==================== block 1
block_1/ff_map.png
Other sequential cells in the stronger grey, the rest of the logic in the fainter grey.
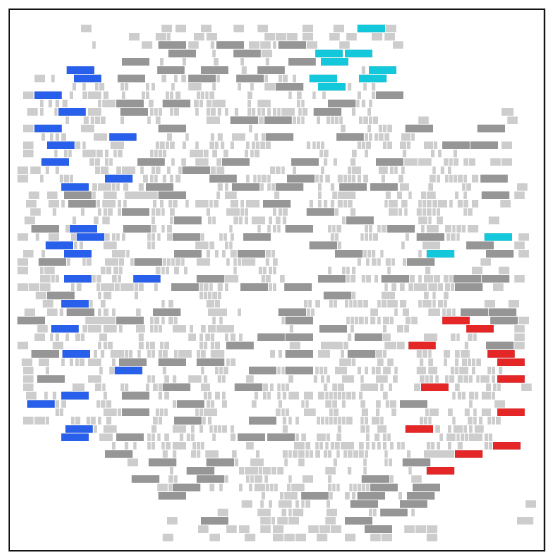
block_1/port_trees.png
Scale bar: 50 µm.
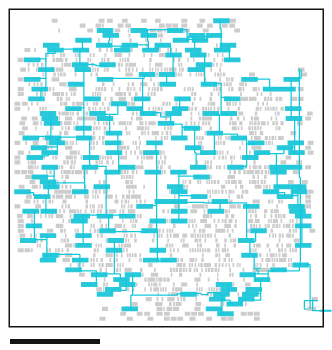
block_1/placed.png
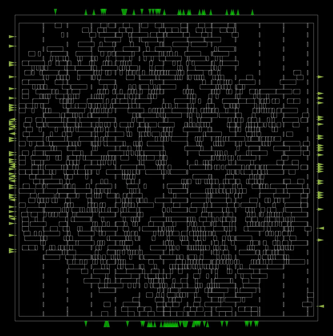
--- src/rtl/acq_search_ctrl_if.sv ---
// Correlator request/response and per-PRN result record signals of the acquisition search controller.
// The controller uses the master view; the correlator and channel-assignment logic use the slave view.
interface acq_search_ctrl_if #(
    parameter int unsigned N_DOPPLER   = 21,
    parameter int unsigned CODE_PHASES = 1023,
    parameter int unsigned MAG_W       = 24
);
    localparam int unsigned DW = (N_DOPPLER > 1) ? $clog2(N_DOPPLER) : 1;
    localparam int unsigned PW = (CODE_PHASES > 1) ? $clog2(CODE_PHASES) : 1;

    logic             corr_start;
    logic [5:0]       corr_prn;
    logic [DW-1:0]    corr_dopp_idx;
    logic [PW-1:0]    corr_code_phase;
    logic             corr_done;
    logic [MAG_W-1:0] corr_mag;

    logic             res_valid;
    logic             res_ready;
    logic [5:0]       res_prn;
    logic [DW-1:0]    res_dopp_idx;
    logic [PW-1:0]    res_code_phase;
    logic [MAG_W-1:0] res_mag;
    logic             res_found;

    modport master (
        output corr_start, corr_prn, corr_dopp_idx, corr_code_phase,
        input  corr_done, corr_mag,
        output res_valid, res_prn, res_dopp_idx, res_code_phase, res_mag, res_found,
        input  res_ready
    );

    modport slave (
        input  corr_start, corr_prn, corr_dopp_idx, corr_code_phase,
        output corr_done, corr_mag,
        input  res_valid, res_prn, res_dopp_idx, res_code_phase, res_mag, res_found,
        output res_ready
    );
endinterface

--- src/rtl/acq_search_ctrl.sv ---
// Acquisition search sequencer: sweeps PRN x Doppler x code phase through the shared correlator,
// tracks the peak cell per PRN and emits one found/not-found record per PRN.
module acq_search_ctrl #(
    parameter int unsigned N_DOPPLER   = 21,
    parameter int unsigned CODE_PHASES = 1023,
    parameter int unsigned MAG_W       = 24,
    parameter int unsigned TIMEOUT_CYC = 4096
) (
    input  logic             sys_clk,
    input  logic             rst_n,
    input  logic             start,
    input  logic             abort,
    input  logic [5:0]       prn_first,
    input  logic [5:0]       prn_last,
    input  logic [MAG_W-1:0] threshold,
    acq_search_ctrl_if.master bus,
    output logic             busy,
    output logic             done,
    output logic             error
);
    localparam int unsigned DW = (N_DOPPLER > 1) ? $clog2(N_DOPPLER) : 1;
    localparam int unsigned PW = (CODE_PHASES > 1) ? $clog2(CODE_PHASES) : 1;
    localparam int unsigned TW = (TIMEOUT_CYC > 1) ? $clog2(TIMEOUT_CYC) : 1;

    localparam logic [DW-1:0] DOPP_LAST  = DW'(N_DOPPLER - 1);
    localparam logic [PW-1:0] PHASE_LAST = PW'(CODE_PHASES - 1);
    localparam logic [TW-1:0] TCNT_LAST  = TW'(TIMEOUT_CYC - 1);

    typedef enum logic [2:0] {
        S_IDLE,
        S_CONFIG,
        S_WAIT,
        S_EVAL,
        S_REPORT
    } state_t;

    state_t           state, state_d;

    logic [5:0]       prn_q, prn_d;
    logic [5:0]       prn_last_q, prn_last_d;
    logic [DW-1:0]    dopp_q, dopp_d;
    logic [PW-1:0]    phase_q, phase_d;
    logic [MAG_W-1:0] thr_q, thr_d;
    logic [MAG_W-1:0] mag_q, mag_d;
    logic [TW-1:0]    tcnt_q, tcnt_d;

    logic [MAG_W-1:0] best_mag_q, best_mag_d;
    logic [DW-1:0]    best_dopp_q, best_dopp_d;
    logic [PW-1:0]    best_phase_q, best_phase_d;

    logic             busy_q, busy_d;
    logic             done_q, done_d;
    logic             error_q, error_d;
    logic             corr_start_q, corr_start_d;
    logic             res_valid_q, res_valid_d;
    logic             res_found_q, res_found_d;
    logic [5:0]       res_prn_q, res_prn_d;
    logic [DW-1:0]    res_dopp_q, res_dopp_d;
    logic [PW-1:0]    res_phase_q, res_phase_d;
    logic [MAG_W-1:0] res_mag_q, res_mag_d;

    // State register and all registered outputs
    always_ff @(posedge sys_clk or negedge rst_n) begin
        if (!rst_n) begin
            state        <= S_IDLE;
            prn_q        <= '0;
            prn_last_q   <= '0;
            dopp_q       <= '0;
            phase_q      <= '0;
            thr_q        <= '0;
            mag_q        <= '0;
            tcnt_q       <= '0;
            best_mag_q   <= '0;
            best_dopp_q  <= '0;
            best_phase_q <= '0;
            busy_q       <= 1'b0;
            done_q       <= 1'b0;
            error_q      <= 1'b0;
            corr_start_q <= 1'b0;
            res_valid_q  <= 1'b0;
            res_found_q  <= 1'b0;
            res_prn_q    <= '0;
            res_dopp_q   <= '0;
            res_phase_q  <= '0;
            res_mag_q    <= '0;
        end else begin
            state        <= state_d;
            prn_q        <= prn_d;
            prn_last_q   <= prn_last_d;
            dopp_q       <= dopp_d;
            phase_q      <= phase_d;
            thr_q        <= thr_d;
            mag_q        <= mag_d;
            tcnt_q       <= tcnt_d;
            best_mag_q   <= best_mag_d;
            best_dopp_q  <= best_dopp_d;
            best_phase_q <= best_phase_d;
            busy_q       <= busy_d;
            done_q       <= done_d;
            error_q      <= error_d;
            corr_start_q <= corr_start_d;
            res_valid_q  <= res_valid_d;
            res_found_q  <= res_found_d;
            res_prn_q    <= res_prn_d;
            res_dopp_q   <= res_dopp_d;
            res_phase_q  <= res_phase_d;
            res_mag_q    <= res_mag_d;
        end
    end

    // Next state, counters and best-cell tracking; outputs are decoded from the next state
    always_comb begin
        state_d      = state;
        prn_d        = prn_q;
        prn_last_d   = prn_last_q;
        dopp_d       = dopp_q;
        phase_d      = phase_q;
        thr_d        = thr_q;
        mag_d        = mag_q;
        tcnt_d       = tcnt_q;
        best_mag_d   = best_mag_q;
        best_dopp_d  = best_dopp_q;
        best_phase_d = best_phase_q;
        error_d      = error_q;
        done_d       = 1'b0;

        if (abort) begin
            state_d = S_IDLE;
        end else begin
            case (state)
                S_IDLE: begin
                    if (start) begin
                        if (prn_first <= prn_last) begin
                            prn_d        = prn_first;
                            prn_last_d   = prn_last;
                            thr_d        = threshold;
                            dopp_d       = '0;
                            phase_d      = '0;
                            best_mag_d   = '0;
                            best_dopp_d  = '0;
                            best_phase_d = '0;
                            error_d      = 1'b0;
                            state_d      = S_CONFIG;
                        end else begin
                            error_d = 1'b1;
                        end
                    end
                end
                S_CONFIG: begin
                    tcnt_d  = '0;
                    state_d = S_WAIT;
                end
                S_WAIT: begin
                    if (bus.corr_done) begin
                        mag_d   = bus.corr_mag;
                        state_d = S_EVAL;
                    end else if (tcnt_q == TCNT_LAST) begin
                        error_d = 1'b1;
                        state_d = S_IDLE;
                    end else begin
                        tcnt_d = TW'(tcnt_q + TW'(1));
                    end
                end
                S_EVAL: begin
                    // Strict compare so ties keep the earliest cell in sweep order
                    if (mag_q > best_mag_q) begin
                        best_mag_d   = mag_q;
                        best_dopp_d  = dopp_q;
                        best_phase_d = phase_q;
                    end
                    if (phase_q != PHASE_LAST) begin
                        phase_d = PW'(phase_q + PW'(1));
                        state_d = S_CONFIG;
                    end else if (dopp_q != DOPP_LAST) begin
                        phase_d = '0;
                        dopp_d  = DW'(dopp_q + DW'(1));
                        state_d = S_CONFIG;
                    end else begin
                        state_d = S_REPORT;
                    end
                end
                S_REPORT: begin
                    if (bus.res_ready) begin
                        best_mag_d   = '0;
                        best_dopp_d  = '0;
                        best_phase_d = '0;
                        if (prn_q == prn_last_q) begin
                            done_d  = 1'b1;
                            state_d = S_IDLE;
                        end else begin
                            prn_d   = 6'(prn_q + 6'd1);
                            dopp_d  = '0;
                            phase_d = '0;
                            state_d = S_CONFIG;
                        end
                    end
                end
                default: state_d = S_IDLE;
            endcase
        end

        busy_d       = (state_d != S_IDLE);
        corr_start_d = (state_d == S_CONFIG);
        res_valid_d  = (state_d == S_REPORT);
        res_prn_d    = res_valid_d ? prn_d : '0;
        res_dopp_d   = res_valid_d ? best_dopp_d : '0;
        res_phase_d  = res_valid_d ? best_phase_d : '0;
        res_mag_d    = res_valid_d ? best_mag_d : '0;
        res_found_d  = res_valid_d && (best_mag_d > thr_d);
    end

    assign bus.corr_start      = corr_start_q;
    assign bus.corr_prn        = prn_q;
    assign bus.corr_dopp_idx   = dopp_q;
    assign bus.corr_code_phase = phase_q;
    assign bus.res_valid       = res_valid_q;
    assign bus.res_prn         = res_prn_q;
    assign bus.res_dopp_idx    = res_dopp_q;
    assign bus.res_code_phase  = res_phase_q;
    assign bus.res_mag         = res_mag_q;
    assign bus.res_found       = res_found_q;
    assign busy                = busy_q;
    assign done                = done_q;
    assign error               = error_q;
endmodule

--- src/flat_wrapper.sv ---
// flat-port wrapper written by rule: the top's interface ports become plain ports
module acq_search_ctrl_flat 
#(
    parameter int unsigned N_DOPPLER   = 21,
    parameter int unsigned CODE_PHASES = 1023,
    parameter int unsigned MAG_W       = 24,
    parameter int unsigned TIMEOUT_CYC = 4096
)
  (sys_clk, rst_n, start, abort, prn_first, prn_last, threshold, busy, done, error, bus_corr_start, bus_corr_prn, bus_corr_dopp_idx, bus_corr_code_phase, bus_corr_done, bus_corr_mag, bus_res_valid, bus_res_prn, bus_res_dopp_idx, bus_res_code_phase, bus_res_mag, bus_res_found, bus_res_ready);
  acq_search_ctrl_if #(.N_DOPPLER(N_DOPPLER), .CODE_PHASES(CODE_PHASES), .MAG_W(MAG_W)) bus_i ();
  input  logic sys_clk;
  input  logic rst_n;
  input  logic start;
  input  logic abort;
  input  logic [5:0] prn_first;
  input  logic [5:0] prn_last;
  input  logic [MAG_W-1:0] threshold;
  output logic busy;
  output logic done;
  output logic error;
  output wire logic [$bits(bus_i.corr_start)-1:0] bus_corr_start;
  output wire logic [$bits(bus_i.corr_prn)-1:0] bus_corr_prn;
  output wire logic [$bits(bus_i.corr_dopp_idx)-1:0] bus_corr_dopp_idx;
  output wire logic [$bits(bus_i.corr_code_phase)-1:0] bus_corr_code_phase;
  input wire logic [$bits(bus_i.corr_done)-1:0] bus_corr_done;
  input wire logic [$bits(bus_i.corr_mag)-1:0] bus_corr_mag;
  output wire logic [$bits(bus_i.res_valid)-1:0] bus_res_valid;
  output wire logic [$bits(bus_i.res_prn)-1:0] bus_res_prn;
  output wire logic [$bits(bus_i.res_dopp_idx)-1:0] bus_res_dopp_idx;
  output wire logic [$bits(bus_i.res_code_phase)-1:0] bus_res_code_phase;
  output wire logic [$bits(bus_i.res_mag)-1:0] bus_res_mag;
  output wire logic [$bits(bus_i.res_found)-1:0] bus_res_found;
  input wire logic [$bits(bus_i.res_ready)-1:0] bus_res_ready;
  assign bus_corr_start = bus_i.corr_start;
  assign bus_corr_prn = bus_i.corr_prn;
  assign bus_corr_dopp_idx = bus_i.corr_dopp_idx;
  assign bus_corr_code_phase = bus_i.corr_code_phase;
  assign bus_i.corr_done = bus_corr_done;
  assign bus_i.corr_mag = bus_corr_mag;
  assign bus_res_valid = bus_i.res_valid;
  assign bus_res_prn = bus_i.res_prn;
  assign bus_res_dopp_idx = bus_i.res_dopp_idx;
  assign bus_res_code_phase = bus_i.res_code_phase;
  assign bus_res_mag = bus_i.res_mag;
  assign bus_res_found = bus_i.res_found;
  assign bus_i.res_ready = bus_res_ready;
  acq_search_ctrl #(.N_DOPPLER(N_DOPPLER), .CODE_PHASES(CODE_PHASES), .MAG_W(MAG_W), .TIMEOUT_CYC(TIMEOUT_CYC)) u_core (.sys_clk(sys_clk), .rst_n(rst_n), .start(start), .abort(abort), .prn_first(prn_first), .prn_last(prn_last), .threshold(threshold), .bus(bus_i), .busy(busy), .done(done), .error(error));
endmodule
--- config.mk ---
export PLATFORM = sky130hd
export DESIGN_NAME = acq_search_ctrl_flat
export DESIGN_NICKNAME = d
export VERILOG_FILES = /design/src/rtl/acq_search_ctrl_if.sv /design/src/rtl/acq_search_ctrl.sv /design/src/flat_wrapper.sv
export SDC_FILE = /design/constraint.sdc
export NUM_CORES = 1
export LEC_CHECK = 0
export ABC_AREA = 1
export CAP_MARGIN = 15
export CORE_AREA = 2 2 172 174
export CTS_BUF_LIST = sky130_fd_sc_hd__clkbuf_2
export CTS_CLUSTER_DIAMETER = 200
export CTS_CLUSTER_SIZE = 12
export DETAILED_ROUTE_END_ITERATION = 16
export DIE_AREA = 0 0 174 176
export HOLD_SLACK_MARGIN = 0.05
export PLACE_DENSITY = 0.52
export SLEW_MARGIN = 30
export SYNTH_ARGS = -nofsm -noshare
export SYNTH_HDL_FRONTEND = slang
export SYNTH_SLANG_ARGS = --single-unit
export TNS_END_PERCENT = 10
--- constraint.sdc ---
create_clock -name sys_clk -period 6.7 [get_ports sys_clk]
set_input_delay 0.67 -clock sys_clk [delete_from_list [all_inputs] [get_ports sys_clk]]
set_output_delay 0.67 -clock sys_clk [all_outputs]
set_load 0.02 [all_outputs]
==> impl_metrics.json <==
{
  "synth-main-ff-cell": "dfrtp_1",
  "synthAdderAreaFrac_pct": 7.55,
  "crit_path_start": "u_core.state[2]$_DFF_PN0_",
  "status": "completed",
  "drv_cap": 0,
  "combGateArea_um2": 4330,
  "final_max_slew_viol_count": 0,
  "gp_congestion": 0.886,
  "p_leak_nw": 6.12,
  "reg2reg_from": "u_core.state[2]$_DFF_PN0_",
  "crit_path_end_kind": "flop",
  "syn-num-nets": 1429,
  "grt_pass1_vias": 8228,
  "dp_cells": 1785,
  "vias": 8294,
  "yosys.cell_count.top_type": "nand2_1",
  "busiest_layer": "met2",
  "final_hold_viol_count": 0,
  "dp_slack_ns": 2.08,
  "xor_area_share_pct": 1.59,
  "top_area_share_pct": 45.3,
  "routedWlPerCell_um": 14.2,
  "grt_use_met1_pct": 23.9
}
Notes on block_1/ff_map.png above:
Red shows u_core.tcnt_q, sequential cells 12. Cyan shows u_core.bus.res_code_phase, sequential cells 10. Blue shows u_core.thr_q, sequential cells 24.
Another 134 sequential cells are not coloured.
Seq. cell area: 4500 µm²
Seq group: 1.53 mW
flop share of the area: 37.6%
final core utilization: 41.9%

Notes on block_1/port_trees.png above:
Cyan shows rst_n, bits 1, direction input, end cells 180, wire 1,660 µm.
I/O pin cnt: 138
number of port buffers: 137

Notes on block_1/placed.png above:
placeable core area: 28,500 µm²
Final Non-Filler Cells: 1,821
Rows: 62
Flop Count: 180

[flip-flops by register name, indices dropped and copies added, names as in the netlist, 10 cells and up]
signal                      count
u_core.thr_q                   24
u_core.bus.corr_code_phase     10
u_core.tcnt_q                  12
u_core.best_phase_q            10
u_core.mag_q                   24
u_core.bus.res_code_phase      10
u_core.bus.res_mag             24
u_core.best_mag_q              24
[placed cells by master (no fill, tap or decap), types with 4 or more instances in the layout]
cell	count
nor2_1	117
ha_1	60
nor3_1	11
nor2_2	5
clkinv_8	4
a21oi_1	63
nand4_1	12
dfrtp_1	180
inv_1	219
o21ai_0	35
nand2_1	342
nor2_4	5
inv_6	5
nand2_2	4
xor2_1	18
clkdlybuf4s50_1	136
inv_2	20
buf_4	5
nand3_1	100
o21ai_1	31
o21ai_2	6
clkbuf_2	17
[worst max-delay path, stage by stage, from the launching register on]
cell and delay, ns:
dfrtp_1 0.50, inv_2 0.12, nand2_2 0.08, nor2_4 0.07, buf_4 0.50, nor2_4 0.10, nor2_8 0.40, nand3_4 0.52
nand2_1 0.18, nand2_1 0.09, inv_1 0.15, ha_1 0.27, a21oi_1 0.14, o21ai_0 0.09, nand4_1 0.08, o211ai_1 0.13
a211oi_1 0.26, nor2_1 0.07

==================== block 2
## config.mk

```make
export PLATFORM = sky130hd
export DESIGN_NAME = systolic_sequencer
export DESIGN_NICKNAME = d
export VERILOG_FILES = /design/src/rtl/systolic_sequencer.sv
export SDC_FILE = /design/constraint.sdc
export NUM_CORES = 1
export LEC_CHECK = 0
export CAP_MARGIN = 0
export CORE_ASPECT_RATIO = 0.7
export CORE_UTILIZATION = 48
export CTS_CLUSTER_SIZE = 25
export DETAILED_ROUTE_END_ITERATION = 6
export GPL_TIMING_DRIVEN = 0
export PLACE_DENSITY = 0.76
export SLEW_MARGIN = 20
export SYNTH_ARGS = -nofsm -noshare
export SYNTH_HDL_FRONTEND = slang
export SYNTH_SLANG_ARGS = --single-unit
```

## constraint.sdc

```tcl
create_clock -name clk -period 2.5 [get_ports clk]
set_clock_uncertainty 0.05 [all_clocks]
set_input_delay 0.5 -clock clk [delete_from_list [all_inputs] [get_ports clk]]
set_output_delay 0.5 -clock clk [all_outputs]
set_load 0.005 [all_outputs]
```

## src/rtl/systolic_sequencer.sv

```systemverilog
// ---------------------------------------------------------------------------
// systolic_sequencer
//
// Runs one job on the N x N bit-level systolic OR-accumulate array:
//   IDLE -> CLEAR -> LOAD -> FLUSH -> READOUT -> DRAIN -> IDLE
// The array is cleared, the host-supplied number of operand pairs is
// streamed in with BUBBLE zero cycles after each pair, the pipeline is
// flushed with zeros, the N result rows are captured into a local buffer
// during readout, and the buffer is then drained over the result port.
//
// Ports:
//   clk, rst_n            clock, asynchronous active-low reset
//   start, len            job request and pair count (sampled in IDLE)
//   busy, done            job in progress, one-cycle completion pulse
//   in_valid/in_ready     operand pair handshake, data on in_a/in_b
//   arr_in1, arr_in2      registered operand drive to the array
//   arr_clear             synchronous clear to the array
//   arr_readout           array readout select
//   arr_out               array bottom-row output
//   res_valid/res_ready   result handshake, data on res_data/res_last
//   dbg_state             current FSM state for observation
//
// Handshakes (both ports): a transfer happens in a cycle where valid and
// ready are both high at the rising clock edge. A producer never drops
// valid or changes data without a transfer; ready may not depend on
// valid. in_ready and res_valid decode from registered state only.
// ---------------------------------------------------------------------------
module systolic_sequencer #(
  parameter int N            = 8,
  parameter int LEN_W        = 8,
  parameter int BUBBLE       = 1,
  parameter int FLUSH_CYCLES = 16
) (
  input  logic             clk,
  input  logic             rst_n,
  input  logic             start,
  input  logic [LEN_W-1:0] len,
  output logic             busy,
  output logic             done,
  input  logic             in_valid,
  output logic             in_ready,
  input  logic [N-1:0]     in_a,
  input  logic [N-1:0]     in_b,
  output logic [N-1:0]     arr_in1,
  output logic [N-1:0]     arr_in2,
  output logic             arr_clear,
  output logic             arr_readout,
  input  logic [N-1:0]     arr_out,
  output logic             res_valid,
  input  logic             res_ready,
  output logic [N-1:0]     res_data,
  output logic             res_last,
  output logic [2:0]       dbg_state
);

  localparam int CNT_NEED = $clog2(FLUSH_CYCLES + N + 1);
  localparam int CNT_W    = (CNT_NEED > 6) ? CNT_NEED : 6;
  localparam int IDX_W    = (N > 1) ? $clog2(N) : 1;

  typedef enum logic [2:0] {
    IDLE    = 3'd0,
    CLEAR   = 3'd1,
    LOAD    = 3'd2,
    FLUSH   = 3'd3,
    READOUT = 3'd4,
    DRAIN   = 3'd5
  } state_t;

  state_t             state_q, state_d;
  logic [LEN_W-1:0]   remaining_q;
  logic [1:0]         bubble_q;
  logic [CNT_W-1:0]   cnt_q;
  logic [IDX_W-1:0]   idx_q;
  logic [N-1:0]       row_buf [N];
  logic [N-1:0]       arr_in1_q, arr_in2_q;
  logic               busy_q, done_q, clear_q, readout_q;
  logic               accept, res_hs, last_idx;

  // Handshake decode, from registered state only.
  assign in_ready  = (state_q == LOAD) && (remaining_q != '0) && (bubble_q == 2'd0);
  assign accept    = in_valid && in_ready;
  assign res_valid = (state_q == DRAIN);
  assign last_idx  = (idx_q == IDX_W'(N - 1));
  assign res_last  = res_valid && last_idx;
  assign res_data  = res_valid ? row_buf[idx_q] : '0;
  assign res_hs    = res_valid && res_ready;

  assign busy        = busy_q;
  assign done        = done_q;
  assign arr_clear   = clear_q;
  assign arr_readout = readout_q;
  assign arr_in1     = arr_in1_q;
  assign arr_in2     = arr_in2_q;
  assign dbg_state   = state_q;

  always_comb begin
    state_d = state_q;
    case (state_q)
      IDLE:    if (start) state_d = CLEAR;
      CLEAR:   state_d = (remaining_q == '0) ? FLUSH : LOAD;
      // Leave once every pair is in and the bubble count reaches zero on
      // this edge; the final bubble cycle therefore coincides with the
      // first flush cycle. The !accept term keeps a data cycle out of
      // FLUSH when BUBBLE is 0.
      LOAD:    if (!accept && (remaining_q == '0) && (bubble_q <= 2'd1))
                 state_d = FLUSH;
      FLUSH:   if (cnt_q == CNT_W'(FLUSH_CYCLES - 1)) state_d = READOUT;
      READOUT: if (cnt_q == CNT_W'(N)) state_d = DRAIN;
      DRAIN:   if (res_hs && last_idx) state_d = IDLE;
      default: state_d = IDLE;
    endcase
  end

  always_ff @(posedge clk or negedge rst_n) begin
    if (!rst_n) begin
      state_q     <= IDLE;
      remaining_q <= '0;
      bubble_q    <= 2'd0;
      cnt_q       <= '0;
      idx_q       <= '0;
      arr_in1_q   <= '0;
      arr_in2_q   <= '0;
      busy_q      <= 1'b0;
      done_q      <= 1'b0;
      clear_q     <= 1'b0;
      readout_q   <= 1'b0;
    end else begin
      state_q   <= state_d;
      busy_q    <= (state_d != IDLE);
      done_q    <= res_hs && last_idx;
      clear_q   <= (state_d == CLEAR);
      readout_q <= (state_d == READOUT);
      // Operands reach the array only in the cycle after an accept.
      arr_in1_q <= accept ? in_a : '0;
      arr_in2_q <= accept ? in_b : '0;

      if (state_q == IDLE && start)
        remaining_q <= len;
      else if (accept)
        remaining_q <= remaining_q - 1'b1;

      if (accept)
        bubble_q <= 2'(BUBBLE);
      else if (bubble_q != 2'd0)
        bubble_q <= bubble_q - 1'b1;

      // Shared phase counter: restarts on every state change and only
      // runs in the timed states.
      if ((state_d != state_q) || !(state_q inside {FLUSH, READOUT}))
        cnt_q <= '0;
      else
        cnt_q <= cnt_q + 1'b1;

      if (state_q != DRAIN)
        idx_q <= '0;
      else if (res_hs)
        idx_q <= idx_q + 1'b1;
    end
  end

  // Result buffer: contents are don't-care until written, so no reset.
  // Readout cycle 0 is the array's select latency and is skipped.
  always_ff @(posedge clk) begin
    if (state_q == READOUT && cnt_q != '0)
      row_buf[IDX_W'(cnt_q - 1'b1)] <= arr_out;
  end

endmodule
```

==> impl_metrics.json <==
{
  "final_core_util_pct": 67.7,
  "failed_checks": "negative setup slack",
  "layout_setup_ws_ns": -0.0382,
  "top_register": "row_buf",
  "ys_cells": 301,
  "cp.buffers_inverters": 2,
  "die_width_um": 117,
  "worstSetupStartpointType": "flop",
  "critPathKind": "flop to flop",
  "wl_met1_mm": 4.42,
  "r2r_slack_ns": -0.04,
  "period_needed_ns": 2.54,
  "combGateArea_um2": 1460,
  "tool_warnings": 30,
  "setup_viol": 14,
  "relSlewSlack_pct": 58.4,
  "n_clock_buffer": 12,
  "status": "complete, but fails checks",
  "synth_cells": 301,
  "switching_share_pct": 28.5,
  "clk-power_mw": 1.28,
  "worstMarginPinSlew_ns": 0.624,
  "top_area_share_pct": 43.3,
  "rsz0062_at_grt": "true",
  "ff2ff_path_depth": 7,
  "gp_congestion": 0.856,
  "p_leak_nw": 2.25,
  "dieHeight_um": 82.5,
  "p_seq_share_pct": 48.0
}
cell families after synthesis:
| family | Yosys count | synth area share, % |
|---|---|---|
| flip-flops | 106 | 66.9 |
| buffers and inverters | 22 | 2.14 |
| XOR/XNOR | 8 | 1.58 |
| AND/OR/NAND/NOR | 108 | 12.9 |
| adder cells (fa/ha/maj) | 7 | 1.97 |
| AND-OR/OR-AND | 24 | 4.14 |
| multiplexers | 26 | 10.4 |
cell usage after synthesis (all sizes together) (2+ instances only):
library cell,instances
buf,6
mux2i,10
and2,17
nor3,6
mux4,16
clkbuf,7
nor2,29
edfxtp,64
xnor2,4
nor2b,6
nand2,16
a21oi,3
or3,3
xor2,4
inv,8
a31oi,2
a211o,2
o211a,2
dfrtp,42
or3b,2
o21ai,3
and3,3
ha,7
nand3,11
nand4,2
nand2b,3
o211ai,3
or4,3
placed cells by master, fill, tap and decap left out, drive strengths merged, types with 11 or more instances in the layout:
master         count
mux4              16
clkdlybuf4s50     58
clkbuf            22
nor2              29
dfrtp             42
and2              17
nand3             11
edfxtp            64
nand2             16
buf               32
repair_timing:
action,CTS,global route
endpoints found under the setup margin,66,63
hold buffers,0,0
setup buffers,14,4
gates cloned,1,0
resized,65,16
pin swaps,1,3
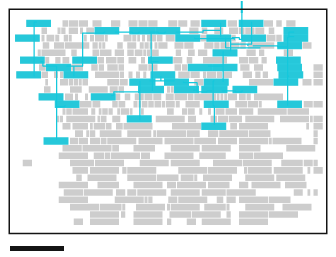
block_2/port_trees.png
Scale bar: 20 µm.
Cyan shows rst_n, bits 1, direction input, end cells 42, wire 364 µm.
number of port buffers: 69
I/O pin cnt: 71

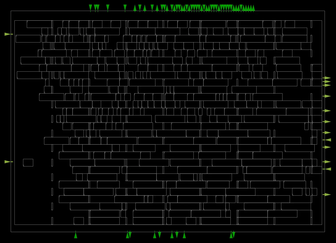
block_2/placed.png
filler instances: 592
flop share of the area: 50.4%
Rows: 28
Flop Count: 106


==================== block 3
**src/rtl/pll_ctrl.sv**
```systemverilog
// pll_ctrl -- acquisition sequencer for the iCE40 PLL (12 MHz ref -> 127.5 MHz core).
//
// Lives entirely in the 12 MHz reference domain. Holds the PLL in reset for
// RST_CYCLES, waits up to LOCK_TIMEOUT for LOCK, then requires SETTLE_CYCLES of
// continuous lock before raising 'ready' for the fast-domain reset generator.
// Timed-out attempts are retried; after MAX_RETRIES failures the sequencer parks
// in FAIL until 'restart' or 'rst_n'. Losing lock while LOCKED re-runs acquisition.
//
// Ports:
//   clk_in     in   12 MHz reference clock (only clock)
//   rst_n      in   asynchronous active-low reset
//   pll_lock   in   PLL LOCK, asynchronous (synchronised here)
//   restart    in   single-cycle synchronous re-acquire request
//   pll_resetb out  PLL RESETB (0 holds PLL in reset)
//   ready      out  PLL locked and settled
//   fail       out  acquisition abandoned
//   state      out  debug state: RESET=0 WAIT_LOCK=1 SETTLE=2 LOCKED=3 FAIL=4
//   retry_cnt  out  cumulative timed-out attempts (saturating)
//   loss_cnt   out  cumulative lock losses from LOCKED (saturating)

module pll_ctrl #(
    parameter int RST_CYCLES    = 16,
    parameter int LOCK_TIMEOUT  = 1200,
    parameter int SETTLE_CYCLES = 120,
    parameter int MAX_RETRIES   = 4,
    parameter int CNT_W         = 8
) (
    input  logic             clk_in,
    input  logic             rst_n,
    input  logic             pll_lock,
    input  logic             restart,
    output logic             pll_resetb,
    output logic             ready,
    output logic             fail,
    output logic [2:0]       state,
    output logic [CNT_W-1:0] retry_cnt,
    output logic [CNT_W-1:0] loss_cnt
);

    // One shared cycle counter sized for the longest timed interval.
    localparam int MAX_AB  = (RST_CYCLES > LOCK_TIMEOUT) ? RST_CYCLES : LOCK_TIMEOUT;
    localparam int MAX_CYC = (MAX_AB > SETTLE_CYCLES) ? MAX_AB : SETTLE_CYCLES;
    localparam int CW      = $clog2(MAX_CYC + 1);
    localparam int AW      = $clog2(MAX_RETRIES + 1);

    typedef enum logic [2:0] {
        ST_RESET     = 3'd0,
        ST_WAIT_LOCK = 3'd1,
        ST_SETTLE    = 3'd2,
        ST_LOCKED    = 3'd3,
        ST_FAIL      = 3'd4
    } state_t;

    state_t          cur_state, next_state;
    logic [CW-1:0]   cyc_cnt, cyc_nxt;
    logic [AW-1:0]   attempt, attempt_nxt, attempt_inc;
    logic            lock_meta, lock_s;
    logic            timeout, lost;
    logic            resetb_nxt, ready_nxt, fail_nxt;
    logic [CNT_W-1:0] retry_nxt, loss_nxt;

    assign state       = cur_state;
    assign attempt_inc = attempt + AW'(1);

    // State register: synchroniser, FSM state, counters and all registered outputs.
    always_ff @(posedge clk_in or negedge rst_n) begin
        if (!rst_n) begin
            lock_meta  <= 1'b0;
            lock_s     <= 1'b0;
            cur_state  <= ST_RESET;
            cyc_cnt    <= '0;
            attempt    <= '0;
            pll_resetb <= 1'b0;
            ready      <= 1'b0;
            fail       <= 1'b0;
            retry_cnt  <= '0;
            loss_cnt   <= '0;
        end else begin
            lock_meta  <= pll_lock;
            lock_s     <= lock_meta;
            cur_state  <= next_state;
            cyc_cnt    <= cyc_nxt;
            attempt    <= attempt_nxt;
            pll_resetb <= resetb_nxt;
            ready      <= ready_nxt;
            fail       <= fail_nxt;
            retry_cnt  <= retry_nxt;
            loss_cnt   <= loss_nxt;
        end
    end

    // Next-state logic. Lock is checked before the timeout so a lock arriving on
    // the timeout cycle wins. restart overrides everything, including a loss.
    always_comb begin
        next_state = cur_state;
        timeout    = 1'b0;
        lost       = 1'b0;
        case (cur_state)
            ST_RESET: begin
                if (cyc_cnt == CW'(RST_CYCLES - 1))
                    next_state = ST_WAIT_LOCK;
            end
            ST_WAIT_LOCK: begin
                if (lock_s) begin
                    next_state = ST_SETTLE;
                end else if (cyc_cnt == CW'(LOCK_TIMEOUT - 1)) begin
                    timeout    = 1'b1;
                    next_state = (attempt_inc == AW'(MAX_RETRIES)) ? ST_FAIL : ST_RESET;
                end
            end
            ST_SETTLE: begin
                if (!lock_s)
                    next_state = ST_WAIT_LOCK;
                else if (cyc_cnt == CW'(SETTLE_CYCLES - 1))
                    next_state = ST_LOCKED;
            end
            ST_LOCKED: begin
                if (!lock_s) begin
                    lost       = 1'b1;
                    next_state = ST_RESET;
                end
            end
            ST_FAIL: begin
                next_state = ST_FAIL;
            end
            default: begin
                next_state = ST_RESET;
            end
        endcase
        if (restart) begin
            next_state = ST_RESET;
            timeout    = 1'b0;
            lost       = 1'b0;
        end

        // Counter restarts on every transition; it idles at 0 in untimed states.
        if (restart || next_state != cur_state ||
            cur_state == ST_LOCKED || cur_state == ST_FAIL)
            cyc_nxt = '0;
        else
            cyc_nxt = cyc_cnt + CW'(1);

        // Attempts are counted per acquisition and forgotten once lock is reached.
        if (restart)
            attempt_nxt = '0;
        else if (timeout)
            attempt_nxt = attempt_inc;
        else if (next_state == ST_LOCKED && cur_state != ST_LOCKED)
            attempt_nxt = '0;
        else
            attempt_nxt = attempt;
    end

    // Output logic: next values of the registered outputs, decoded from next_state.
    always_comb begin
        resetb_nxt = (next_state == ST_WAIT_LOCK) || (next_state == ST_SETTLE) ||
                     (next_state == ST_LOCKED);
        ready_nxt  = (next_state == ST_LOCKED);
        fail_nxt   = (next_state == ST_FAIL);
        retry_nxt  = retry_cnt;
        loss_nxt   = loss_cnt;
        if (timeout && retry_cnt != {CNT_W{1'b1}})
            retry_nxt = retry_cnt + CNT_W'(1);
        if (lost && loss_cnt != {CNT_W{1'b1}})
            loss_nxt = loss_cnt + CNT_W'(1);
    end

endmodule

```
**config.mk**
```make
export PLATFORM = sky130hd
export DESIGN_NAME = pll_ctrl
export DESIGN_NICKNAME = d
export VERILOG_FILES = /design/src/rtl/pll_ctrl.sv
export SDC_FILE = /design/constraint.sdc
export NUM_CORES = 1
export LEC_CHECK = 0
export ABC_CLOCK_PERIOD_IN_PS = 3100
export CAP_MARGIN = 20
export CORE_MARGIN = 2
export CORE_UTILIZATION = 54
export CTS_BUF_LIST = sky130_fd_sc_hd__clkbuf_4 sky130_fd_sc_hd__clkbuf_8 sky130_fd_sc_hd__clkbuf_16
export DETAILED_ROUTE_END_ITERATION = 8
export PLACE_DENSITY = 0.79
export SYNTH_ARGS = -nofsm -noshare
export SYNTH_HDL_FRONTEND = slang
export SYNTH_SLANG_ARGS = --single-unit
```
**constraint.sdc**
```tcl
create_clock -name clk_in -period 3.1 [get_ports clk_in]
set_clock_uncertainty 0.15 [all_clocks]
set_input_delay 0.62 -clock clk_in [delete_from_list [all_inputs] [get_ports clk_in]]
set_output_delay 0.62 -clock clk_in [all_outputs]
set_load 0.01 [all_outputs]
```
==> impl_metrics.json <==
{
  "use_met3_pct": 5.77,
  "comb_power_share_pct": 4.2,
  "hp-class": "flop to flop",
  "std_cell_rows": 21,
  "grt_overflow": 0,
  "final_cells": 256,
  "syn-num-nets": 186,
  "n_all_inverters": 10,
  "combGateArea_um2": 862,
  "bufAreaShareNonClock_pct": 12.2,
  "htree_levels": 2,
  "cts_setup_buffers": 0,
  "status": "completed",
  "place_hpwl_mm": 2.66,
  "dp_slack_ns": 0.482,
  "wl_met1_mm": 1.48,
  "worstHoldPathCells": 0
}
[power by group through the flow]
stage / registers (mW) / clock network, mW / logic [mW]
after floorplan: 0.515 / 0 / 0.0141
after global placement: 0.515 / 0 / 0.0335
after detailed placement: 0.515 / 0 / 0.0348
after CTS: 0.506 / 0.277 / 0.0351
after global routing: 0.507 / 0.305 / 0.0400
final: 0.506 / 0.269 / 0.0342
[logic make-up (layout without fill, tap and decap cells)]
| group | after synthesis | in the layout | share of synthesized area [%] |
|---|---|---|---|
| adders and majority gates | 5 | 5 | 3.36 |
| AOI/OAI and AO/OA | 15 | 15 | 7.19 |
| buffers and inverters | 13 | 46 | 2.69 |
| muxes | 3 | 3 | 1.75 |
| DFF | 38 | 38 | 51.0 |
| and+or+nand+nor | 79 | 79 | 22.7 |
| xor gates and xnor gates | 24 | 24 | 11.3 |
[synth_stat cells, types with 3 or more instances]
cell     instances  area share (%)
nor2_1          23             4.6
nor3_1           4             1.1
and3_1           3             1.0
or3_1            3             1.0
ha_1             5             3.4
dfrtp_1         38              51
inv_1           10             2.0
nand4_1          7             2.4
nand2_1         12             2.4
nand3_1         12             3.2
xor2_1          14             6.6
xnor2_1         10             4.7
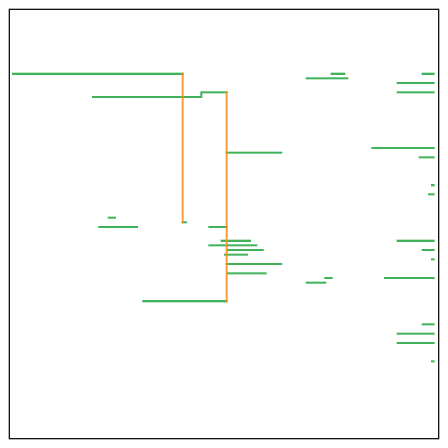
block_3/layers.png
Only two layers are drawn.
Green shows M3, wire length 170 µm. Orange shows M4, wire length 52.4 µm.

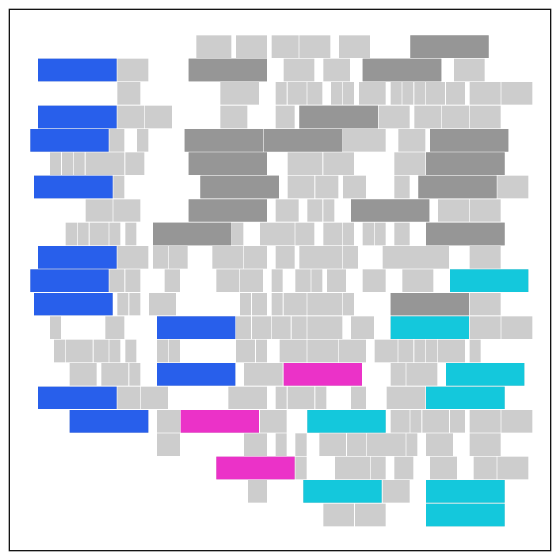
block_3/ff_map.png
Other sequential cells in the stronger grey, the rest of the logic in the fainter grey.
Cyan shows retry_cnt, sequential cells 8. Magenta shows attempt, sequential cells 3. Blue shows cyc_cnt, sequential cells 11.
Another 16 sequential cells are not coloured.
final core utilization: 67.3%
Seq group: 0.506 mW
flop share of the area: 42.4%
Seq. cell area: 951 µm²


==================== block 4
block_4/layers.png
Only two layers are drawn.
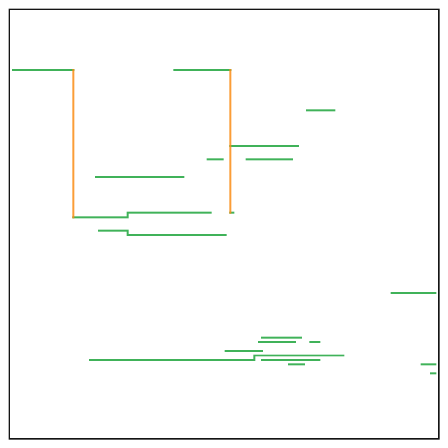
block_4/m2.png
Scale bar: 20 µm.
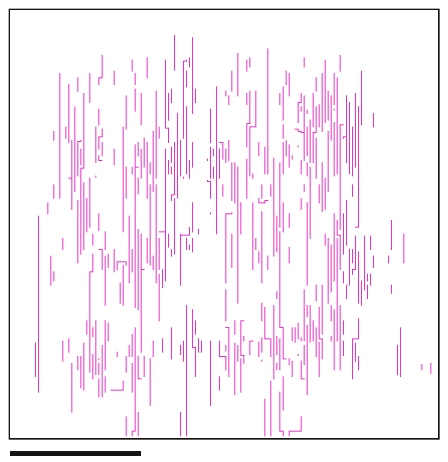
block_4/ff_map.png
Other sequential cells in the stronger grey, the rest of the logic in the fainter grey.
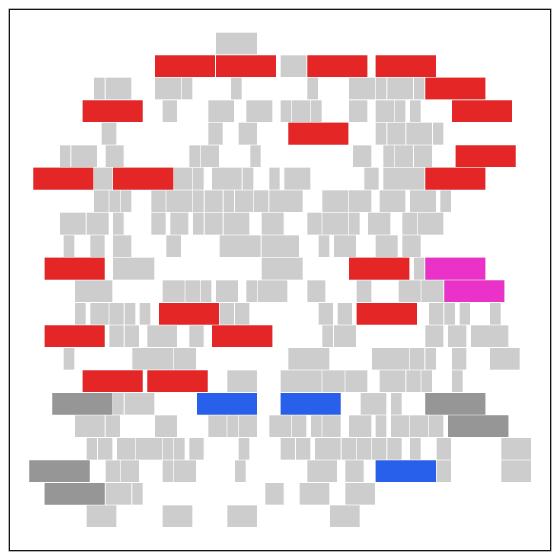
File: src/rtl/sata_oob_device_ctrl.sv
// Device-side SATA OOB responder: answers COMRESET with COMINIT and COMWAKE with COMWAKE,
// then drives ALIGN until the host returns ALIGNs, retrying on timeouts.
module sata_oob_device_ctrl #(
    parameter int unsigned CLKFREQ     = 100_000,
    parameter int unsigned RETRY_US    = 10_000,
    parameter int unsigned ALIGN_TO_US = 55,
    parameter int unsigned RXALIGN_NUM = 2
) (
    input  logic       clk,
    input  logic       reset,
    input  logic       oob_ready,
    output logic       oob_cominit,
    output logic       oob_comwake,
    input  logic       rx_cominit,
    input  logic       rx_comwake,
    input  logic       rxalign,
    output logic       txalign,
    output logic       linkup,
    output logic [2:0] state
);

    localparam longint unsigned T_RETRY = (64'(CLKFREQ) * 64'(RETRY_US)) / 64'd1000;
    localparam longint unsigned T_ALIGN = (64'(CLKFREQ) * 64'(ALIGN_TO_US)) / 64'd1000;
    localparam longint unsigned T_MAX   = (T_RETRY > T_ALIGN) ? T_RETRY : T_ALIGN;
    localparam int TW = (T_MAX < 64'd1) ? 1 : $clog2(T_MAX + 64'd1);
    localparam int CW = (RXALIGN_NUM < 1) ? 1 : $clog2(RXALIGN_NUM + 1);

    // Last timer value still inside the window; the transition fires on it.
    localparam logic [TW-1:0] RETRY_LAST = TW'((T_RETRY > 64'd0) ? T_RETRY - 64'd1 : 64'd0);
    localparam logic [TW-1:0] ALIGN_LAST = TW'((T_ALIGN > 64'd0) ? T_ALIGN - 64'd1 : 64'd0);
    localparam logic [CW-1:0] CNT_LAST   = CW'((RXALIGN_NUM > 0) ? RXALIGN_NUM - 1 : 0);

    typedef enum logic [2:0] {
        S_IDLE     = 3'd0,
        S_TX_INIT  = 3'd1,
        S_WT_WAKE  = 3'd2,
        S_TX_WAKE  = 3'd3,
        S_TX_ALIGN = 3'd4,
        S_LINKUP   = 3'd5
    } state_t;

    typedef enum logic [1:0] {
        P_SEND  = 2'd0,
        P_GUARD = 2'd1,
        P_DONE  = 2'd2
    } phase_t;

    state_t          r_state;
    phase_t          r_phase;
    logic            r_guard;
    logic [TW-1:0]   r_timer;
    logic [CW-1:0]   r_cnt;
    logic            r_txalign;
    logic            r_linkup;
    logic            w_cmd_fire;

    // The command strobe is qualified by the live oob_ready so it can never be
    // presented to the coder while it is busy; the phase register makes it one cycle.
    assign w_cmd_fire  = !reset && !rx_cominit && oob_ready && (r_phase == P_SEND) &&
                         ((r_state == S_TX_INIT) || (r_state == S_TX_WAKE));
    assign oob_cominit = w_cmd_fire && (r_state == S_TX_INIT);
    assign oob_comwake = w_cmd_fire && (r_state == S_TX_WAKE);
    assign txalign     = r_txalign;
    assign linkup      = r_linkup;
    assign state       = r_state;

    always_ff @(posedge clk) begin
        if (reset) begin
            r_state   <= S_IDLE;
            r_phase   <= P_SEND;
            r_guard   <= 1'b0;
            r_timer   <= '0;
            r_cnt     <= '0;
            r_txalign <= 1'b0;
            r_linkup  <= 1'b0;
        end else if (rx_cominit) begin
            r_state   <= S_TX_INIT;
            r_phase   <= P_SEND;
            r_guard   <= 1'b0;
            r_timer   <= '0;
            r_cnt     <= '0;
            r_txalign <= 1'b0;
            r_linkup  <= 1'b0;
        end else begin
            case (r_state)
                S_IDLE: begin
                    r_phase <= P_SEND;
                end
                S_TX_INIT, S_TX_WAKE: begin
                    case (r_phase)
                        P_SEND: begin
                            if (oob_ready) begin
                                r_phase <= P_GUARD;
                                r_guard <= 1'b0;
                            end
                        end
                        P_GUARD: begin
                            if (r_guard) r_phase <= P_DONE;
                            else         r_guard <= 1'b1;
                        end
                        P_DONE: begin
                            if (oob_ready) begin
                                r_phase <= P_SEND;
                                r_timer <= '0;
                                r_cnt   <= '0;
                                if (r_state == S_TX_INIT) begin
                                    r_state <= S_WT_WAKE;
                                end else begin
                                    r_state   <= S_TX_ALIGN;
                                    r_txalign <= 1'b1;
                                end
                            end
                        end
                        default: r_phase <= P_SEND;
                    endcase
                end
                S_WT_WAKE: begin
                    if (rx_comwake) begin
                        r_state <= S_TX_WAKE;
                        r_phase <= P_SEND;
                    end else if (r_timer >= RETRY_LAST) begin
                        r_state <= S_TX_INIT;
                        r_phase <= P_SEND;
                    end else begin
                        r_timer <= r_timer + 1'b1;
                    end
                end
                S_TX_ALIGN: begin
                    // Link-up is tested before the timeout so it wins a tie.
                    if (rxalign && (r_cnt >= CNT_LAST)) begin
                        r_state  <= S_LINKUP;
                        r_linkup <= 1'b1;
                    end else if (r_timer >= ALIGN_LAST) begin
                        r_state   <= S_TX_INIT;
                        r_phase   <= P_SEND;
                        r_txalign <= 1'b0;
                        r_timer   <= '0;
                        r_cnt     <= '0;
                    end else begin
                        r_timer <= r_timer + 1'b1;
                        r_cnt   <= rxalign ? r_cnt + 1'b1 : '0;
                    end
                end
                S_LINKUP: begin
                    r_linkup  <= 1'b1;
                    r_txalign <= 1'b1;
                end
                default: begin
                    r_state <= S_IDLE;
                end
            endcase
        end
    end

endmodule

File: config.mk
export PLATFORM = sky130hd
export DESIGN_NAME = sata_oob_device_ctrl
export DESIGN_NICKNAME = d
export VERILOG_FILES = /design/src/rtl/sata_oob_device_ctrl.sv
export SDC_FILE = /design/constraint.sdc
export NUM_CORES = 1
export LEC_CHECK = 0
export CORE_MARGIN = 2
export CORE_UTILIZATION = 45
export CTS_BUF_LIST = sky130_fd_sc_hd__clkbuf_4 sky130_fd_sc_hd__clkbuf_8
export DETAILED_ROUTE_END_ITERATION = 6
export GPL_ROUTABILITY_DRIVEN = 0
export SYNTH_ARGS = -nofsm -noshare
export SYNTH_HDL_FRONTEND = slang
export SYNTH_SLANG_ARGS = --single-unit
File: constraint.sdc
create_clock -name clk -period 3.76 [get_ports clk]
set_input_delay 0.564 -clock clk [delete_from_list [all_inputs] [get_ports clk]]
set_output_delay 0.564 -clock clk [all_outputs]
set_load 0.03 [all_outputs]
==> impl_metrics.json <==
{
  "comb_share_pct": 52.6,
  "n_clock_buffer": 8,
  "std_cell_rows": 22,
  "synth_cell_type_count": 44,
  "holdWs_ns": 0.462,
  "max_stage_delay_ns": 0.68,
  "layout_setup_ws_ns": 0.641,
  "p_leak_nw": 0.589,
  "p_seq_share_pct": 49.4,
  "die_width_um": 65.3,
  "p_int_mw": 0.514,
  "n_all_inverters": 7,
  "cts_buffer_depth": 2,
  "pg_comb_mw": 0.0243,
  "postSynthSeqShare_pct": 35.6,
  "ff_count": 30,
  "edf_count": 0,
  "regArea_um2": 601,
  "bufAreaShareNonClock_pct": 6.21,
  "worstHoldEndpoint": "r_cnt[1]$_SDFFE_PP0P_",
  "status": "completed",
  "nNonClkBuffers": 12,
  "routedWlPerCell_um": 14.2,
  "yosys.cell_count.top_type": "nor2_1",
  "worstMarginPinSlew_ns": 0.693,
  "synth_cells": 218,
  "period_needed_ns": 3.12,
  "numSynthFlops": 30,
  "drive_above_1_share_pct": 6.61,
  "path_clk_slew_ns": 0.06
}
Notes on block_4/layers.png above:
Orange shows M4, wire length 44.2 µm. Green shows M3, wire length 175 µm.

Notes on block_4/m2.png above:
The wires run mostly vertical. The layer holds 44% of the routed length.

Notes on block_4/ff_map.png above:
Magenta shows r_cnt, sequential cells 2. Red shows r_timer, sequential cells 20. Blue shows state, sequential cells 3.
Another 5 sequential cells are not coloured.

==> worst min-delay path, stage by stage (launching register included) <==
cell and delay [ns]:
dfxtp_1 0.31, nand2_1 0.05, a21oi_1 0.05
==> cells in the final DEF, fill, tap and decap left out, types with 2 or more instances in the layout <==
cell type and count:
and3_1 3, ha_1 2, nor3b_1 4, dfxtp_1 30, a21o_1 2, o21ai_0 12, or2_2 2, nor2_1 31
xnor2_1 11, nand2b_1 2, a211o_1 2, mux2i_1 2, clkdlybuf4s50_1 12, clkbuf_8 8, nand3_1 7, nand4_1 5
and4_1 3, nor3_1 6, a31oi_1 4, a21oi_1 15, and2_1 2, nor4b_1 2, nand3b_1 6, inv_1 7
o211ai_1 3, nand2_1 18, nor4_1 10
==> logic make-up (layout without fill, tap and decap cells) <==
logic type | count (synthesis) | count (layout) | share of synthesized area [%]
AOI/OAI and AO/OA | 46 | 46 | 17.3
xor gates and xnor gates | 11 | 11 | 5.70
adders and majority gates | 2 | 2 | 1.48
buffers and inverters | 18 | 27 | 4.30
DFF | 30 | 30 | 35.6
muxes | 2 | 2 | 1.19
and+or+nand+nor | 109 | 109 | 34.4

==================== block 5
### config.mk
export PLATFORM = sky130hd
export DESIGN_NAME = instr_fetch
export DESIGN_NICKNAME = d
export VERILOG_FILES = /design/src/rtl/instr_fetch_pkg.sv /design/src/rtl/sync_fifo.sv /design/src/rtl/instr_fetch.sv
export SDC_FILE = /design/constraint.sdc
export NUM_CORES = 1
export LEC_CHECK = 0
export ABC_CLOCK_PERIOD_IN_PS = 7900
export CAP_MARGIN = 20
export CORE_UTILIZATION = 50
export CTS_BUF_LIST = sky130_fd_sc_hd__clkbuf_2
export CTS_CLUSTER_SIZE = 28
export DETAILED_ROUTE_END_ITERATION = 10
export GPL_TIMING_DRIVEN = 0
export MAX_ROUTING_LAYER = met4
export PLACE_DENSITY = 0.73
export SYNTH_ARGS = -nofsm -noshare
export SYNTH_HDL_FRONTEND = slang
export SYNTH_SLANG_ARGS = --single-unit
### constraint.sdc
create_clock -name clk -period 7.9 [get_ports clk]
set_clock_uncertainty 0.1 [all_clocks]
set_input_delay 1.58 -clock clk [delete_from_list [all_inputs] [get_ports clk]]
set_output_delay 1.58 -clock clk [all_outputs]
set_load 0.05 [all_outputs]
### src/rtl/instr_fetch_pkg.sv
// Shared types for the fetch stage: word type, FIFO entry layout, FSM states.
package instr_fetch_pkg;

    typedef logic [31:0] t_word;

    typedef struct packed {
        t_word instr;
        t_word pc;
    } t_fetch_entry;

    typedef enum logic {
        FS_FETCH = 1'b0,
        FS_DRAIN = 1'b1
    } t_fetch_state;

    localparam int unsigned INSTR_BYTES = 4;

    // Clear the byte-offset bits so every fetch address is word aligned.
    function automatic t_word align_word(input t_word a);
        return a & ~t_word'(INSTR_BYTES - 1);
    endfunction

endpackage

### src/rtl/sync_fifo.sv
// Small synchronous FIFO with flush; power-of-two depth, pointers wrap naturally.
module sync_fifo #(
    parameter int WIDTH = 64,
    parameter int DEPTH = 2
) (
    input  logic                     clk,
    input  logic                     rst_n,
    input  logic                     flush,
    input  logic                     push,
    input  logic [WIDTH-1:0]         push_data,
    input  logic                     pop,
    output logic [WIDTH-1:0]         pop_data,
    output logic                     full,
    output logic                     empty,
    output logic [$clog2(DEPTH):0]   count
);

    localparam int AW = $clog2(DEPTH);
    localparam int CW = AW + 1;

    logic [WIDTH-1:0] mem [DEPTH];
    logic [AW-1:0]    wr_ptr, rd_ptr;
    logic [CW-1:0]    cnt;
    logic             do_push, do_pop;

    assign full     = (cnt == CW'(DEPTH));
    assign empty    = (cnt == '0);
    assign count    = cnt;
    assign pop_data = mem[rd_ptr];
    // Guards keep the pointers consistent even if a caller misbehaves.
    assign do_push  = push && !full;
    assign do_pop   = pop && !empty;

    // Storage and pointer update; flush discards contents but keeps stale data words.
    always_ff @(posedge clk) begin
        if (!rst_n) begin
            wr_ptr <= '0;
            rd_ptr <= '0;
            cnt    <= '0;
            for (int i = 0; i < DEPTH; i++) mem[i] <= '0;
        end else if (flush) begin
            wr_ptr <= '0;
            rd_ptr <= '0;
            cnt    <= '0;
        end else begin
            if (do_push) begin
                mem[wr_ptr] <= push_data;
                wr_ptr      <= wr_ptr + AW'(1);
            end
            if (do_pop) rd_ptr <= rd_ptr + AW'(1);
            cnt <= cnt + CW'(do_push) - CW'(do_pop);
        end
    end

endmodule

### src/rtl/instr_fetch.sv
// Fetch stage: owns the PC, issues credit-limited imem reads, buffers in-order
// responses and hands {instr, pc} to the decoder. Redirects flush and drain.
module instr_fetch
    import instr_fetch_pkg::*;
#(
    parameter t_word RESET_PC   = 32'h0000_0000,
    parameter int    FIFO_DEPTH = 2
) (
    input  logic  clk,
    input  logic  rst_n,
    output logic  imem_req_valid,
    input  logic  imem_req_ready,
    output t_word imem_req_addr,
    input  logic  imem_rsp_valid,
    input  t_word imem_rsp_data,
    output logic  instr_valid,
    input  logic  instr_ready,
    output t_word instr,
    output t_word instr_pc,
    input  logic  redirect_valid,
    input  t_word redirect_pc
);

    localparam int CW = $clog2(FIFO_DEPTH) + 1;

    t_fetch_state  state;
    t_word         req_pc, rsp_pc;
    logic [CW-1:0] outstanding, discard, occupancy, rsp_dec, stale;
    logic [CW:0]   in_flight;
    logic          credit, req_fire;
    logic          fifo_push, fifo_pop, fifo_full, fifo_empty;
    t_fetch_entry  push_entry, head;

    // Every request must have a guaranteed FIFO slot: in-flight plus buffered <= depth.
    assign in_flight = {1'b0, outstanding} + {1'b0, occupancy};
    assign credit    = !fifo_full && (in_flight < (CW+1)'(FIFO_DEPTH));

    assign imem_req_valid = rst_n && (state == FS_FETCH) && !redirect_valid && credit;
    assign imem_req_addr  = rst_n ? req_pc : RESET_PC;
    assign req_fire       = imem_req_valid && imem_req_ready;

    // Responses are only kept in FETCH; the redirect cycle and DRAIN drop them.
    assign fifo_push  = (state == FS_FETCH) && !redirect_valid && imem_rsp_valid;
    assign push_entry = '{instr: imem_rsp_data, pc: rsp_pc};

    assign instr_valid = rst_n && !fifo_empty;
    assign instr       = rst_n ? head.instr : '0;
    assign instr_pc    = rst_n ? head.pc    : '0;
    assign fifo_pop    = instr_valid && instr_ready;

    // Responses still owed after a redirect, excluding one returning this cycle.
    assign rsp_dec = CW'(imem_rsp_valid);
    assign stale   = outstanding - rsp_dec;

    sync_fifo #(
        .WIDTH ($bits(t_fetch_entry)),
        .DEPTH (FIFO_DEPTH)
    ) u_fifo (
        .clk       (clk),
        .rst_n     (rst_n),
        .flush     (redirect_valid),
        .push      (fifo_push),
        .push_data (push_entry),
        .pop       (fifo_pop),
        .pop_data  (head),
        .full      (fifo_full),
        .empty     (fifo_empty),
        .count     (occupancy)
    );

    // PC, credit and FSM update; redirect overrides everything but reset.
    always_ff @(posedge clk) begin
        if (!rst_n) begin
            state       <= FS_FETCH;
            req_pc      <= RESET_PC;
            rsp_pc      <= RESET_PC;
            outstanding <= '0;
            discard     <= '0;
        end else if (redirect_valid) begin
            req_pc      <= align_word(redirect_pc);
            rsp_pc      <= align_word(redirect_pc);
            outstanding <= stale;
            discard     <= stale;
            state       <= (stale != '0) ? FS_DRAIN : FS_FETCH;
        end else if (state == FS_FETCH) begin
            if (req_fire)       req_pc <= req_pc + t_word'(INSTR_BYTES);
            if (imem_rsp_valid) rsp_pc <= rsp_pc + t_word'(INSTR_BYTES);
            outstanding <= outstanding + CW'(req_fire) - rsp_dec;
        end else if (imem_rsp_valid) begin
            outstanding <= outstanding - CW'(1);
            discard     <= discard - CW'(1);
            if (discard == CW'(1)) state <= FS_FETCH;
        end
    end

endmodule

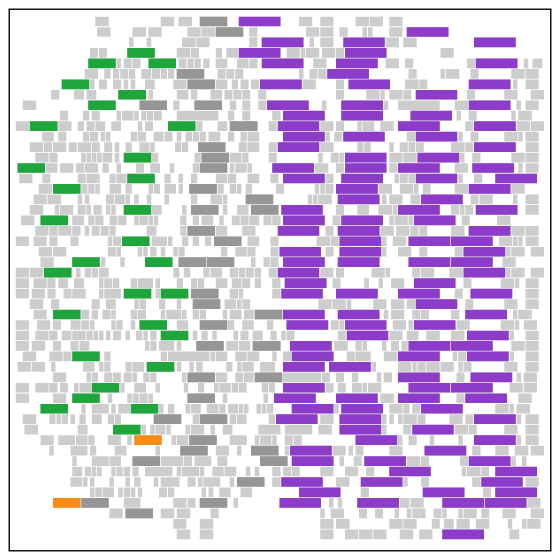
block_5/ff_map.png
Other sequential cells in the stronger grey, the rest of the logic in the fainter grey.
Green shows req_pc, sequential cells 30. Orange shows outstanding, sequential cells 2. Purple shows u_fifo.mem, sequential cells 124.
Another 38 sequential cells are not coloured.
Seq. cell area: 5120 µm²
final core utilization: 63.3%
flop share of the area: 43.3%
Seq group: 1.18 mW

==> impl_metrics.json <==
{
  "critPathKind": "input pin to output port",
  "fin_nets": 1196,
  "cts_buffer_depth": 2,
  "r2r_slack_ns": 4.11,
  "final_max_slew_viol_count": 0,
  "top_area_share_pct": 38.9,
  "cts_made_buffers": 17,
  "dp_slack_ns": 1.47,
  "critical_path.max_fanout": 10,
  "status": "completed",
  "crit_path_start": "rst_n",
  "grtUsageTotal_pct": 25.1,
  "bufAreaShareNonClock_pct": 16.1,
  "dp_cells": 1332,
  "worstMarginPinSlew_ns": 0.947,
  "n_clock_buffer": 17,
  "synth_cell_type_count": 55,
  "grt_pass1_vias": 7131,
  "synthTopCellsByCount": "147 x and2_1, 124 x edfxtp_1, 111 x nor2_1",
  "cts.sink_count": 194,
  "synth-main-ff-cell": "edfxtp_1",
  "timing.rr.end": "outstanding[1]$_SDFFE_PN0P_",
  "synthAdderAreaFrac_pct": 1.26,
  "postRouteAntennaNets": 0,
  "layout_setup_ws_ns": 1.45,
  "yosys_area_um2": 9570,
  "combGateArea_um2": 4160,
  "p_leak_nw": 4.20,
  "io_buffers": 161
}
## per-stage QoR
stage          power (mW)  hold WS, ns
2_1_floorplan        1.41        0.374
4_1_cts              2.08        0.449
3_5_place_dp         1.54        0.411
3_3_place_gp         1.54        0.395
6_report             2.07        0.455
5_1_grt              2.16        0.482
## worst max-delay path, cell delays in order
cell             delay [ns]
clkdlybuf4s50_1        0.63
clkbuf_1               0.35
clkbuf_1               0.50
clkbuf_1               0.67
and2_1                 0.22
clkdlybuf4s50_1        0.81
## state kept, by name (all words and copies together) (netlist names), named ones only
name and flops:
rsp_pc 30, req_pc 30, discard 2, u_fifo.wr_ptr 1
u_fifo.mem 124, state 1, u_fifo.rd_ptr 1, outstanding 2
u_fifo.count 2
## routing by layer
metal  wire (µm)  vias to the layer above  part of all wire [%]  GRT usage [%]
met5           0                        -                     0              -
met4         331                        0                   1.4           7.40
met3        1640                       25                   7.0           4.55
met2       11200                      289                    48           40.2
met1       10300                     3527                    44           32.4
li1            -                     3656                     -              -
## power by group
group	switching [mW]	total (mW)	internal [mW]
registers	0.0393	1.18	1.14
logic	0.217	0.348	0.131
clock network	0.362	0.550	0.187
total	0.618	2.07	1.46

==================== block 6
block_6/layers.png
Only two layers are drawn.
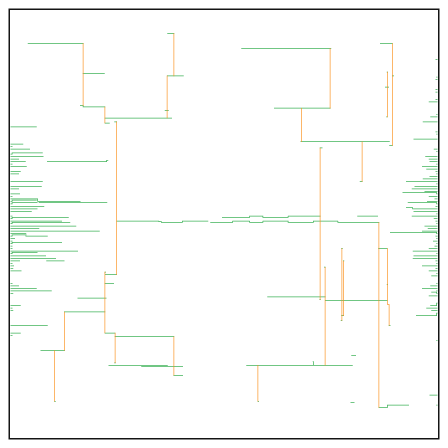
block_6/m2.png
Scale bar: 50 µm.
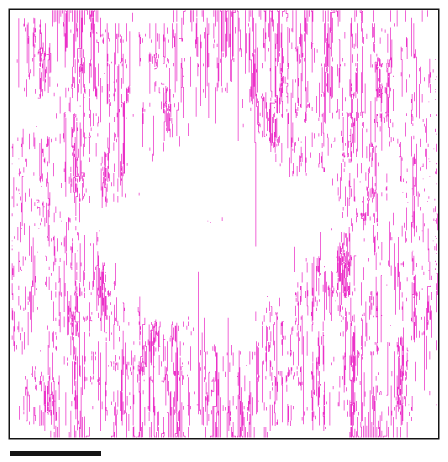
block_6/placed.png
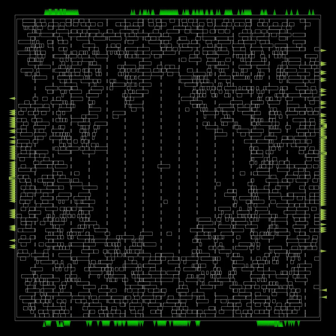
<file path="src/rtl/perf_counter_bank.sv">
// perf_counter_bank: a bank of independent start/stop cycle counters.
// Each channel can accumulate over several intervals, flag overflow and
// count completed intervals. A global snapshot copies every channel's counter
// and overflow flag into shadow registers in one edge, so the host can read a
// coherent set while the live counters keep running.
//
// Event interface: start/stop/clear/snap are single-cycle pulses sampled on
// the rising clock edge. There is no backpressure. snap_valid is a one-cycle
// pulse in the cycle after the snap edge, and it marks new shadow contents.
module perf_counter_bank #(
  parameter int NUM_CH   = 4,
  parameter int WIDTH    = 32,
  parameter int RUNS_W   = 8,
  parameter int SATURATE = 0
) (
  input  logic                      clk,
  input  logic                      rst,
  input  logic [NUM_CH-1:0]         start,
  input  logic [NUM_CH-1:0]         stop,
  input  logic [NUM_CH-1:0]         accum,
  input  logic [NUM_CH-1:0]         clear,
  input  logic                      snap,
  output logic [NUM_CH*WIDTH-1:0]   value,
  output logic [NUM_CH*RUNS_W-1:0]  runs,
  output logic [NUM_CH-1:0]         running,
  output logic [NUM_CH-1:0]         ovf,
  output logic [NUM_CH*WIDTH-1:0]   snap_value,
  output logic [NUM_CH-1:0]         snap_ovf,
  output logic                      snap_valid
);

  typedef enum logic {
    ST_IDLE = 1'b0,
    ST_RUN  = 1'b1
  } state_t;

  localparam logic [WIDTH-1:0]  CNT_MAX  = {WIDTH{1'b1}};
  localparam logic [RUNS_W-1:0] RUNS_MAX = {RUNS_W{1'b1}};

  state_t              state_q [NUM_CH];
  logic [WIDTH-1:0]    cnt_q   [NUM_CH];
  logic [RUNS_W-1:0]   runs_q  [NUM_CH];
  logic [NUM_CH-1:0]   ovf_q;

  logic [NUM_CH*WIDTH-1:0] snap_value_q;
  logic [NUM_CH-1:0]       snap_ovf_q;
  logic                    snap_valid_q;

  // Per-channel FSM and counters. The priority is clear, then a start from
  // IDLE, then a stop in RUN, then counting in RUN.
  always_ff @(posedge clk or posedge rst) begin
    if (rst) begin
      for (int i = 0; i < NUM_CH; i++) begin
        state_q[i] <= ST_IDLE;
        cnt_q[i]   <= '0;
        runs_q[i]  <= '0;
      end
      ovf_q <= '0;
    end else begin
      for (int i = 0; i < NUM_CH; i++) begin
        if (clear[i]) begin
          state_q[i] <= ST_IDLE;
          cnt_q[i]   <= '0;
          runs_q[i]  <= '0;
          ovf_q[i]   <= 1'b0;
        end else if (state_q[i] == ST_IDLE) begin
          // A stop without a start is ignored in IDLE. The start edge itself
          // does not count, so start at edge 0 and stop at edge N gives N-1.
          if (start[i]) begin
            state_q[i] <= ST_RUN;
            if (!accum[i]) begin
              cnt_q[i] <= '0;
              ovf_q[i] <= 1'b0;
            end
          end
        end else if (stop[i]) begin
          // The stop edge holds the count. A start in the same cycle is ignored.
          state_q[i] <= ST_IDLE;
          if (runs_q[i] != RUNS_MAX) begin
            runs_q[i] <= runs_q[i] + 1'b1;
          end
        end else if (cnt_q[i] == CNT_MAX) begin
          // Increment at all-ones: the counter wraps or holds, and ovf is sticky.
          ovf_q[i] <= 1'b1;
          if (SATURATE == 0) begin
            cnt_q[i] <= '0;
          end
        end else begin
          cnt_q[i] <= cnt_q[i] + 1'b1;
        end
      end
    end
  end

  // Shadow capture samples the register outputs as they stand before the
  // edge. Because of that, a clear on the same edge leaves the pre-clear
  // value in the shadow.
  always_ff @(posedge clk or posedge rst) begin
    if (rst) begin
      snap_value_q <= '0;
      snap_ovf_q   <= '0;
      snap_valid_q <= 1'b0;
    end else begin
      snap_valid_q <= snap;
      if (snap) begin
        snap_value_q <= value;
        snap_ovf_q   <= ovf_q;
      end
    end
  end

  // Flatten the per-channel registers onto the packed output buses.
  for (genvar g = 0; g < NUM_CH; g++) begin : g_ch
    assign value[g*WIDTH +: WIDTH]   = cnt_q[g];
    assign runs[g*RUNS_W +: RUNS_W]  = runs_q[g];
    assign running[g]                = (state_q[g] == ST_RUN);
  end

  assign ovf        = ovf_q;
  assign snap_value = snap_value_q;
  assign snap_ovf   = snap_ovf_q;
  assign snap_valid = snap_valid_q;

endmodule

</file>
<file path="config.mk">
export PLATFORM = sky130hd
export DESIGN_NAME = perf_counter_bank
export DESIGN_NICKNAME = d
export VERILOG_FILES = /design/src/rtl/perf_counter_bank.sv
export SDC_FILE = /design/constraint.sdc
export NUM_CORES = 1
export LEC_CHECK = 0
export CAP_MARGIN = 5
export CORE_UTILIZATION = 25
export DETAILED_ROUTE_END_ITERATION = 6
export PLACE_DENSITY_LB_ADDON = 0.12
export REMOVE_ABC_BUFFERS = 1
export SYNTH_ARGS = -nofsm -noshare
export SYNTH_HDL_FRONTEND = slang
export SYNTH_SLANG_ARGS = --single-unit
</file>
<file path="constraint.sdc">
create_clock -name clk -period 11.39 [get_ports clk]
set_clock_uncertainty 0.1 [all_clocks]
set_input_delay 1.139 -clock clk [delete_from_list [all_inputs] [get_ports clk]]
set_output_delay 1.139 -clock clk [all_outputs]
set_load 0.01 [all_outputs]
</file>
==> impl_metrics.json <==
{
  "critical_path.max_fanout": 120,
  "cts_tree": "built",
  "status": "completed",
  "ys_cells": 1192,
  "fp-utilization_pct": 25.5,
  "xor_area_share_pct": 8.38,
  "crit_top_cell": "buf_4",
  "rsz0062_at_grt": "false",
  "synth-main-ff-cell": "dfrtp_1",
  "crit_path_start": "rst",
  "ctsResizeCount": 0,
  "period_needed_ns": 3.52,
  "cts_made_buffers": 39,
  "drive_above_1_share_pct": 14.3,
  "grt_overflow": 0,
  "top_area_share_pct": 55.8,
  "pg_comb_mw": 0.101,
  "synth_cell_type_count": 55,
  "drv_cap": 0,
  "fmax_mhz": 284
}
About block_6/layers.png:
Orange shows M4, wire length 816 µm. Green shows M3, wire length 1,950 µm.
Routed WL: 37.4 mm
overall global routing resource usage: 13.7%
via count: 10.2k

About block_6/m2.png:
1,309 nets have wire on it. The layer holds 46% of the routed length.
met2 Track Usage GR: 21.1%

About block_6/placed.png:
flop share of the area: 40.1%
Rows: 84
num tapcells: 688

## worst min-delay path by stage
stage                                            from                           to  cells past startpoint
after floorplan                  runs[25]$_DFFE_PP0P_         runs[25]$_DFFE_PP0P_                      2
after global placement     snap_value[29]$_DFFE_PP0P_   snap_value[29]$_DFFE_PP0P_                      1
after detailed placement   snap_value[52]$_DFFE_PP0P_   snap_value[52]$_DFFE_PP0P_                      1
after CTS                 snap_value[114]$_DFFE_PP0P_  snap_value[114]$_DFFE_PP0P_                      1
after global routing       snap_value[79]$_DFFE_PP0P_   snap_value[79]$_DFFE_PP0P_                      1
final                      snap_value[97]$_DFFE_PP0P_   snap_value[97]$_DFFE_PP0P_                      1
## area by class of cell
cell class,instances,area (µm²)
Timing Repair Buffer,332,3290
Inverter,25,101
Sequential cell,301,7530
Fill cell,5383,34200
Clock buffer,56,1120
Clock inverter,9,176
Tap cell,688,861
Multi-Input combinational cell,818,5700
## through the flow
step                      worst slack, ns  area (µm²)
after floorplan                      1.83       13300
after global placement               7.15       17500
after detailed placement             7.13       17500
after CTS                            7.70       18800
after global routing                 7.36       18800
final                                7.87       18800

==================== block 7
block_7/m2.png
Scale bar: 20 µm.
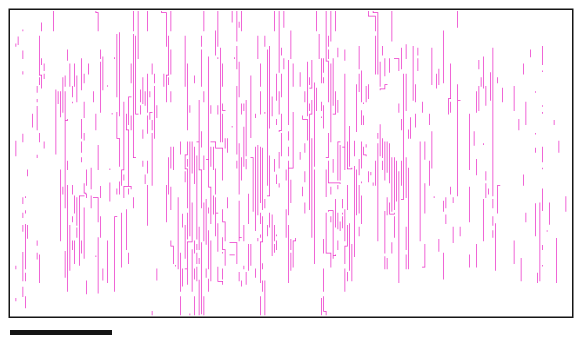
block_7/port_trees.png
Scale bar: 20 µm.
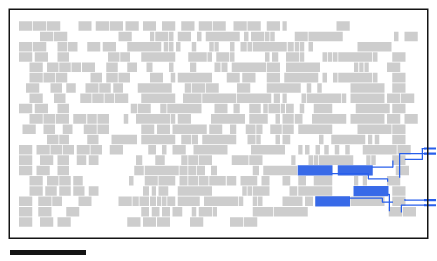
block_7/ff_map.png
Other sequential cells in the stronger grey, the rest of the logic in the fainter grey.
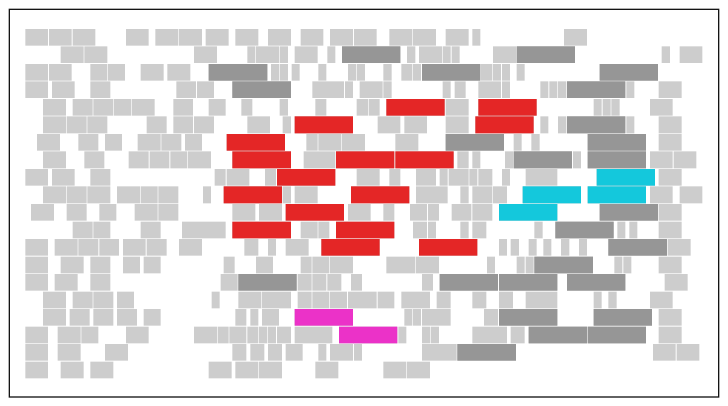
--- config.mk ---
export PLATFORM = sky130hd
export DESIGN_NAME = bs_rr_arbiter
export DESIGN_NICKNAME = d
export VERILOG_FILES = /design/src/rtl/bs_rr_arbiter.sv
export SDC_FILE = /design/constraint.sdc
export NUM_CORES = 1
export LEC_CHECK = 0
export CAP_MARGIN = 10
export CORE_AREA = 2 2 108 58
export DETAILED_ROUTE_END_ITERATION = 7
export DIE_AREA = 0 0 110 60
export PLACE_DENSITY_LB_ADDON = 0.15
export SYNTH_ARGS = -nofsm -noshare
export SYNTH_HDL_FRONTEND = slang
export SYNTH_SLANG_ARGS = --single-unit
export TNS_END_PERCENT = 30
--- constraint.sdc ---
create_clock -name clk -period 3.8 [get_ports clk]
set_input_delay 0.38 -clock clk [delete_from_list [all_inputs] [get_ports clk]]
set_output_delay 0.38 -clock clk [all_outputs]
set_load 0.03 [all_outputs]
--- src/rtl/bs_rr_arbiter.sv ---
// Shared-bus arbiter: picks one pending port, pops its head packet and pushes it to the
// destination port(s). Define BS_ARB_STATS_EN to add the pkt_cnt/drop_cnt statistics outputs.
module bs_rr_arbiter #(
    parameter int unsigned drvrs     = 4,
    parameter int unsigned pckg_sz   = 16,
    parameter logic [7:0]  broadcast = 8'hFF,
    parameter int unsigned ARB_MODE  = 1
) (
    input  logic                     clk,
    input  logic                     reset,
    input  logic [drvrs-1:0]         pndng,
    input  logic [drvrs*pckg_sz-1:0] D_pop,
    output logic [drvrs-1:0]         pop,
    output logic [drvrs-1:0]         push,
    output logic [pckg_sz-1:0]       D_push,
    output logic                     drop
`ifdef BS_ARB_STATS_EN
    ,
    output logic [31:0]              pkt_cnt,
    output logic [31:0]              drop_cnt
`endif
);

    localparam int unsigned IW = $clog2(drvrs);
    localparam logic [IW-1:0] LastPort = IW'(drvrs - 1);

    typedef enum logic [1:0] {IDLE, GRANT, SEND} state_t;

    state_t             state;
    logic [IW-1:0]      grant;
    logic [IW-1:0]      rr_ptr;
    logic [IW-1:0]      winner;
    logic [IW-1:0]      next_ptr;
    logic [pckg_sz-1:0] pkt_reg;
    logic [pckg_sz-1:0] sel_pkt;
    logic [drvrs-1:0]   grant_oh;
    logic [drvrs-1:0]   push_mask;
    logic [7:0]         dest;
    logic [31:0]        dest_u;
    logic               is_unicast;
    logic               is_bcast;
    logic               drop_c;

    // Lowest pending index overall, then overridden by the lowest pending index at or
    // above rr_ptr: this yields a wrap-around search starting at rr_ptr.
    always_comb begin
        winner = '0;
        for (int i = drvrs - 1; i >= 0; i--) begin
            if (pndng[i]) winner = IW'(i);
        end
        if (ARB_MODE == 1) begin
            for (int i = drvrs - 1; i >= 0; i--) begin
                if (pndng[i] && (IW'(i) >= rr_ptr)) winner = IW'(i);
            end
        end
    end

    always_comb begin
        grant_oh = '0;
        sel_pkt  = '0;
        for (int unsigned i = 0; i < drvrs; i++) begin
            grant_oh[i] = (IW'(i) == grant);
            if (grant_oh[i]) sel_pkt = D_pop[i*pckg_sz +: pckg_sz];
        end
    end

    assign next_ptr = (grant == LastPort) ? '0 : grant + 1'b1;

    assign dest       = pkt_reg[pckg_sz-1 -: 8];
    assign dest_u     = {24'd0, dest};
    assign is_unicast = (dest_u < drvrs);
    assign is_bcast   = !is_unicast && (dest == broadcast);
    assign drop_c     = !is_unicast && !is_bcast;

    always_comb begin
        push_mask = '0;
        for (int unsigned i = 0; i < drvrs; i++) begin
            if (is_unicast)    push_mask[i] = (dest_u == i);
            else if (is_bcast) push_mask[i] = !grant_oh[i];
        end
    end

    always_ff @(posedge clk or posedge reset) begin
        if (reset) begin
            state    <= IDLE;
            grant    <= '0;
            rr_ptr   <= '0;
            pkt_reg  <= '0;
            pop      <= '0;
            push     <= '0;
            D_push   <= '0;
            drop     <= 1'b0;
`ifdef BS_ARB_STATS_EN
            pkt_cnt  <= '0;
            drop_cnt <= '0;
`endif
        end else begin
            pop  <= '0;
            push <= '0;
            drop <= 1'b0;
            unique case (state)
                IDLE: begin
                    if (|pndng) begin
                        grant <= winner;
                        state <= GRANT;
                    end
                end
                GRANT: begin
                    // The request may have been withdrawn since IDLE; abandon without popping.
                    if (|(pndng & grant_oh)) begin
                        pop     <= grant_oh;
                        pkt_reg <= sel_pkt;
                        rr_ptr  <= next_ptr;
                        state   <= SEND;
                    end else begin
                        state <= IDLE;
                    end
                end
                SEND: begin
                    push   <= push_mask;
                    D_push <= pkt_reg;
                    drop   <= drop_c;
`ifdef BS_ARB_STATS_EN
                    if (drop_c)          drop_cnt <= drop_cnt + 32'd1;
                    else if (|push_mask) pkt_cnt  <= pkt_cnt + 32'd1;
`endif
                    state  <= IDLE;
                end
                default: state <= IDLE;
            endcase
        end
    end

endmodule
==> impl_metrics.json <==
{
  "status": "completed",
  "yosys_warnings": 0,
  "path_clk_slew_ns": 0.08,
  "place_area_um2": 3520,
  "holdWs_ns": 0.478,
  "die_area_um2": 6600,
  "largest_class": "multi-input combinational cells",
  "drv_cap": 0,
  "nNonClkBuffers": 96,
  "top_power_group": "combinational cells",
  "logic_family": "AND-OR/OR-AND gates",
  "simple_gate_share_pct": 18.3,
  "hp-class": "flop to flop",
  "cts_made_buffers": 5,
  "die_width_um": 110,
  "setup_tns_ns": 0,
  "n_antenna_cell": 0,
  "fin_nets": 424,
  "cts_setup_buffers": 0,
  "final_hold_viol_count": 0,
  "final_max_slew_viol_count": 0,
  "postSynthSeqShare_pct": 44.9,
  "avgSynthCellArea_um2": 9.80,
  "grtUsageTotal_pct": 22.1,
  "cp.required_ns": 3.98,
  "seq_area_share_pct": 32.6,
  "place_hpwl_mm": 5.18,
  "cts_root_buf": "clkbuf_8"
}
About block_7/m2.png:
The layer carries 2,650 µm of wire. The layer holds 38% of the routed length. The wires run mostly vertical.
met2 Track Usage GR: 28.0%
via count: 2,318

About block_7/port_trees.png:
Blue shows pop, bits 4, direction output, end cells 4, wire 76.5 µm.

About block_7/ff_map.png:
Magenta shows grant, sequential cells 2. Cyan shows push, sequential cells 4, where east. Red shows pkt_reg, sequential cells 16.
Another 25 sequential cells are not coloured.

## critical path, stage by stage, from the launching register on
cell	delay, ns
dfrtp_1	0.44
inv_1	0.10
ha_1	0.95
a22oi_2	0.20
a21o_1	0.44
inv_4	0.18
mux2_4	0.30
## per-layer routing
metal / up-vias / wire length [µm] / track usage (%) / share of wire (%)
li1: 1112 / - / - / -
met1: 1094 / 3470 / 36.1 / 50
met2: 110 / 2650 / 28.0 / 38
met3: 2 / 821 / 6.54 / 12
met4: 0 / 29 / 4.34 / 0.42
met5: - / 0 / 0 / 0
## final timing paths
| path | start | endpoint | depth (start not counted) |
|---|---|---|---|
| worst min register to register | D_push[11]$_DFFE_PP0P_ | D_push[11]$_DFFE_PP0P_ | 2 |
| worst max register to register | grant[0]$_DFFE_PP0P_ | rr_ptr[1]$_DFFE_PP0P_ | 6 |
| worst min-delay path | D_push[11]$_DFFE_PP0P_ | D_push[11]$_DFFE_PP0P_ | 2 |
| worst max-delay path | grant[0]$_DFFE_PP0P_ | rr_ptr[1]$_DFFE_PP0P_ | 6 |
| min in group asynchronous | reset | D_push[2]$_DFFE_PP0P_ | 2 |
| max in group asynchronous | reset | pkt_reg[7]$_DFFE_PP0P_ | 2 |

==================== block 8
--- config.mk ---
export PLATFORM = sky130hd
export DESIGN_NAME = dmem_arbiter_flat
export DESIGN_NICKNAME = d
export VERILOG_FILES = /design/src/rtl/dmem_arbiter_if.sv /design/src/rtl/dmem_arbiter.sv /design/src/flat_wrapper.sv
export SDC_FILE = /design/constraint.sdc
export NUM_CORES = 1
export LEC_CHECK = 0
export CORE_AREA = 2 2 120 122
export CTS_CLUSTER_SIZE = 12
export DETAILED_ROUTE_END_ITERATION = 10
export DIE_AREA = 0 0 122 124
export PLACE_DENSITY = 0.78
export SLEW_MARGIN = 10
export SYNTH_ARGS = -nofsm -noshare
export SYNTH_HDL_FRONTEND = slang
export SYNTH_SLANG_ARGS = --single-unit
--- constraint.sdc ---
create_clock -name clk -period 6.2 [get_ports clk]
set_clock_uncertainty 0.2 [all_clocks]
set_input_delay 0.62 -clock clk [delete_from_list [all_inputs] [get_ports clk]]
set_output_delay 0.62 -clock clk [all_outputs]
set_load 0.005 [all_outputs]
--- src/rtl/dmem_arbiter_if.sv ---
// One requester port of the data-memory arbiter: request/command in, grant and
// load-return out. The requester owns the master side, the arbiter the slave side.
interface dmem_arbiter_if #(
  parameter int XLEN = 32,
  parameter int BE_W = XLEN / 8
);
  logic            req;
  logic            we;
  logic [XLEN-1:0] addr;
  logic [XLEN-1:0] wdata;
  logic [BE_W-1:0] be;
  logic            gnt;
  logic            rvalid;
  logic [XLEN-1:0] rdata;

  modport master (
    output req, we, addr, wdata, be,
    input  gnt, rvalid, rdata
  );

  modport slave (
    input  req, we, addr, wdata, be,
    output gnt, rvalid, rdata
  );
endinterface

--- src/rtl/dmem_arbiter.sv ---
// Round-robin arbiter in front of a single-port, full-word-write data memory.
// Hides the one-cycle read latency and turns byte-enabled stores into read-modify-write.
module dmem_arbiter #(
  parameter int XLEN = 32,
  parameter int BE_W = XLEN / 8
) (
  input  logic            clk,
  input  logic            reset,
  dmem_arbiter_if.slave   p0,
  dmem_arbiter_if.slave   p1,
  output logic [XLEN-1:0] mem_address,
  output logic [XLEN-1:0] mem_wdata,
  output logic            mem_we,
  output logic            mem_re,
  input  logic [XLEN-1:0] mem_rdata,
  output logic            busy
);

  typedef enum logic [1:0] {
    IDLE,
    RD_WAIT,
    RMW_MERGE
  } state_t;

  localparam logic [XLEN-1:0] WORD_MASK = {{(XLEN-2){1'b1}}, 2'b00};

  state_t          state;
  state_t          state_next;
  logic            last;
  logic            owner;
  logic [XLEN-1:0] addr_q;
  logic [XLEN-1:0] wdata_q;
  logic [BE_W-1:0] be_q;

  logic            win;
  logic            grant;
  logic            rvalid0;
  logic            rvalid1;
  logic            win_we;
  logic [XLEN-1:0] win_addr;
  logic [XLEN-1:0] win_wdata;
  logic [BE_W-1:0] win_be;
  logic [XLEN-1:0] merged;

  // On a tie the port that did not win last time goes first.
  always_comb begin
    if (p0.req && p1.req) win = ~last;
    else                  win = p1.req;
    win_we    = win ? p1.we    : p0.we;
    win_addr  = win ? p1.addr  : p0.addr;
    win_wdata = win ? p1.wdata : p0.wdata;
    win_be    = win ? p1.be    : p0.be;
  end

  always_comb begin
    merged = '0;
    for (int k = 0; k < BE_W; k++) begin
      merged[8*k +: 8] = be_q[k] ? wdata_q[8*k +: 8] : mem_rdata[8*k +: 8];
    end
  end

  always_comb begin
    // NOTE: every signal written here gets a default first, so no path can infer a latch.
    state_next  = state;
    grant       = 1'b0;
    rvalid0     = 1'b0;
    rvalid1     = 1'b0;
    mem_address = '0;
    mem_wdata   = '0;
    mem_we      = 1'b0;
    mem_re      = 1'b0;
    // NOTE: reset is synchronous, so the reset cycle itself must be silenced here;
    // otherwise a held request would be granted or a merge written before the edge.
    if (!reset) begin
      unique case (state)
        IDLE: begin
          if (p0.req || p1.req) begin
            grant = 1'b1;
            if (!win_we) begin
              mem_re      = 1'b1;
              mem_address = win_addr & WORD_MASK;
              state_next  = RD_WAIT;
            end else if (&win_be) begin
              mem_we      = 1'b1;
              mem_wdata   = win_wdata;
              mem_address = win_addr & WORD_MASK;
            end else if (|win_be) begin
              mem_re      = 1'b1;
              mem_address = win_addr & WORD_MASK;
              state_next  = RMW_MERGE;
            end
          end
        end
        RD_WAIT: begin
          mem_address = addr_q & WORD_MASK;
          rvalid0     = ~owner;
          rvalid1     = owner;
          state_next  = IDLE;
        end
        RMW_MERGE: begin
          mem_address = addr_q & WORD_MASK;
          mem_we      = 1'b1;
          mem_wdata   = merged;
          state_next  = IDLE;
        end
        default: state_next = IDLE;
      endcase
    end
  end

  // NOTE: sequential state uses non-blocking assignments so every register samples
  // the pre-edge values regardless of statement order.
  always_ff @(posedge clk) begin
    if (reset) begin
      state <= IDLE;
      last  <= 1'b1;
    end else begin
      state <= state_next;
      if (grant) last <= win;
    end
  end

  // NOTE: the payload registers carry no reset; they are only read in states that
  // are entered through a grant, which always loads them first.
  always_ff @(posedge clk) begin
    if (grant) begin
      owner   <= win;
      addr_q  <= win_addr;
      wdata_q <= win_wdata;
      be_q    <= win_be;
    end
  end

  assign busy     = !reset && (state != IDLE);
  assign p0.gnt   = grant & ~win;
  assign p1.gnt   = grant & win;
  assign p0.rvalid = rvalid0;
  assign p1.rvalid = rvalid1;
  assign p0.rdata  = rvalid0 ? mem_rdata : '0;
  assign p1.rdata  = rvalid1 ? mem_rdata : '0;

endmodule
--- src/flat_wrapper.sv ---
// flat-port wrapper written by rule: the top's interface ports become plain ports
module dmem_arbiter_flat 
#(
  parameter int XLEN = 32,
  parameter int BE_W = XLEN / 8
)
  (clk, reset, mem_address, mem_wdata, mem_we, mem_re, mem_rdata, busy, p0_req, p0_we, p0_addr, p0_wdata, p0_be, p0_gnt, p0_rvalid, p0_rdata, p1_req, p1_we, p1_addr, p1_wdata, p1_be, p1_gnt, p1_rvalid, p1_rdata);
  dmem_arbiter_if #(.XLEN(XLEN), .BE_W(BE_W)) p0_i ();
  dmem_arbiter_if #(.XLEN(XLEN), .BE_W(BE_W)) p1_i ();
  input  logic clk;
  input  logic reset;
  output logic [XLEN-1:0] mem_address;
  output logic [XLEN-1:0] mem_wdata;
  output logic mem_we;
  output logic mem_re;
  input  logic [XLEN-1:0] mem_rdata;
  output logic busy;
  input wire logic [$bits(p0_i.req)-1:0] p0_req;
  input wire logic [$bits(p0_i.we)-1:0] p0_we;
  input wire logic [$bits(p0_i.addr)-1:0] p0_addr;
  input wire logic [$bits(p0_i.wdata)-1:0] p0_wdata;
  input wire logic [$bits(p0_i.be)-1:0] p0_be;
  output wire logic [$bits(p0_i.gnt)-1:0] p0_gnt;
  output wire logic [$bits(p0_i.rvalid)-1:0] p0_rvalid;
  output wire logic [$bits(p0_i.rdata)-1:0] p0_rdata;
  input wire logic [$bits(p1_i.req)-1:0] p1_req;
  input wire logic [$bits(p1_i.we)-1:0] p1_we;
  input wire logic [$bits(p1_i.addr)-1:0] p1_addr;
  input wire logic [$bits(p1_i.wdata)-1:0] p1_wdata;
  input wire logic [$bits(p1_i.be)-1:0] p1_be;
  output wire logic [$bits(p1_i.gnt)-1:0] p1_gnt;
  output wire logic [$bits(p1_i.rvalid)-1:0] p1_rvalid;
  output wire logic [$bits(p1_i.rdata)-1:0] p1_rdata;
  assign p0_i.req = p0_req;
  assign p0_i.we = p0_we;
  assign p0_i.addr = p0_addr;
  assign p0_i.wdata = p0_wdata;
  assign p0_i.be = p0_be;
  assign p0_gnt = p0_i.gnt;
  assign p0_rvalid = p0_i.rvalid;
  assign p0_rdata = p0_i.rdata;
  assign p1_i.req = p1_req;
  assign p1_i.we = p1_we;
  assign p1_i.addr = p1_addr;
  assign p1_i.wdata = p1_wdata;
  assign p1_i.be = p1_be;
  assign p1_gnt = p1_i.gnt;
  assign p1_rvalid = p1_i.rvalid;
  assign p1_rdata = p1_i.rdata;
  dmem_arbiter #(.XLEN(XLEN), .BE_W(BE_W)) u_core (.clk(clk), .reset(reset), .p0(p0_i), .p1(p1_i), .mem_address(mem_address), .mem_wdata(mem_wdata), .mem_we(mem_we), .mem_re(mem_re), .mem_rdata(mem_rdata), .busy(busy));
endmodule
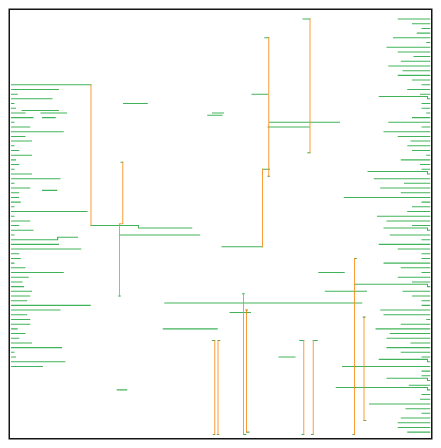
block_8/layers.png
Only two layers are drawn.
Green shows M3, wire length 1,380 µm. Orange shows M4, wire length 448 µm.

==> impl_metrics.json <==
{
  "worstHoldPathCells": 2,
  "status": "completed",
  "cts_hold_buf": 0,
  "mostFrequentLayoutCell": "clkdlybuf4s50_1",
  "cp.required_ns": 5.38,
  "worst_skew_pair.late_latency_ns": 0.32,
  "critical_path.max_fanout": 38,
  "lay_top_cells": "302 x clkdlybuf4s50_1, 67 x edfxtp_1, 66 x mux2_2",
  "setup_tns_ns": 0,
  "setup_viol": 0,
  "path_clk_slew_ns": 0.05,
  "synth_cell_type_count": 32,
  "crit_path_end": "mem_address[10]",
  "dr_wl_met3_mm": 1.38,
  "p_sw_mw": 0.401,
  "pg_comb_mw": 0.460,
  "drt-initial-drc-count": 277,
  "drive_above_1_share_pct": 12.8,
  "layout_setup_ws_ns": 1.46,
  "viasPerCell": 5.18,
  "ctsResizeCount": 0,
  "nNonClkBuffers": 311,
  "routed_wl_mm": 17.2,
  "worstMarginPinSlew_ns": 1.14,
  "clock_cell_area_share_pct": 3.07,
  "std_cell_rows": 43,
  "fp.coreArea_um2": 13700,
  "logic_gates": 358
}
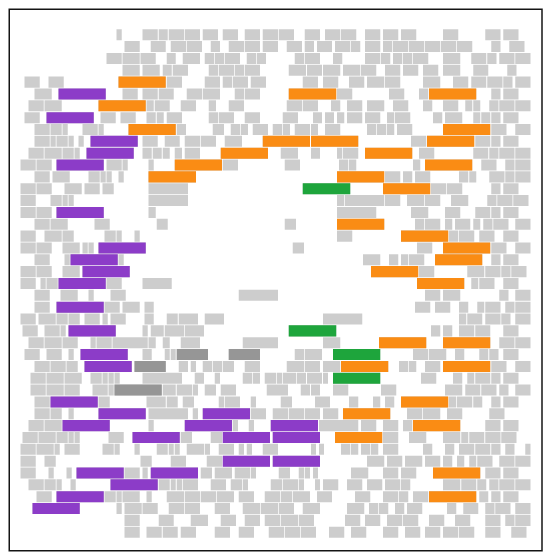
block_8/ff_map.png
Other sequential cells in the stronger grey, the rest of the logic in the fainter grey.
Green shows u_core.be_q, sequential cells 4. Orange shows u_core.wdata_q, sequential cells 32. Purple shows u_core.addr_q, sequential cells 30.
Seq. cell area: 2070 µm²
final core utilization: 60.4%
flop share of the area: 25.0%

synthesized netlist by cell type (3+ instances only):
master | instances | share of area (%)
and2_1 | 65 | 8.2
buf_1 | 4 | 0.30
buf_2 | 12 | 1.2
buf_4 | 4 | 0.61
buf_6 | 9 | 2.1
clkbuf_1 | 17 | 1.3
dfxtp_1 | 3 | 1.2
edfxtp_1 | 67 | 41
ha_1 | 4 | 1.0
inv_1 | 3 | 0.23
mux2_2 | 66 | 15
mux2i_1 | 35 | 7.1
nand2_1 | 60 | 4.6
nand2b_1 | 3 | 0.38
nand4_1 | 34 | 4.3
nor2_1 | 6 | 0.46
nor2b_1 | 3 | 0.38
o211ai_1 | 30 | 4.6
o21ai_0 | 24 | 2.4
o21ai_1 | 9 | 0.91
kinds of logic after synthesis:
logic type,share of synthesized area (%)
adder cells (fa/ha/maj),1.02
multiplexers,22.2
other,0.0761
AND-OR/OR-AND,9.49
AND/OR/NAND/NOR,19.5
flip-flops,42.0
buffers and inverters,5.71
registers in the layout, indices dropped and copies added, names as in the netlist:
register,flops
u_core.state,2
u_core.wdata_q,32
u_core.addr_q,30
u_core.be_q,4
u_core.owner,1
u_core.last,1

==================== block 9
--- src/rtl/uart_cmd_pkg.sv ---
// ============================================================================
// uart_cmd_pkg : parser state encoding and default framing constants
// Rev 1.0
// ============================================================================
`default_nettype none

package uart_cmd_pkg;

  typedef enum logic [2:0] {
    ST_IDLE    = 3'd0,
    ST_OPCODE  = 3'd1,
    ST_LEN     = 3'd2,
    ST_PAYLOAD = 3'd3,
    ST_CHECK   = 3'd4,
    ST_HOLD    = 3'd5
  } state_t;

  localparam logic [7:0] DEF_SYNC_BYTE   = 8'hA5;
  localparam int         DEF_MAX_PAYLOAD = 8;

endpackage

`default_nettype wire

--- src/rtl/uart_byte_timer.sv ---
// ============================================================================
// uart_byte_timer : inter-byte silence counter with a one-cycle expire flag
// Rev 1.0
// ============================================================================
`default_nettype none

module uart_byte_timer #(
  parameter int TIMEOUT_CYCLES = 25000
) (
  input  logic clk,
  input  logic rst_n,
  input  logic clear,
  input  logic enable,
  output logic expire
);

  localparam int             W    = $clog2(TIMEOUT_CYCLES);
  localparam logic [W-1:0]   LAST = W'(TIMEOUT_CYCLES - 1);

  logic [W-1:0] count;

  // A byte arriving on the expiring cycle suppresses the timeout.
  assign expire = enable && !clear && (count == LAST);

  always_ff @(posedge clk or negedge rst_n) begin
    if (!rst_n) begin
      count <= '0;
    end else if (clear || !enable || expire) begin
      count <= '0;
    end else begin
      count <= count + W'(1);
    end
  end

endmodule

`default_nettype wire

--- src/rtl/uart_cmd_parser.sv ---
// ============================================================================
// uart_cmd_parser : frames SYNC/OPCODE/LEN/PAYLOAD/CHK bytes into commands
// Rev 1.0
// ============================================================================
`default_nettype none

module uart_cmd_parser
  import uart_cmd_pkg::*;
#(
  parameter logic [7:0] SYNC_BYTE      = DEF_SYNC_BYTE,
  parameter int         MAX_PAYLOAD    = DEF_MAX_PAYLOAD,
  parameter int         TIMEOUT_CYCLES = 25000
) (
  input  logic                     i_clk,
  input  logic                     i_rst_n,
  input  logic                     i_rx_done,
  input  logic [7:0]               i_rx_byte,
  output logic                     o_cmd_valid,
  input  logic                     i_cmd_ready,
  output logic [7:0]               o_cmd_opcode,
  output logic [7:0]               o_cmd_len,
  output logic [8*MAX_PAYLOAD-1:0] o_cmd_payload,
  output logic                     o_err_checksum,
  output logic                     o_err_len,
  output logic                     o_err_timeout,
  output logic                     o_overrun
);

  state_t     state, state_nxt;
  logic [7:0] idx;
  logic [7:0] xor_acc;
  logic       timer_en, timer_expire;
  logic       chk_err_nxt, len_err_nxt, to_err_nxt, ovr_nxt;

  assign timer_en    = (state == ST_OPCODE) || (state == ST_LEN) ||
                       (state == ST_PAYLOAD) || (state == ST_CHECK);
  assign o_cmd_valid = (state == ST_HOLD);

  uart_byte_timer #(
    .TIMEOUT_CYCLES (TIMEOUT_CYCLES)
  ) u_timer (
    .clk    (i_clk),
    .rst_n  (i_rst_n),
    .clear  (i_rx_done),
    .enable (timer_en),
    .expire (timer_expire)
  );

  always_ff @(posedge i_clk or negedge i_rst_n) begin
    if (!i_rst_n) begin
      state <= ST_IDLE;
    end else begin
      state <= state_nxt;
    end
  end

  always_comb begin
    state_nxt   = state;
    chk_err_nxt = 1'b0;
    len_err_nxt = 1'b0;
    to_err_nxt  = 1'b0;
    ovr_nxt     = 1'b0;
    unique case (state)
      ST_IDLE: begin
        if (i_rx_done && (i_rx_byte == SYNC_BYTE)) state_nxt = ST_OPCODE;
      end
      ST_OPCODE: begin
        if (i_rx_done) state_nxt = ST_LEN;
      end
      ST_LEN: begin
        if (i_rx_done) begin
          if (i_rx_byte > 8'(MAX_PAYLOAD)) begin
            len_err_nxt = 1'b1;
            state_nxt   = ST_IDLE;
          end else if (i_rx_byte == 8'd0) begin
            state_nxt = ST_CHECK;
          end else begin
            state_nxt = ST_PAYLOAD;
          end
        end
      end
      ST_PAYLOAD: begin
        if (i_rx_done && (idx == o_cmd_len - 8'd1)) state_nxt = ST_CHECK;
      end
      ST_CHECK: begin
        if (i_rx_done) begin
          if (i_rx_byte == xor_acc) begin
            state_nxt = ST_HOLD;
          end else begin
            chk_err_nxt = 1'b1;
            state_nxt   = ST_IDLE;
          end
        end
      end
      ST_HOLD: begin
        ovr_nxt = i_rx_done;
        if (i_cmd_ready) state_nxt = ST_IDLE;
      end
      default: state_nxt = ST_IDLE;
    endcase
    if (timer_expire) begin
      to_err_nxt = 1'b1;
      state_nxt  = ST_IDLE;
    end
  end

  always_ff @(posedge i_clk or negedge i_rst_n) begin
    if (!i_rst_n) begin
      o_cmd_opcode   <= '0;
      o_cmd_len      <= '0;
      o_cmd_payload  <= '0;
      idx            <= '0;
      xor_acc        <= '0;
      o_err_checksum <= 1'b0;
      o_err_len      <= 1'b0;
      o_err_timeout  <= 1'b0;
      o_overrun      <= 1'b0;
    end else begin
      o_err_checksum <= chk_err_nxt;
      o_err_len      <= len_err_nxt;
      o_err_timeout  <= to_err_nxt;
      o_overrun      <= ovr_nxt;
      if (i_rx_done) begin
        unique case (state)
          ST_IDLE: xor_acc <= '0;
          ST_OPCODE: begin
            o_cmd_opcode  <= i_rx_byte;
            o_cmd_payload <= '0;
            xor_acc       <= i_rx_byte;
          end
          ST_LEN: begin
            o_cmd_len <= i_rx_byte;
            idx       <= '0;
            xor_acc   <= xor_acc ^ i_rx_byte;
          end
          ST_PAYLOAD: begin
            for (int k = 0; k < MAX_PAYLOAD; k++) begin
              if (idx == 8'(k)) o_cmd_payload[8*k +: 8] <= i_rx_byte;
            end
            idx     <= idx + 8'd1;
            xor_acc <= xor_acc ^ i_rx_byte;
          end
          default: ;
        endcase
      end
    end
  end

endmodule

`default_nettype wire
--- config.mk ---
export PLATFORM = sky130hd
export DESIGN_NAME = uart_cmd_parser
export DESIGN_NICKNAME = d
export VERILOG_FILES = /design/src/rtl/uart_cmd_pkg.sv /design/src/rtl/uart_byte_timer.sv /design/src/rtl/uart_cmd_parser.sv
export SDC_FILE = /design/constraint.sdc
export NUM_CORES = 1
export LEC_CHECK = 0
export ABC_AREA = 0
export ABC_CLOCK_PERIOD_IN_PS = 3700
export CAP_MARGIN = 40
export CORE_ASPECT_RATIO = 0.8
export CORE_MARGIN = 3
export CORE_UTILIZATION = 50
export CTS_CLUSTER_SIZE = 28
export DETAILED_ROUTE_END_ITERATION = 10
export PLACE_DENSITY = 0.76
export SETUP_SLACK_MARGIN = 0.3
export SYNTH_ARGS = -nofsm -noshare
export SYNTH_HDL_FRONTEND = slang
export SYNTH_HIERARCHICAL = 1
export SYNTH_SLANG_ARGS = --single-unit
--- constraint.sdc ---
create_clock -name i_clk -period 3.7 [get_ports i_clk]
set_input_delay 0.37 -clock i_clk [delete_from_list [all_inputs] [get_ports i_clk]]
set_output_delay 0.37 -clock i_clk [all_outputs]
set_load 0.1 [all_outputs]
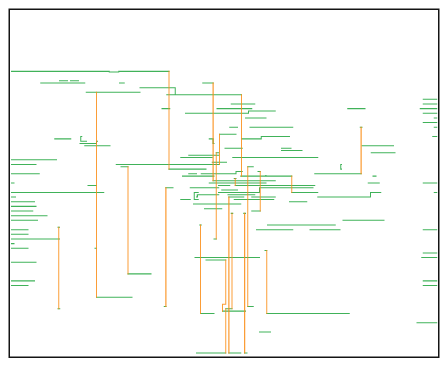
block_9/layers.png
Only two layers are drawn.
Orange shows M4, wire length 525 µm. Green shows M3, wire length 967 µm.
WL per Instance: 21.1 µm
via count: 4,806

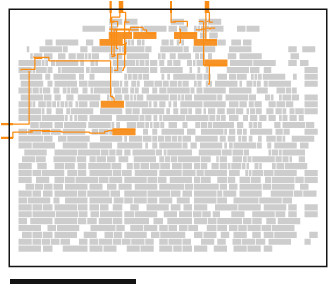
block_9/port_trees.png
Scale bar: 50 µm.
Orange shows o_cmd_opcode, bits 8, direction output, end cells 8, wire 377 µm.
I/O pin cnt: 97
number of port buffers: 96

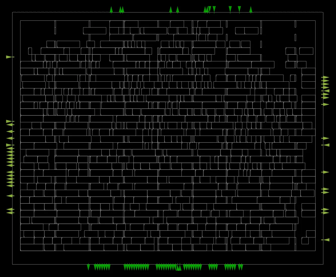
block_9/placed.png
final core utilization: 79.0%
Flop Count: 118

==> impl_metrics.json <==
{
  "yosysTopAreaCell": "dfrtp_1",
  "final_max_slew_viol_count": 0,
  "cts.sink_count": 118,
  "final_hold_viol_count": 0,
  "status": "completed",
  "crit_family": "simple AND/OR/NAND/NOR gates",
  "grt_use_met1_pct": 35.1,
  "postRouteAntennaNets": 0,
  "layout_setup_ws_ns": 0.516,
  "path_clk_slew_ns": 0.06,
  "worstSetupStartpointType": "flop",
  "p_clk_share_pct": 33.3,
  "mostFrequentLayoutCell": "dfrtp_1",
  "yosys.cell_count.top_type": "dfrtp_1",
  "critical_path.max_fanout": 5,
  "top_power_group": "sequential cells",
  "report.power.total_mw": 4.59,
  "tool_warnings": 29,
  "drt-initial-drc-count": 522,
  "drive_above_1_share_pct": 31.3,
  "lay_top_cells": "118 x dfrtp_1, 94 x clkdlybuf4s50_1, 71 x buf_8",
  "cp_cell_sequence": "or4b_1 -> or4_4 -> nor3b_1 -> inv_1 -> and3_1 -> a32oi_1 -> nand3_1"
}
state kept, by name, indices dropped and copies added, names as in the netlist:
signal          flops
o_err_len           1
o_overrun           1
o_err_checksum      1
o_err_timeout       1
idx                 8
u_timer/count      15
state               3
o_cmd_payload      64
xor_acc             8
o_cmd_len           8
o_cmd_opcode        8
worst paths after layout:
kind	start	slack, ns	endpoint
setup / recovery	u_timer/count[9]$_DFF_PN0_	0.52	state[0]$_DFFE_PN0P_
hold / removal	u_timer/count[0]$_DFF_PN0_	0.48	u_timer/count[0]$_DFF_PN0_
setup reg to reg	u_timer/count[9]$_DFF_PN0_	0.52	state[0]$_DFFE_PN0P_
hold reg to reg	u_timer/count[0]$_DFF_PN0_	0.48	u_timer/count[0]$_DFF_PN0_
max in group asynchronous	i_rst_n	2.26	u_timer/count[8]$_DFF_PN0_
min in group asynchronous	i_rst_n	0.52	o_cmd_payload[16]$_DFFE_PN0P_
cell type report:
cell class	instances	area, µm²
clock buffers	17	425
clock inverters	15	123
fillers	606	2310
inverters	9	33.8
multi-input cells	344	2520
flip-flops and latches	118	2950
well taps	144	180
repair buffers	186	2430
what timing repair did:
item / CTS / global route
gates resized: 0 / 0
endpoints found under the hold margin: 38 / 0
hold buffers: 1 / 0

==================== block 10
block_10/m2.png
Scale bar: 20 µm.
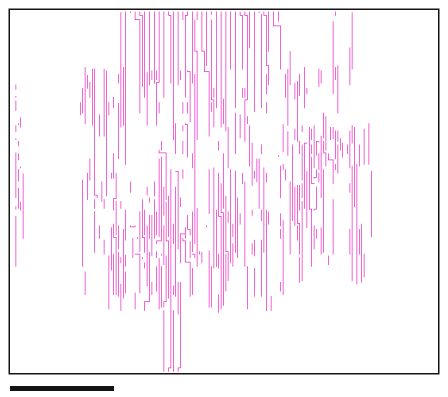
block_10/ff_map.png
Other sequential cells in the stronger grey, the rest of the logic in the fainter grey.
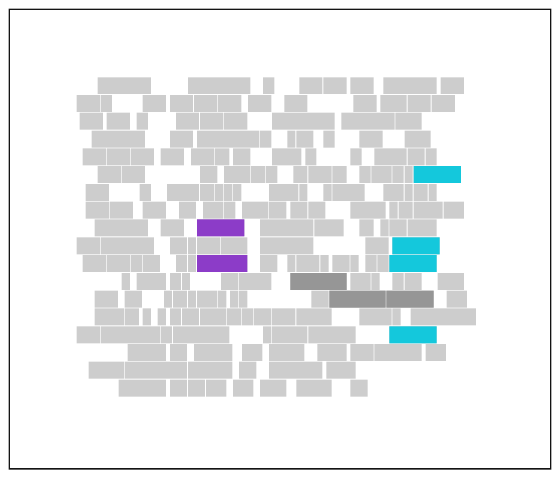
block_10/layers.png
Only two layers are drawn.
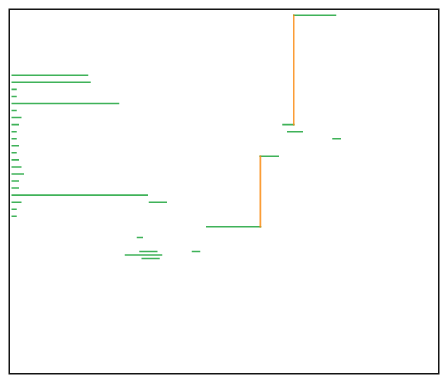
===== src/rtl/fifo_arb_pkg.sv =====
// Shared types and the round-robin search used by the FIFO write arbiter
// and by later readers/arbiters that share a port between requesters.
package fifo_arb_pkg;

    // Upper bound on requesters any user of rr_pick may have.
    localparam int RR_MAX_REQ = 16;
    localparam int RR_IDX_W   = 4;

    typedef enum logic [0:0] {
        IDLE  = 1'b0,
        BURST = 1'b1
    } arb_state_t;

    typedef struct packed {
        logic                found;
        logic [RR_IDX_W-1:0] idx;
    } rr_pick_t;

    // First set bit of valid, searching last_grant+1, last_grant+2, ...
    // wrapping at num_req. Bits at or above num_req are never looked at.
    function automatic rr_pick_t rr_pick(
        input logic [RR_MAX_REQ-1:0] valid,
        input logic [RR_IDX_W-1:0]   last_grant,
        input int unsigned           num_req
    );
        rr_pick_t    res;
        int unsigned cand;
        res = '0;
        for (int unsigned k = 1; k <= RR_MAX_REQ; k++) begin
            // last_grant < num_req and k <= num_req, so one wrap suffices
            cand = 32'(last_grant) + k;
            if (cand >= num_req) begin
                cand = cand - num_req;
            end
            if ((k <= num_req) && !res.found && valid[cand[RR_IDX_W-1:0]]) begin
                res.found = 1'b1;
                res.idx   = cand[RR_IDX_W-1:0];
            end
        end
        return res;
    endfunction

endpackage


===== src/rtl/rr_pick_comb.sv =====
// Purely combinational round-robin picker: returns the first valid
// requester after last_i, wrapping modulo NUM_REQ (2..16).
module rr_pick_comb
    import fifo_arb_pkg::*;
#(
    parameter  int NUM_REQ = 4,
    localparam int IDX_W   = $clog2(NUM_REQ)
) (
    input  logic [NUM_REQ-1:0] valid_i,
    input  logic [IDX_W-1:0]   last_i,
    output logic               found_o,
    output logic [IDX_W-1:0]   idx_o
);

    logic [RR_MAX_REQ-1:0] valid_ext;
    logic [RR_IDX_W-1:0]   last_ext;
    rr_pick_t              pick;

    // Widen to the package's fixed search width, run the search, narrow back.
    always_comb begin
        valid_ext                = '0;
        valid_ext[NUM_REQ-1:0]   = valid_i;
        last_ext                 = '0;
        last_ext[IDX_W-1:0]      = last_i;
        pick                     = rr_pick(valid_ext, last_ext, NUM_REQ);
        found_o                  = pick.found;
        idx_o                    = '0;
        for (int i = 0; i < NUM_REQ; i++) begin
            if (pick.idx == RR_IDX_W'(i)) begin
                idx_o = IDX_W'(i);
            end
        end
    end

endmodule


===== src/rtl/fifo_wr_arbiter.sv =====
// Round-robin burst arbiter in front of the synchronous FIFO write port.
// One requester owns the port from grant until its last beat or MAX_BURST
// beats; every arbitration costs one idle bubble cycle.
// Optional build macro FIFO_WR_ARBITER_PRIO0_EN: requester 0 wins every
// arbitration it is valid for; others keep round-robin order among
// themselves, and grants to 0 do not move the round-robin pointer.
//
// state | meaning
// ------+-------------------------------------------------------------
// IDLE  | no owner; pick the next valid requester (bubble cycle)
// BURST | grant_q owns the write port; beats pass straight to the FIFO
module fifo_wr_arbiter
    import fifo_arb_pkg::*;
#(
    parameter  int NUM_REQ    = 4,
    parameter  int DATA_WIDTH = 8,
    parameter  int MAX_BURST  = 8,
    localparam int IDX_W      = $clog2(NUM_REQ),
    localparam int CNT_W      = $clog2(MAX_BURST + 1)
) (
    input  logic                          clk,
    input  logic                          rst,
    input  logic [NUM_REQ-1:0]            req_valid,
    input  logic [NUM_REQ-1:0]            req_last,
    input  logic [NUM_REQ*DATA_WIDTH-1:0] req_data,
    output logic [NUM_REQ-1:0]            req_ready,
    output logic                          fifo_wr_en,
    output logic [DATA_WIDTH-1:0]         fifo_wr_data,
    input  logic                          fifo_full,
    output logic [IDX_W-1:0]              grant_idx,
    output logic                          busy
);

    arb_state_t         state_q, state_d;
    logic [IDX_W-1:0]   grant_q, grant_d;
    logic [CNT_W-1:0]   beat_q, beat_d;
    logic [IDX_W-1:0]   last_q, last_d;

    logic [NUM_REQ-1:0] rr_valid;
    logic               rr_found;
    logic [IDX_W-1:0]   rr_idx;
    logic               pick_found;
    logic [IDX_W-1:0]   pick_idx;

    logic               gnt_valid;
    logic               gnt_last;
    logic               burst_end;

`ifdef FIFO_WR_ARBITER_PRIO0_EN
    // Requester 0 bypasses the rotation; the rest rotate among themselves.
    always_comb begin
        rr_valid    = req_valid;
        rr_valid[0] = 1'b0;
        pick_found  = req_valid[0] | rr_found;
        pick_idx    = req_valid[0] ? '0 : rr_idx;
    end
`else
    // Plain rotation across every requester.
    always_comb begin
        rr_valid   = req_valid;
        pick_found = rr_found;
        pick_idx   = rr_idx;
    end
`endif

    rr_pick_comb #(
        .NUM_REQ (NUM_REQ)
    ) u_rr_pick (
        .valid_i (rr_valid),
        .last_i  (last_q),
        .found_o (rr_found),
        .idx_o   (rr_idx)
    );

    // Next-state logic plus the zero-latency grant mux to the FIFO port.
    always_comb begin
        state_d      = state_q;
        grant_d      = grant_q;
        beat_d       = beat_q;
        last_d       = last_q;
        req_ready    = '0;
        fifo_wr_en   = 1'b0;
        fifo_wr_data = '0;
        gnt_valid    = 1'b0;
        gnt_last     = 1'b0;
        burst_end    = 1'b0;

        for (int i = 0; i < NUM_REQ; i++) begin
            if (grant_q == IDX_W'(i)) begin
                gnt_valid    = req_valid[i];
                gnt_last     = req_last[i];
                fifo_wr_data = req_data[i*DATA_WIDTH +: DATA_WIDTH];
            end
        end

        unique case (state_q)
            IDLE: begin
                if (pick_found) begin
                    grant_d = pick_idx;
                    beat_d  = '0;
                    state_d = BURST;
                end
            end
            BURST: begin
                for (int i = 0; i < NUM_REQ; i++) begin
                    if (grant_q == IDX_W'(i)) begin
                        req_ready[i] = ~fifo_full;
                    end
                end
                fifo_wr_en = gnt_valid & ~fifo_full;
                if (fifo_wr_en) begin
                    beat_d    = beat_q + 1'b1;
                    burst_end = gnt_last || (beat_q == CNT_W'(MAX_BURST - 1));
                end
                if (burst_end) begin
                    state_d = IDLE;
                    beat_d  = '0;
`ifdef FIFO_WR_ARBITER_PRIO0_EN
                    if (grant_q != '0) begin
                        last_d = grant_q;
                    end
`else
                    last_d  = grant_q;
`endif
                end
            end
            default: state_d = IDLE;
        endcase

        // The cycle that carries reset must not write, even mid-burst.
        if (rst) begin
            req_ready  = '0;
            fifo_wr_en = 1'b0;
        end
    end

    assign busy      = (state_q == BURST) && !rst;
    assign grant_idx = grant_q;

    // State, grant, beat counter and round-robin pointer registers.
    always_ff @(posedge clk) begin
        if (rst) begin
            state_q <= IDLE;
            grant_q <= '0;
            beat_q  <= '0;
            last_q  <= IDX_W'(NUM_REQ - 1);
        end else begin
            state_q <= state_d;
            grant_q <= grant_d;
            beat_q  <= beat_d;
            last_q  <= last_d;
        end
    end

endmodule


===== config.mk =====
export PLATFORM = sky130hd
export DESIGN_NAME = fifo_wr_arbiter
export DESIGN_NICKNAME = d
export VERILOG_FILES = /design/src/rtl/fifo_arb_pkg.sv /design/src/rtl/rr_pick_comb.sv /design/src/rtl/fifo_wr_arbiter.sv
export SDC_FILE = /design/constraint.sdc
export NUM_CORES = 1
export LEC_CHECK = 0
export CORE_ASPECT_RATIO = 0.8
export CORE_MARGIN = 10
export CORE_UTILIZATION = 36
export CTS_CLUSTER_DIAMETER = 50
export CTS_CLUSTER_SIZE = 24
export DETAILED_ROUTE_END_ITERATION = 8
export GPL_TIMING_DRIVEN = 0
export MAX_ROUTING_LAYER = met4
export PLACE_DENSITY_LB_ADDON = 0.15
export SLEW_MARGIN = 20
export SYNTH_ARGS = -nofsm -noshare
export SYNTH_HDL_FRONTEND = slang
export SYNTH_HIERARCHICAL = 1
export SYNTH_SLANG_ARGS = --single-unit

===== constraint.sdc =====
create_clock -name clk -period 2.4 [get_ports clk]
set_clock_uncertainty 0.2 [all_clocks]
set_input_delay 0.48 -clock clk [delete_from_list [all_inputs] [get_ports clk]]
set_output_delay 0.48 -clock clk [all_outputs]
set_load 0.05 [all_outputs]

==> impl_metrics.json <==
{
  "mux_area_share_pct": 32.3,
  "crit_top_cell": "buf_4",
  "tool_warnings": 33,
  "critical_path.max_fanout": 4,
  "clk-power_mw": 0.177,
  "drt_pre_antenna_iters": 4,
  "use_met3_pct": 3.20,
  "drive_above_1_share_pct": 43.0,
  "fp-utilization_pct": 37.1,
  "top_area_share_pct": 16.0,
  "n_antenna_cell": 0,
  "busiest_layer": "met2",
  "clock_cell_area_share_pct": 2.14,
  "synth_cells": 119,
  "drt-initial-drc-count": 30,
  "crit_path_start": "last_q[0]$_SDFFE_PP1P_",
  "failed_checks": "negative setup slack",
  "p_int_mw": 0.587,
  "setup_viol": 6,
  "design_area_um2": 2110,
  "status": "complete, but fails checks",
  "layout_setup_ws_ns": -0.146,
  "synthTopCellsByCount": "17 x nor2_1, 9 x dfxtp_1, 8 x nand2_1, 8 x o21ai_0, 7 x inv_1",
  "htree_levels": 1,
  "cts_buffer_depth": 2,
  "rsz0062_at_grt": "true"
}
Notes on block_10/m2.png above:
The longest straight run is 38.2 µm. The layer carries 2,290 µm of wire.
via count: 1,266
Routed WL: 4.20 mm
met2 Track Usage GR: 25.3%

Notes on block_10/ff_map.png above:
Purple shows grant_idx, sequential cells 2. Cyan shows beat_q, sequential cells 4, where east.
Another 3 sequential cells are not coloured.
Seq group: 0.175 mW
flop share of the area: 8.96%
Seq. cell area: 189 µm²

Notes on block_10/layers.png above:
Green shows M3, wire length 141 µm. Orange shows M4, wire length 34.7 µm.
WL per Instance: 17.5 µm
overall global routing resource usage: 14.7%

==> path summary, 6_finish.rpt <==
| kind | slack, ns | to | cells past startpoint |
|---|---|---|---|
| min | 0.33 | beat_q[0]$_SDFFE_PP0P_ | 2 |
| min reg2reg | 0.33 | beat_q[0]$_SDFFE_PP0P_ | 2 |
| max | -0.15 | beat_q[2]$_SDFFE_PP0P_ | 9 |
| max reg2reg | -0.15 | beat_q[2]$_SDFFE_PP0P_ | 9 |
==> tightest hold or removal path, cell delays in order (launching register included) <==
cell and delay (ns):
dfxtp_1 0.33, nand2_1 0.06, o21ai_0 0.07
==> metrics by stage <==
stage	TNS (ns)	util [%]	power (mW)	std cells
6_report	-0.492	69.3	1.00	240
5_1_grt	-1.05	69.3	1.06	240
4_1_cts	-0.258	65.7	0.962	232
3_5_place_dp	-8.74	59.2	0.730	217
3_3_place_gp	-8.22	59.2	0.722	217
2_1_floorplan	-0.223	-	0.546	119
==> layer usage <==
layer,vias up,routed length (µm)
li1,613,-
met3,4,140
met5,-,0
met1,608,1740
met2,41,2290
met4,0,34
==> repair_timing <==
item	in CTS	in global routing
cloned	0	0
setup endpoints to repair	20	18
setup buffers	11	8
gates resized	85	25
pin swaps	9	5
hold buffers	0	0

==================== block 11
[config.mk]
export PLATFORM = sky130hd
export DESIGN_NAME = adder_32b_gl
export DESIGN_NICKNAME = d
export VERILOG_FILES = /design/src/rtl/adder_32b_gl_pkg.sv /design/src/rtl/adder_4b_gl.sv /design/src/rtl/full_adder_gl.sv /design/src/rtl/adder_32b_gl.sv
export SDC_FILE = /design/constraint.sdc
export NUM_CORES = 1
export LEC_CHECK = 0
export CAP_MARGIN = 10
export CORE_AREA = 2 2 58 60
export DETAILED_ROUTE_END_ITERATION = 12
export DIE_AREA = 0 0 60 62
export GPL_TIMING_DRIVEN = 1
export PLACE_DENSITY = 0.84
export RECOVER_POWER = 100
export SETUP_SLACK_MARGIN = 0.05
export SLEW_MARGIN = 20
export SYNTH_ARGS = -nofsm -noshare
export SYNTH_HDL_FRONTEND = slang
export SYNTH_SLANG_ARGS = --single-unit
[constraint.sdc]
create_clock -name vclk -period 21.6
set_input_delay 4.32 -clock vclk [all_inputs]
set_output_delay 4.32 -clock vclk [all_outputs]
set_load 0.1 [all_outputs]
[src/rtl/adder_32b_gl_pkg.sv]
// Shared widths for the gate-level ripple-carry adder.
// The 32-bit result is built from 4-bit slices chained through their carries.
package adder_32b_gl_pkg;

  localparam int ADDER_NBITS    = 32;
  localparam int ADDER_BLK_BITS = 4;
  localparam int ADDER_NBLKS    = ADDER_NBITS / ADDER_BLK_BITS;

endpackage : adder_32b_gl_pkg

[src/rtl/adder_4b_gl.sv]
// Four-bit ripple-carry slice: four full adders with carry in and carry out.
module adder_4b_gl
  import adder_32b_gl_pkg::*;
(
  input  logic [ADDER_BLK_BITS-1:0] i_a,
  input  logic [ADDER_BLK_BITS-1:0] i_b,
  input  logic                      i_cin,
  output logic [ADDER_BLK_BITS-1:0] o_sum,
  output logic                      o_cout
);

  logic [ADDER_BLK_BITS:0] w_carry;

  assign w_carry[0] = i_cin;

  for (genvar gi = 0; gi < ADDER_BLK_BITS; gi++) begin : g_bit
    full_adder_gl u_fa (
      .a    (i_a[gi]),
      .b    (i_b[gi]),
      .cin  (w_carry[gi]),
      .sum  (o_sum[gi]),
      .cout (w_carry[gi+1])
    );
  end

  assign o_cout = w_carry[ADDER_BLK_BITS];

endmodule : adder_4b_gl

[src/rtl/full_adder_gl.sv]
// One-bit full adder from single-operator gate assigns.
// The a^b term is shared between the sum and the propagate side of the carry.
module full_adder_gl (
  input  logic a,
  input  logic b,
  input  logic cin,
  output logic sum,
  output logic cout
);

  logic w_axb;
  logic w_gen;
  logic w_prop;

  assign w_axb  = a ^ b;
  assign sum    = w_axb ^ cin;
  assign w_gen  = a & b;
  assign w_prop = cin & w_axb;
  assign cout   = w_gen | w_prop;

endmodule : full_adder_gl

[src/rtl/adder_32b_gl.sv]
// Unsigned 32-bit adder, result modulo 2^32, as eight chained 4-bit ripple slices.
// clk and reset only exist for interface uniformity with the rest of the datapath.
module adder_32b_gl
  import adder_32b_gl_pkg::*;
(
  input  logic                   clk,
  input  logic                   reset,
  input  logic [ADDER_NBITS-1:0] in0,
  input  logic [ADDER_NBITS-1:0] in1,
  output logic [ADDER_NBITS-1:0] sum
);

  logic [ADDER_NBLKS:0] w_carry;

  assign w_carry[0] = 1'b0;

  for (genvar gb = 0; gb < ADDER_NBLKS; gb++) begin : g_blk
    adder_4b_gl u_blk (
      .i_a    (in0[gb*ADDER_BLK_BITS +: ADDER_BLK_BITS]),
      .i_b    (in1[gb*ADDER_BLK_BITS +: ADDER_BLK_BITS]),
      .i_cin  (w_carry[gb]),
      .o_sum  (sum[gb*ADDER_BLK_BITS +: ADDER_BLK_BITS]),
      .o_cout (w_carry[gb+1])
    );
  end

  // Carry out of bit 31 is dropped (modulo-2^32 result); clk/reset are unused.
  logic w_unused;
  assign w_unused = &{1'b0, clk, reset, w_carry[ADDER_NBLKS]};

endmodule : adder_32b_gl

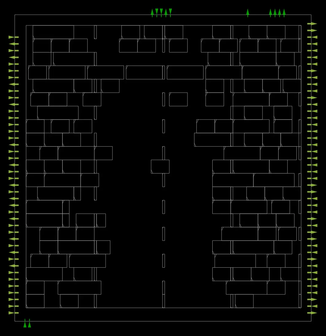
block_11/placed.png
final core utilization: 52.3%
Final Non-Filler Cells: 174

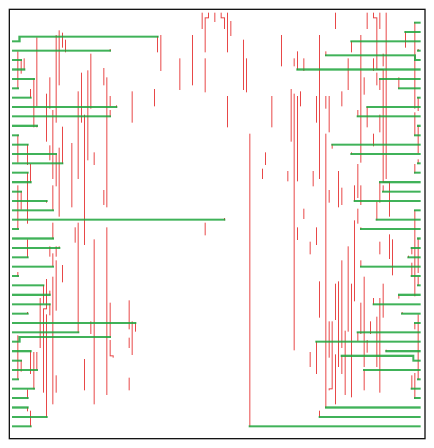
block_11/layers.png
Only two layers are drawn.
Green shows M3, wire length 503 µm. Red shows M2, wire length 1,060 µm.
WL per Instance: 13.4 µm
via count: 686

==> impl_metrics.json <==
{
  "status": "completed",
  "fin_nets": 227,
  "power_density_nw_per_um2": 81.8,
  "area_delta_synth_final_pct": 89.4,
  "drt-initial-drc-count": 2,
  "grt_overflow": 0,
  "grt_pass1_wl_mm": 3.35,
  "critical_path.max_fanout": 1,
  "ff_count": 0,
  "dp_slack_ns": 0.0223,
  "drive_above_1_share_pct": 9.38,
  "yosys_area_um2": 877,
  "worstSetupStartpointType": "input pin",
  "use_met3_pct": 6.00,
  "n_antenna_cell": 0,
  "std_cell_rows": 21,
  "crit_family": "adder cells",
  "fp-utilization_pct": 27.6,
  "mux_area_share_pct": 0,
  "max_stage_delay_ns": 0.40,
  "grt_use_met2_pct": 23.4,
  "topCellsByArea": "fa_1 68%, buf_4 27%, xor3_1 2.7%",
  "yosys.cell_count.top_type": "buf_4",
  "dp_cells": 174,
  "grt_max_degree": 2,
  "die_area_um2": 3720
}
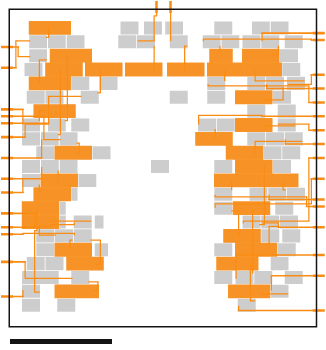
block_11/port_trees.png
Scale bar: 20 µm.
Orange shows in1, bits 32, direction input, end cells 32, wire 603 µm.
number of port buffers: 96
I/O pin cnt: 98

final timing paths:
kind	from	endpoint	slack [ns]	cells after the start
max	in0[0]	sum[31]	0.50	34
min	in1[31]	sum[31]	9.57	3
per-layer routing:
metal | part of all wire [%] | wire length, µm | up-vias
li1 | - | - | 290
met4 | 0 | 0 | 0
met5 | 0 | 0 | -
met1 | 33 | 771 | 310
met3 | 21 | 502 | 0
met2 | 45 | 1060 | 86
timing repair:
item	in CTS	in global routing
setup endpoints to repair	1	2
buffers inserted	0	0
resized	2	7
power breakdown:
part           switching, mW  internal, mW  leakage, nW
Combinational          0.104        0.0315        0.617
Clock                      0             0            0
Sequential                 0             0            0
Total                  0.104        0.0315        0.617
placed cells by master, fill, tap and decap left out:
cell | netlist | routed
fa_1 | 30 | 21
xor3_1 | 1 | 1
clkbuf_1 | 0 | 3
clkbuf_4 | 0 | 1
clkdlybuf4s50_1 | 0 | 64
ha_1 | 1 | 1
fa_2 | 0 | 9
clkbuf_2 | 0 | 1
dlygate4sd3_1 | 0 | 26
buf_12 | 0 | 1
final cells by class:
type / count / area (µm²)
fill: 281 / 1520
multi-input combinational: 32 / 659
tap: 46 / 57.6
timing repair buffer: 96 / 945


==> notes/layouts.md <==
Pictures saved along the way, in no particular order.

Sequential cells coloured by netlist name.
Other sequential cells in the stronger grey, the rest of the logic in the fainter grey.
panel A
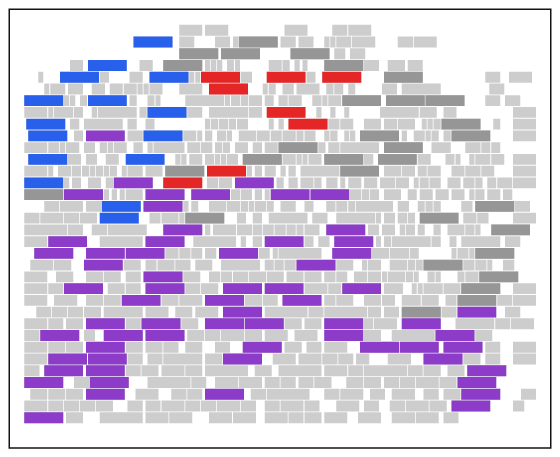
panel B
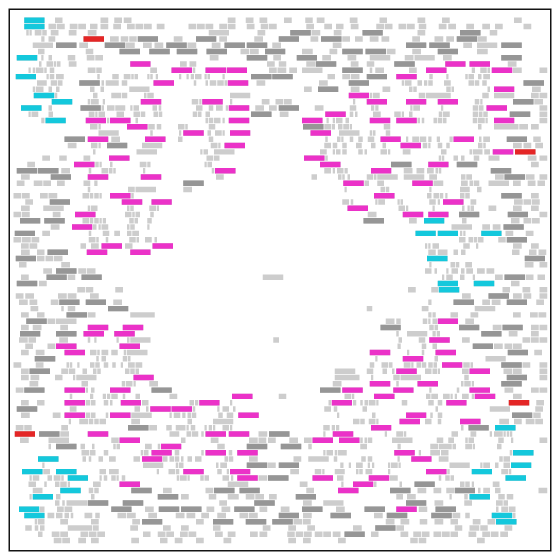
panel C
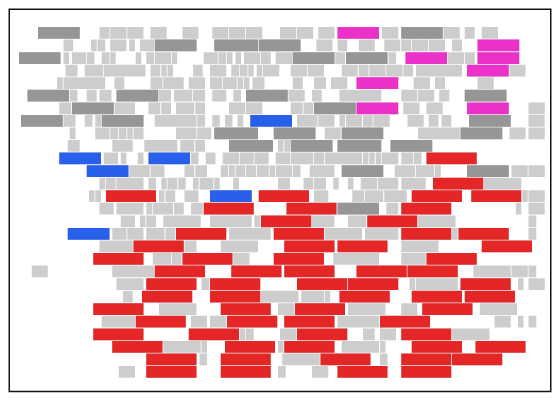
| picture | from |
|---|---|
| panel A | block 9 |
| panel C | block 2 |
| panel B | block 6 |
Of these, fewest cells: panel C
Of these, most cells: panel B


## Gallery

Wires at chosen ports, followed through buffers.
Plate I
Scale bar: 50 µm.
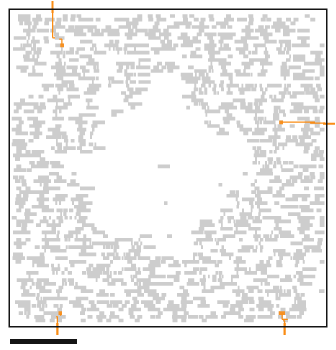
Plate II
Scale bar: 50 µm.
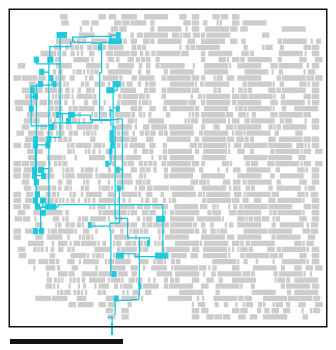
Plate III
Scale bar: 20 µm.
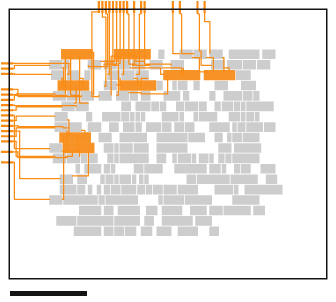
Plate IV
Scale bar: 20 µm.
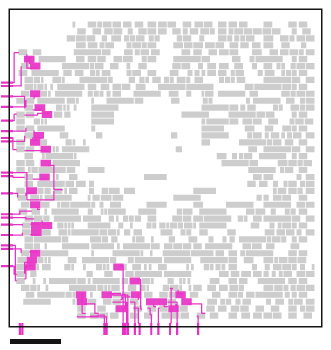
Plate V
Scale bar: 20 µm.
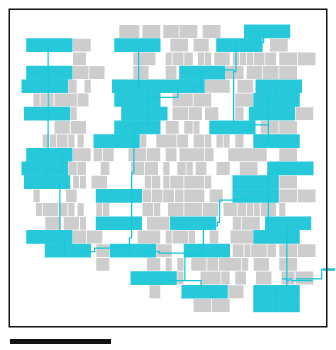
Plate VI
Scale bar: 20 µm.
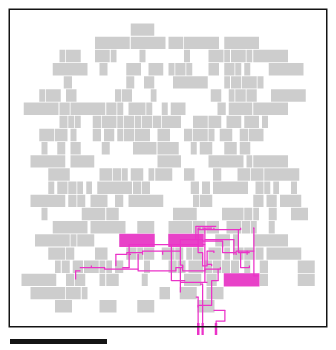
block 4: Plate VI
block 3: Plate V
block 10: Plate III
block 5: Plate II
block 8: Plate IV
block 6: Plate I

Key to Plate V:
Cyan shows rst_n, bits 1, direction input, end cells 38, wire 241 µm.

Power figures rest on the tool's default switching activity, not on a simulated workload.
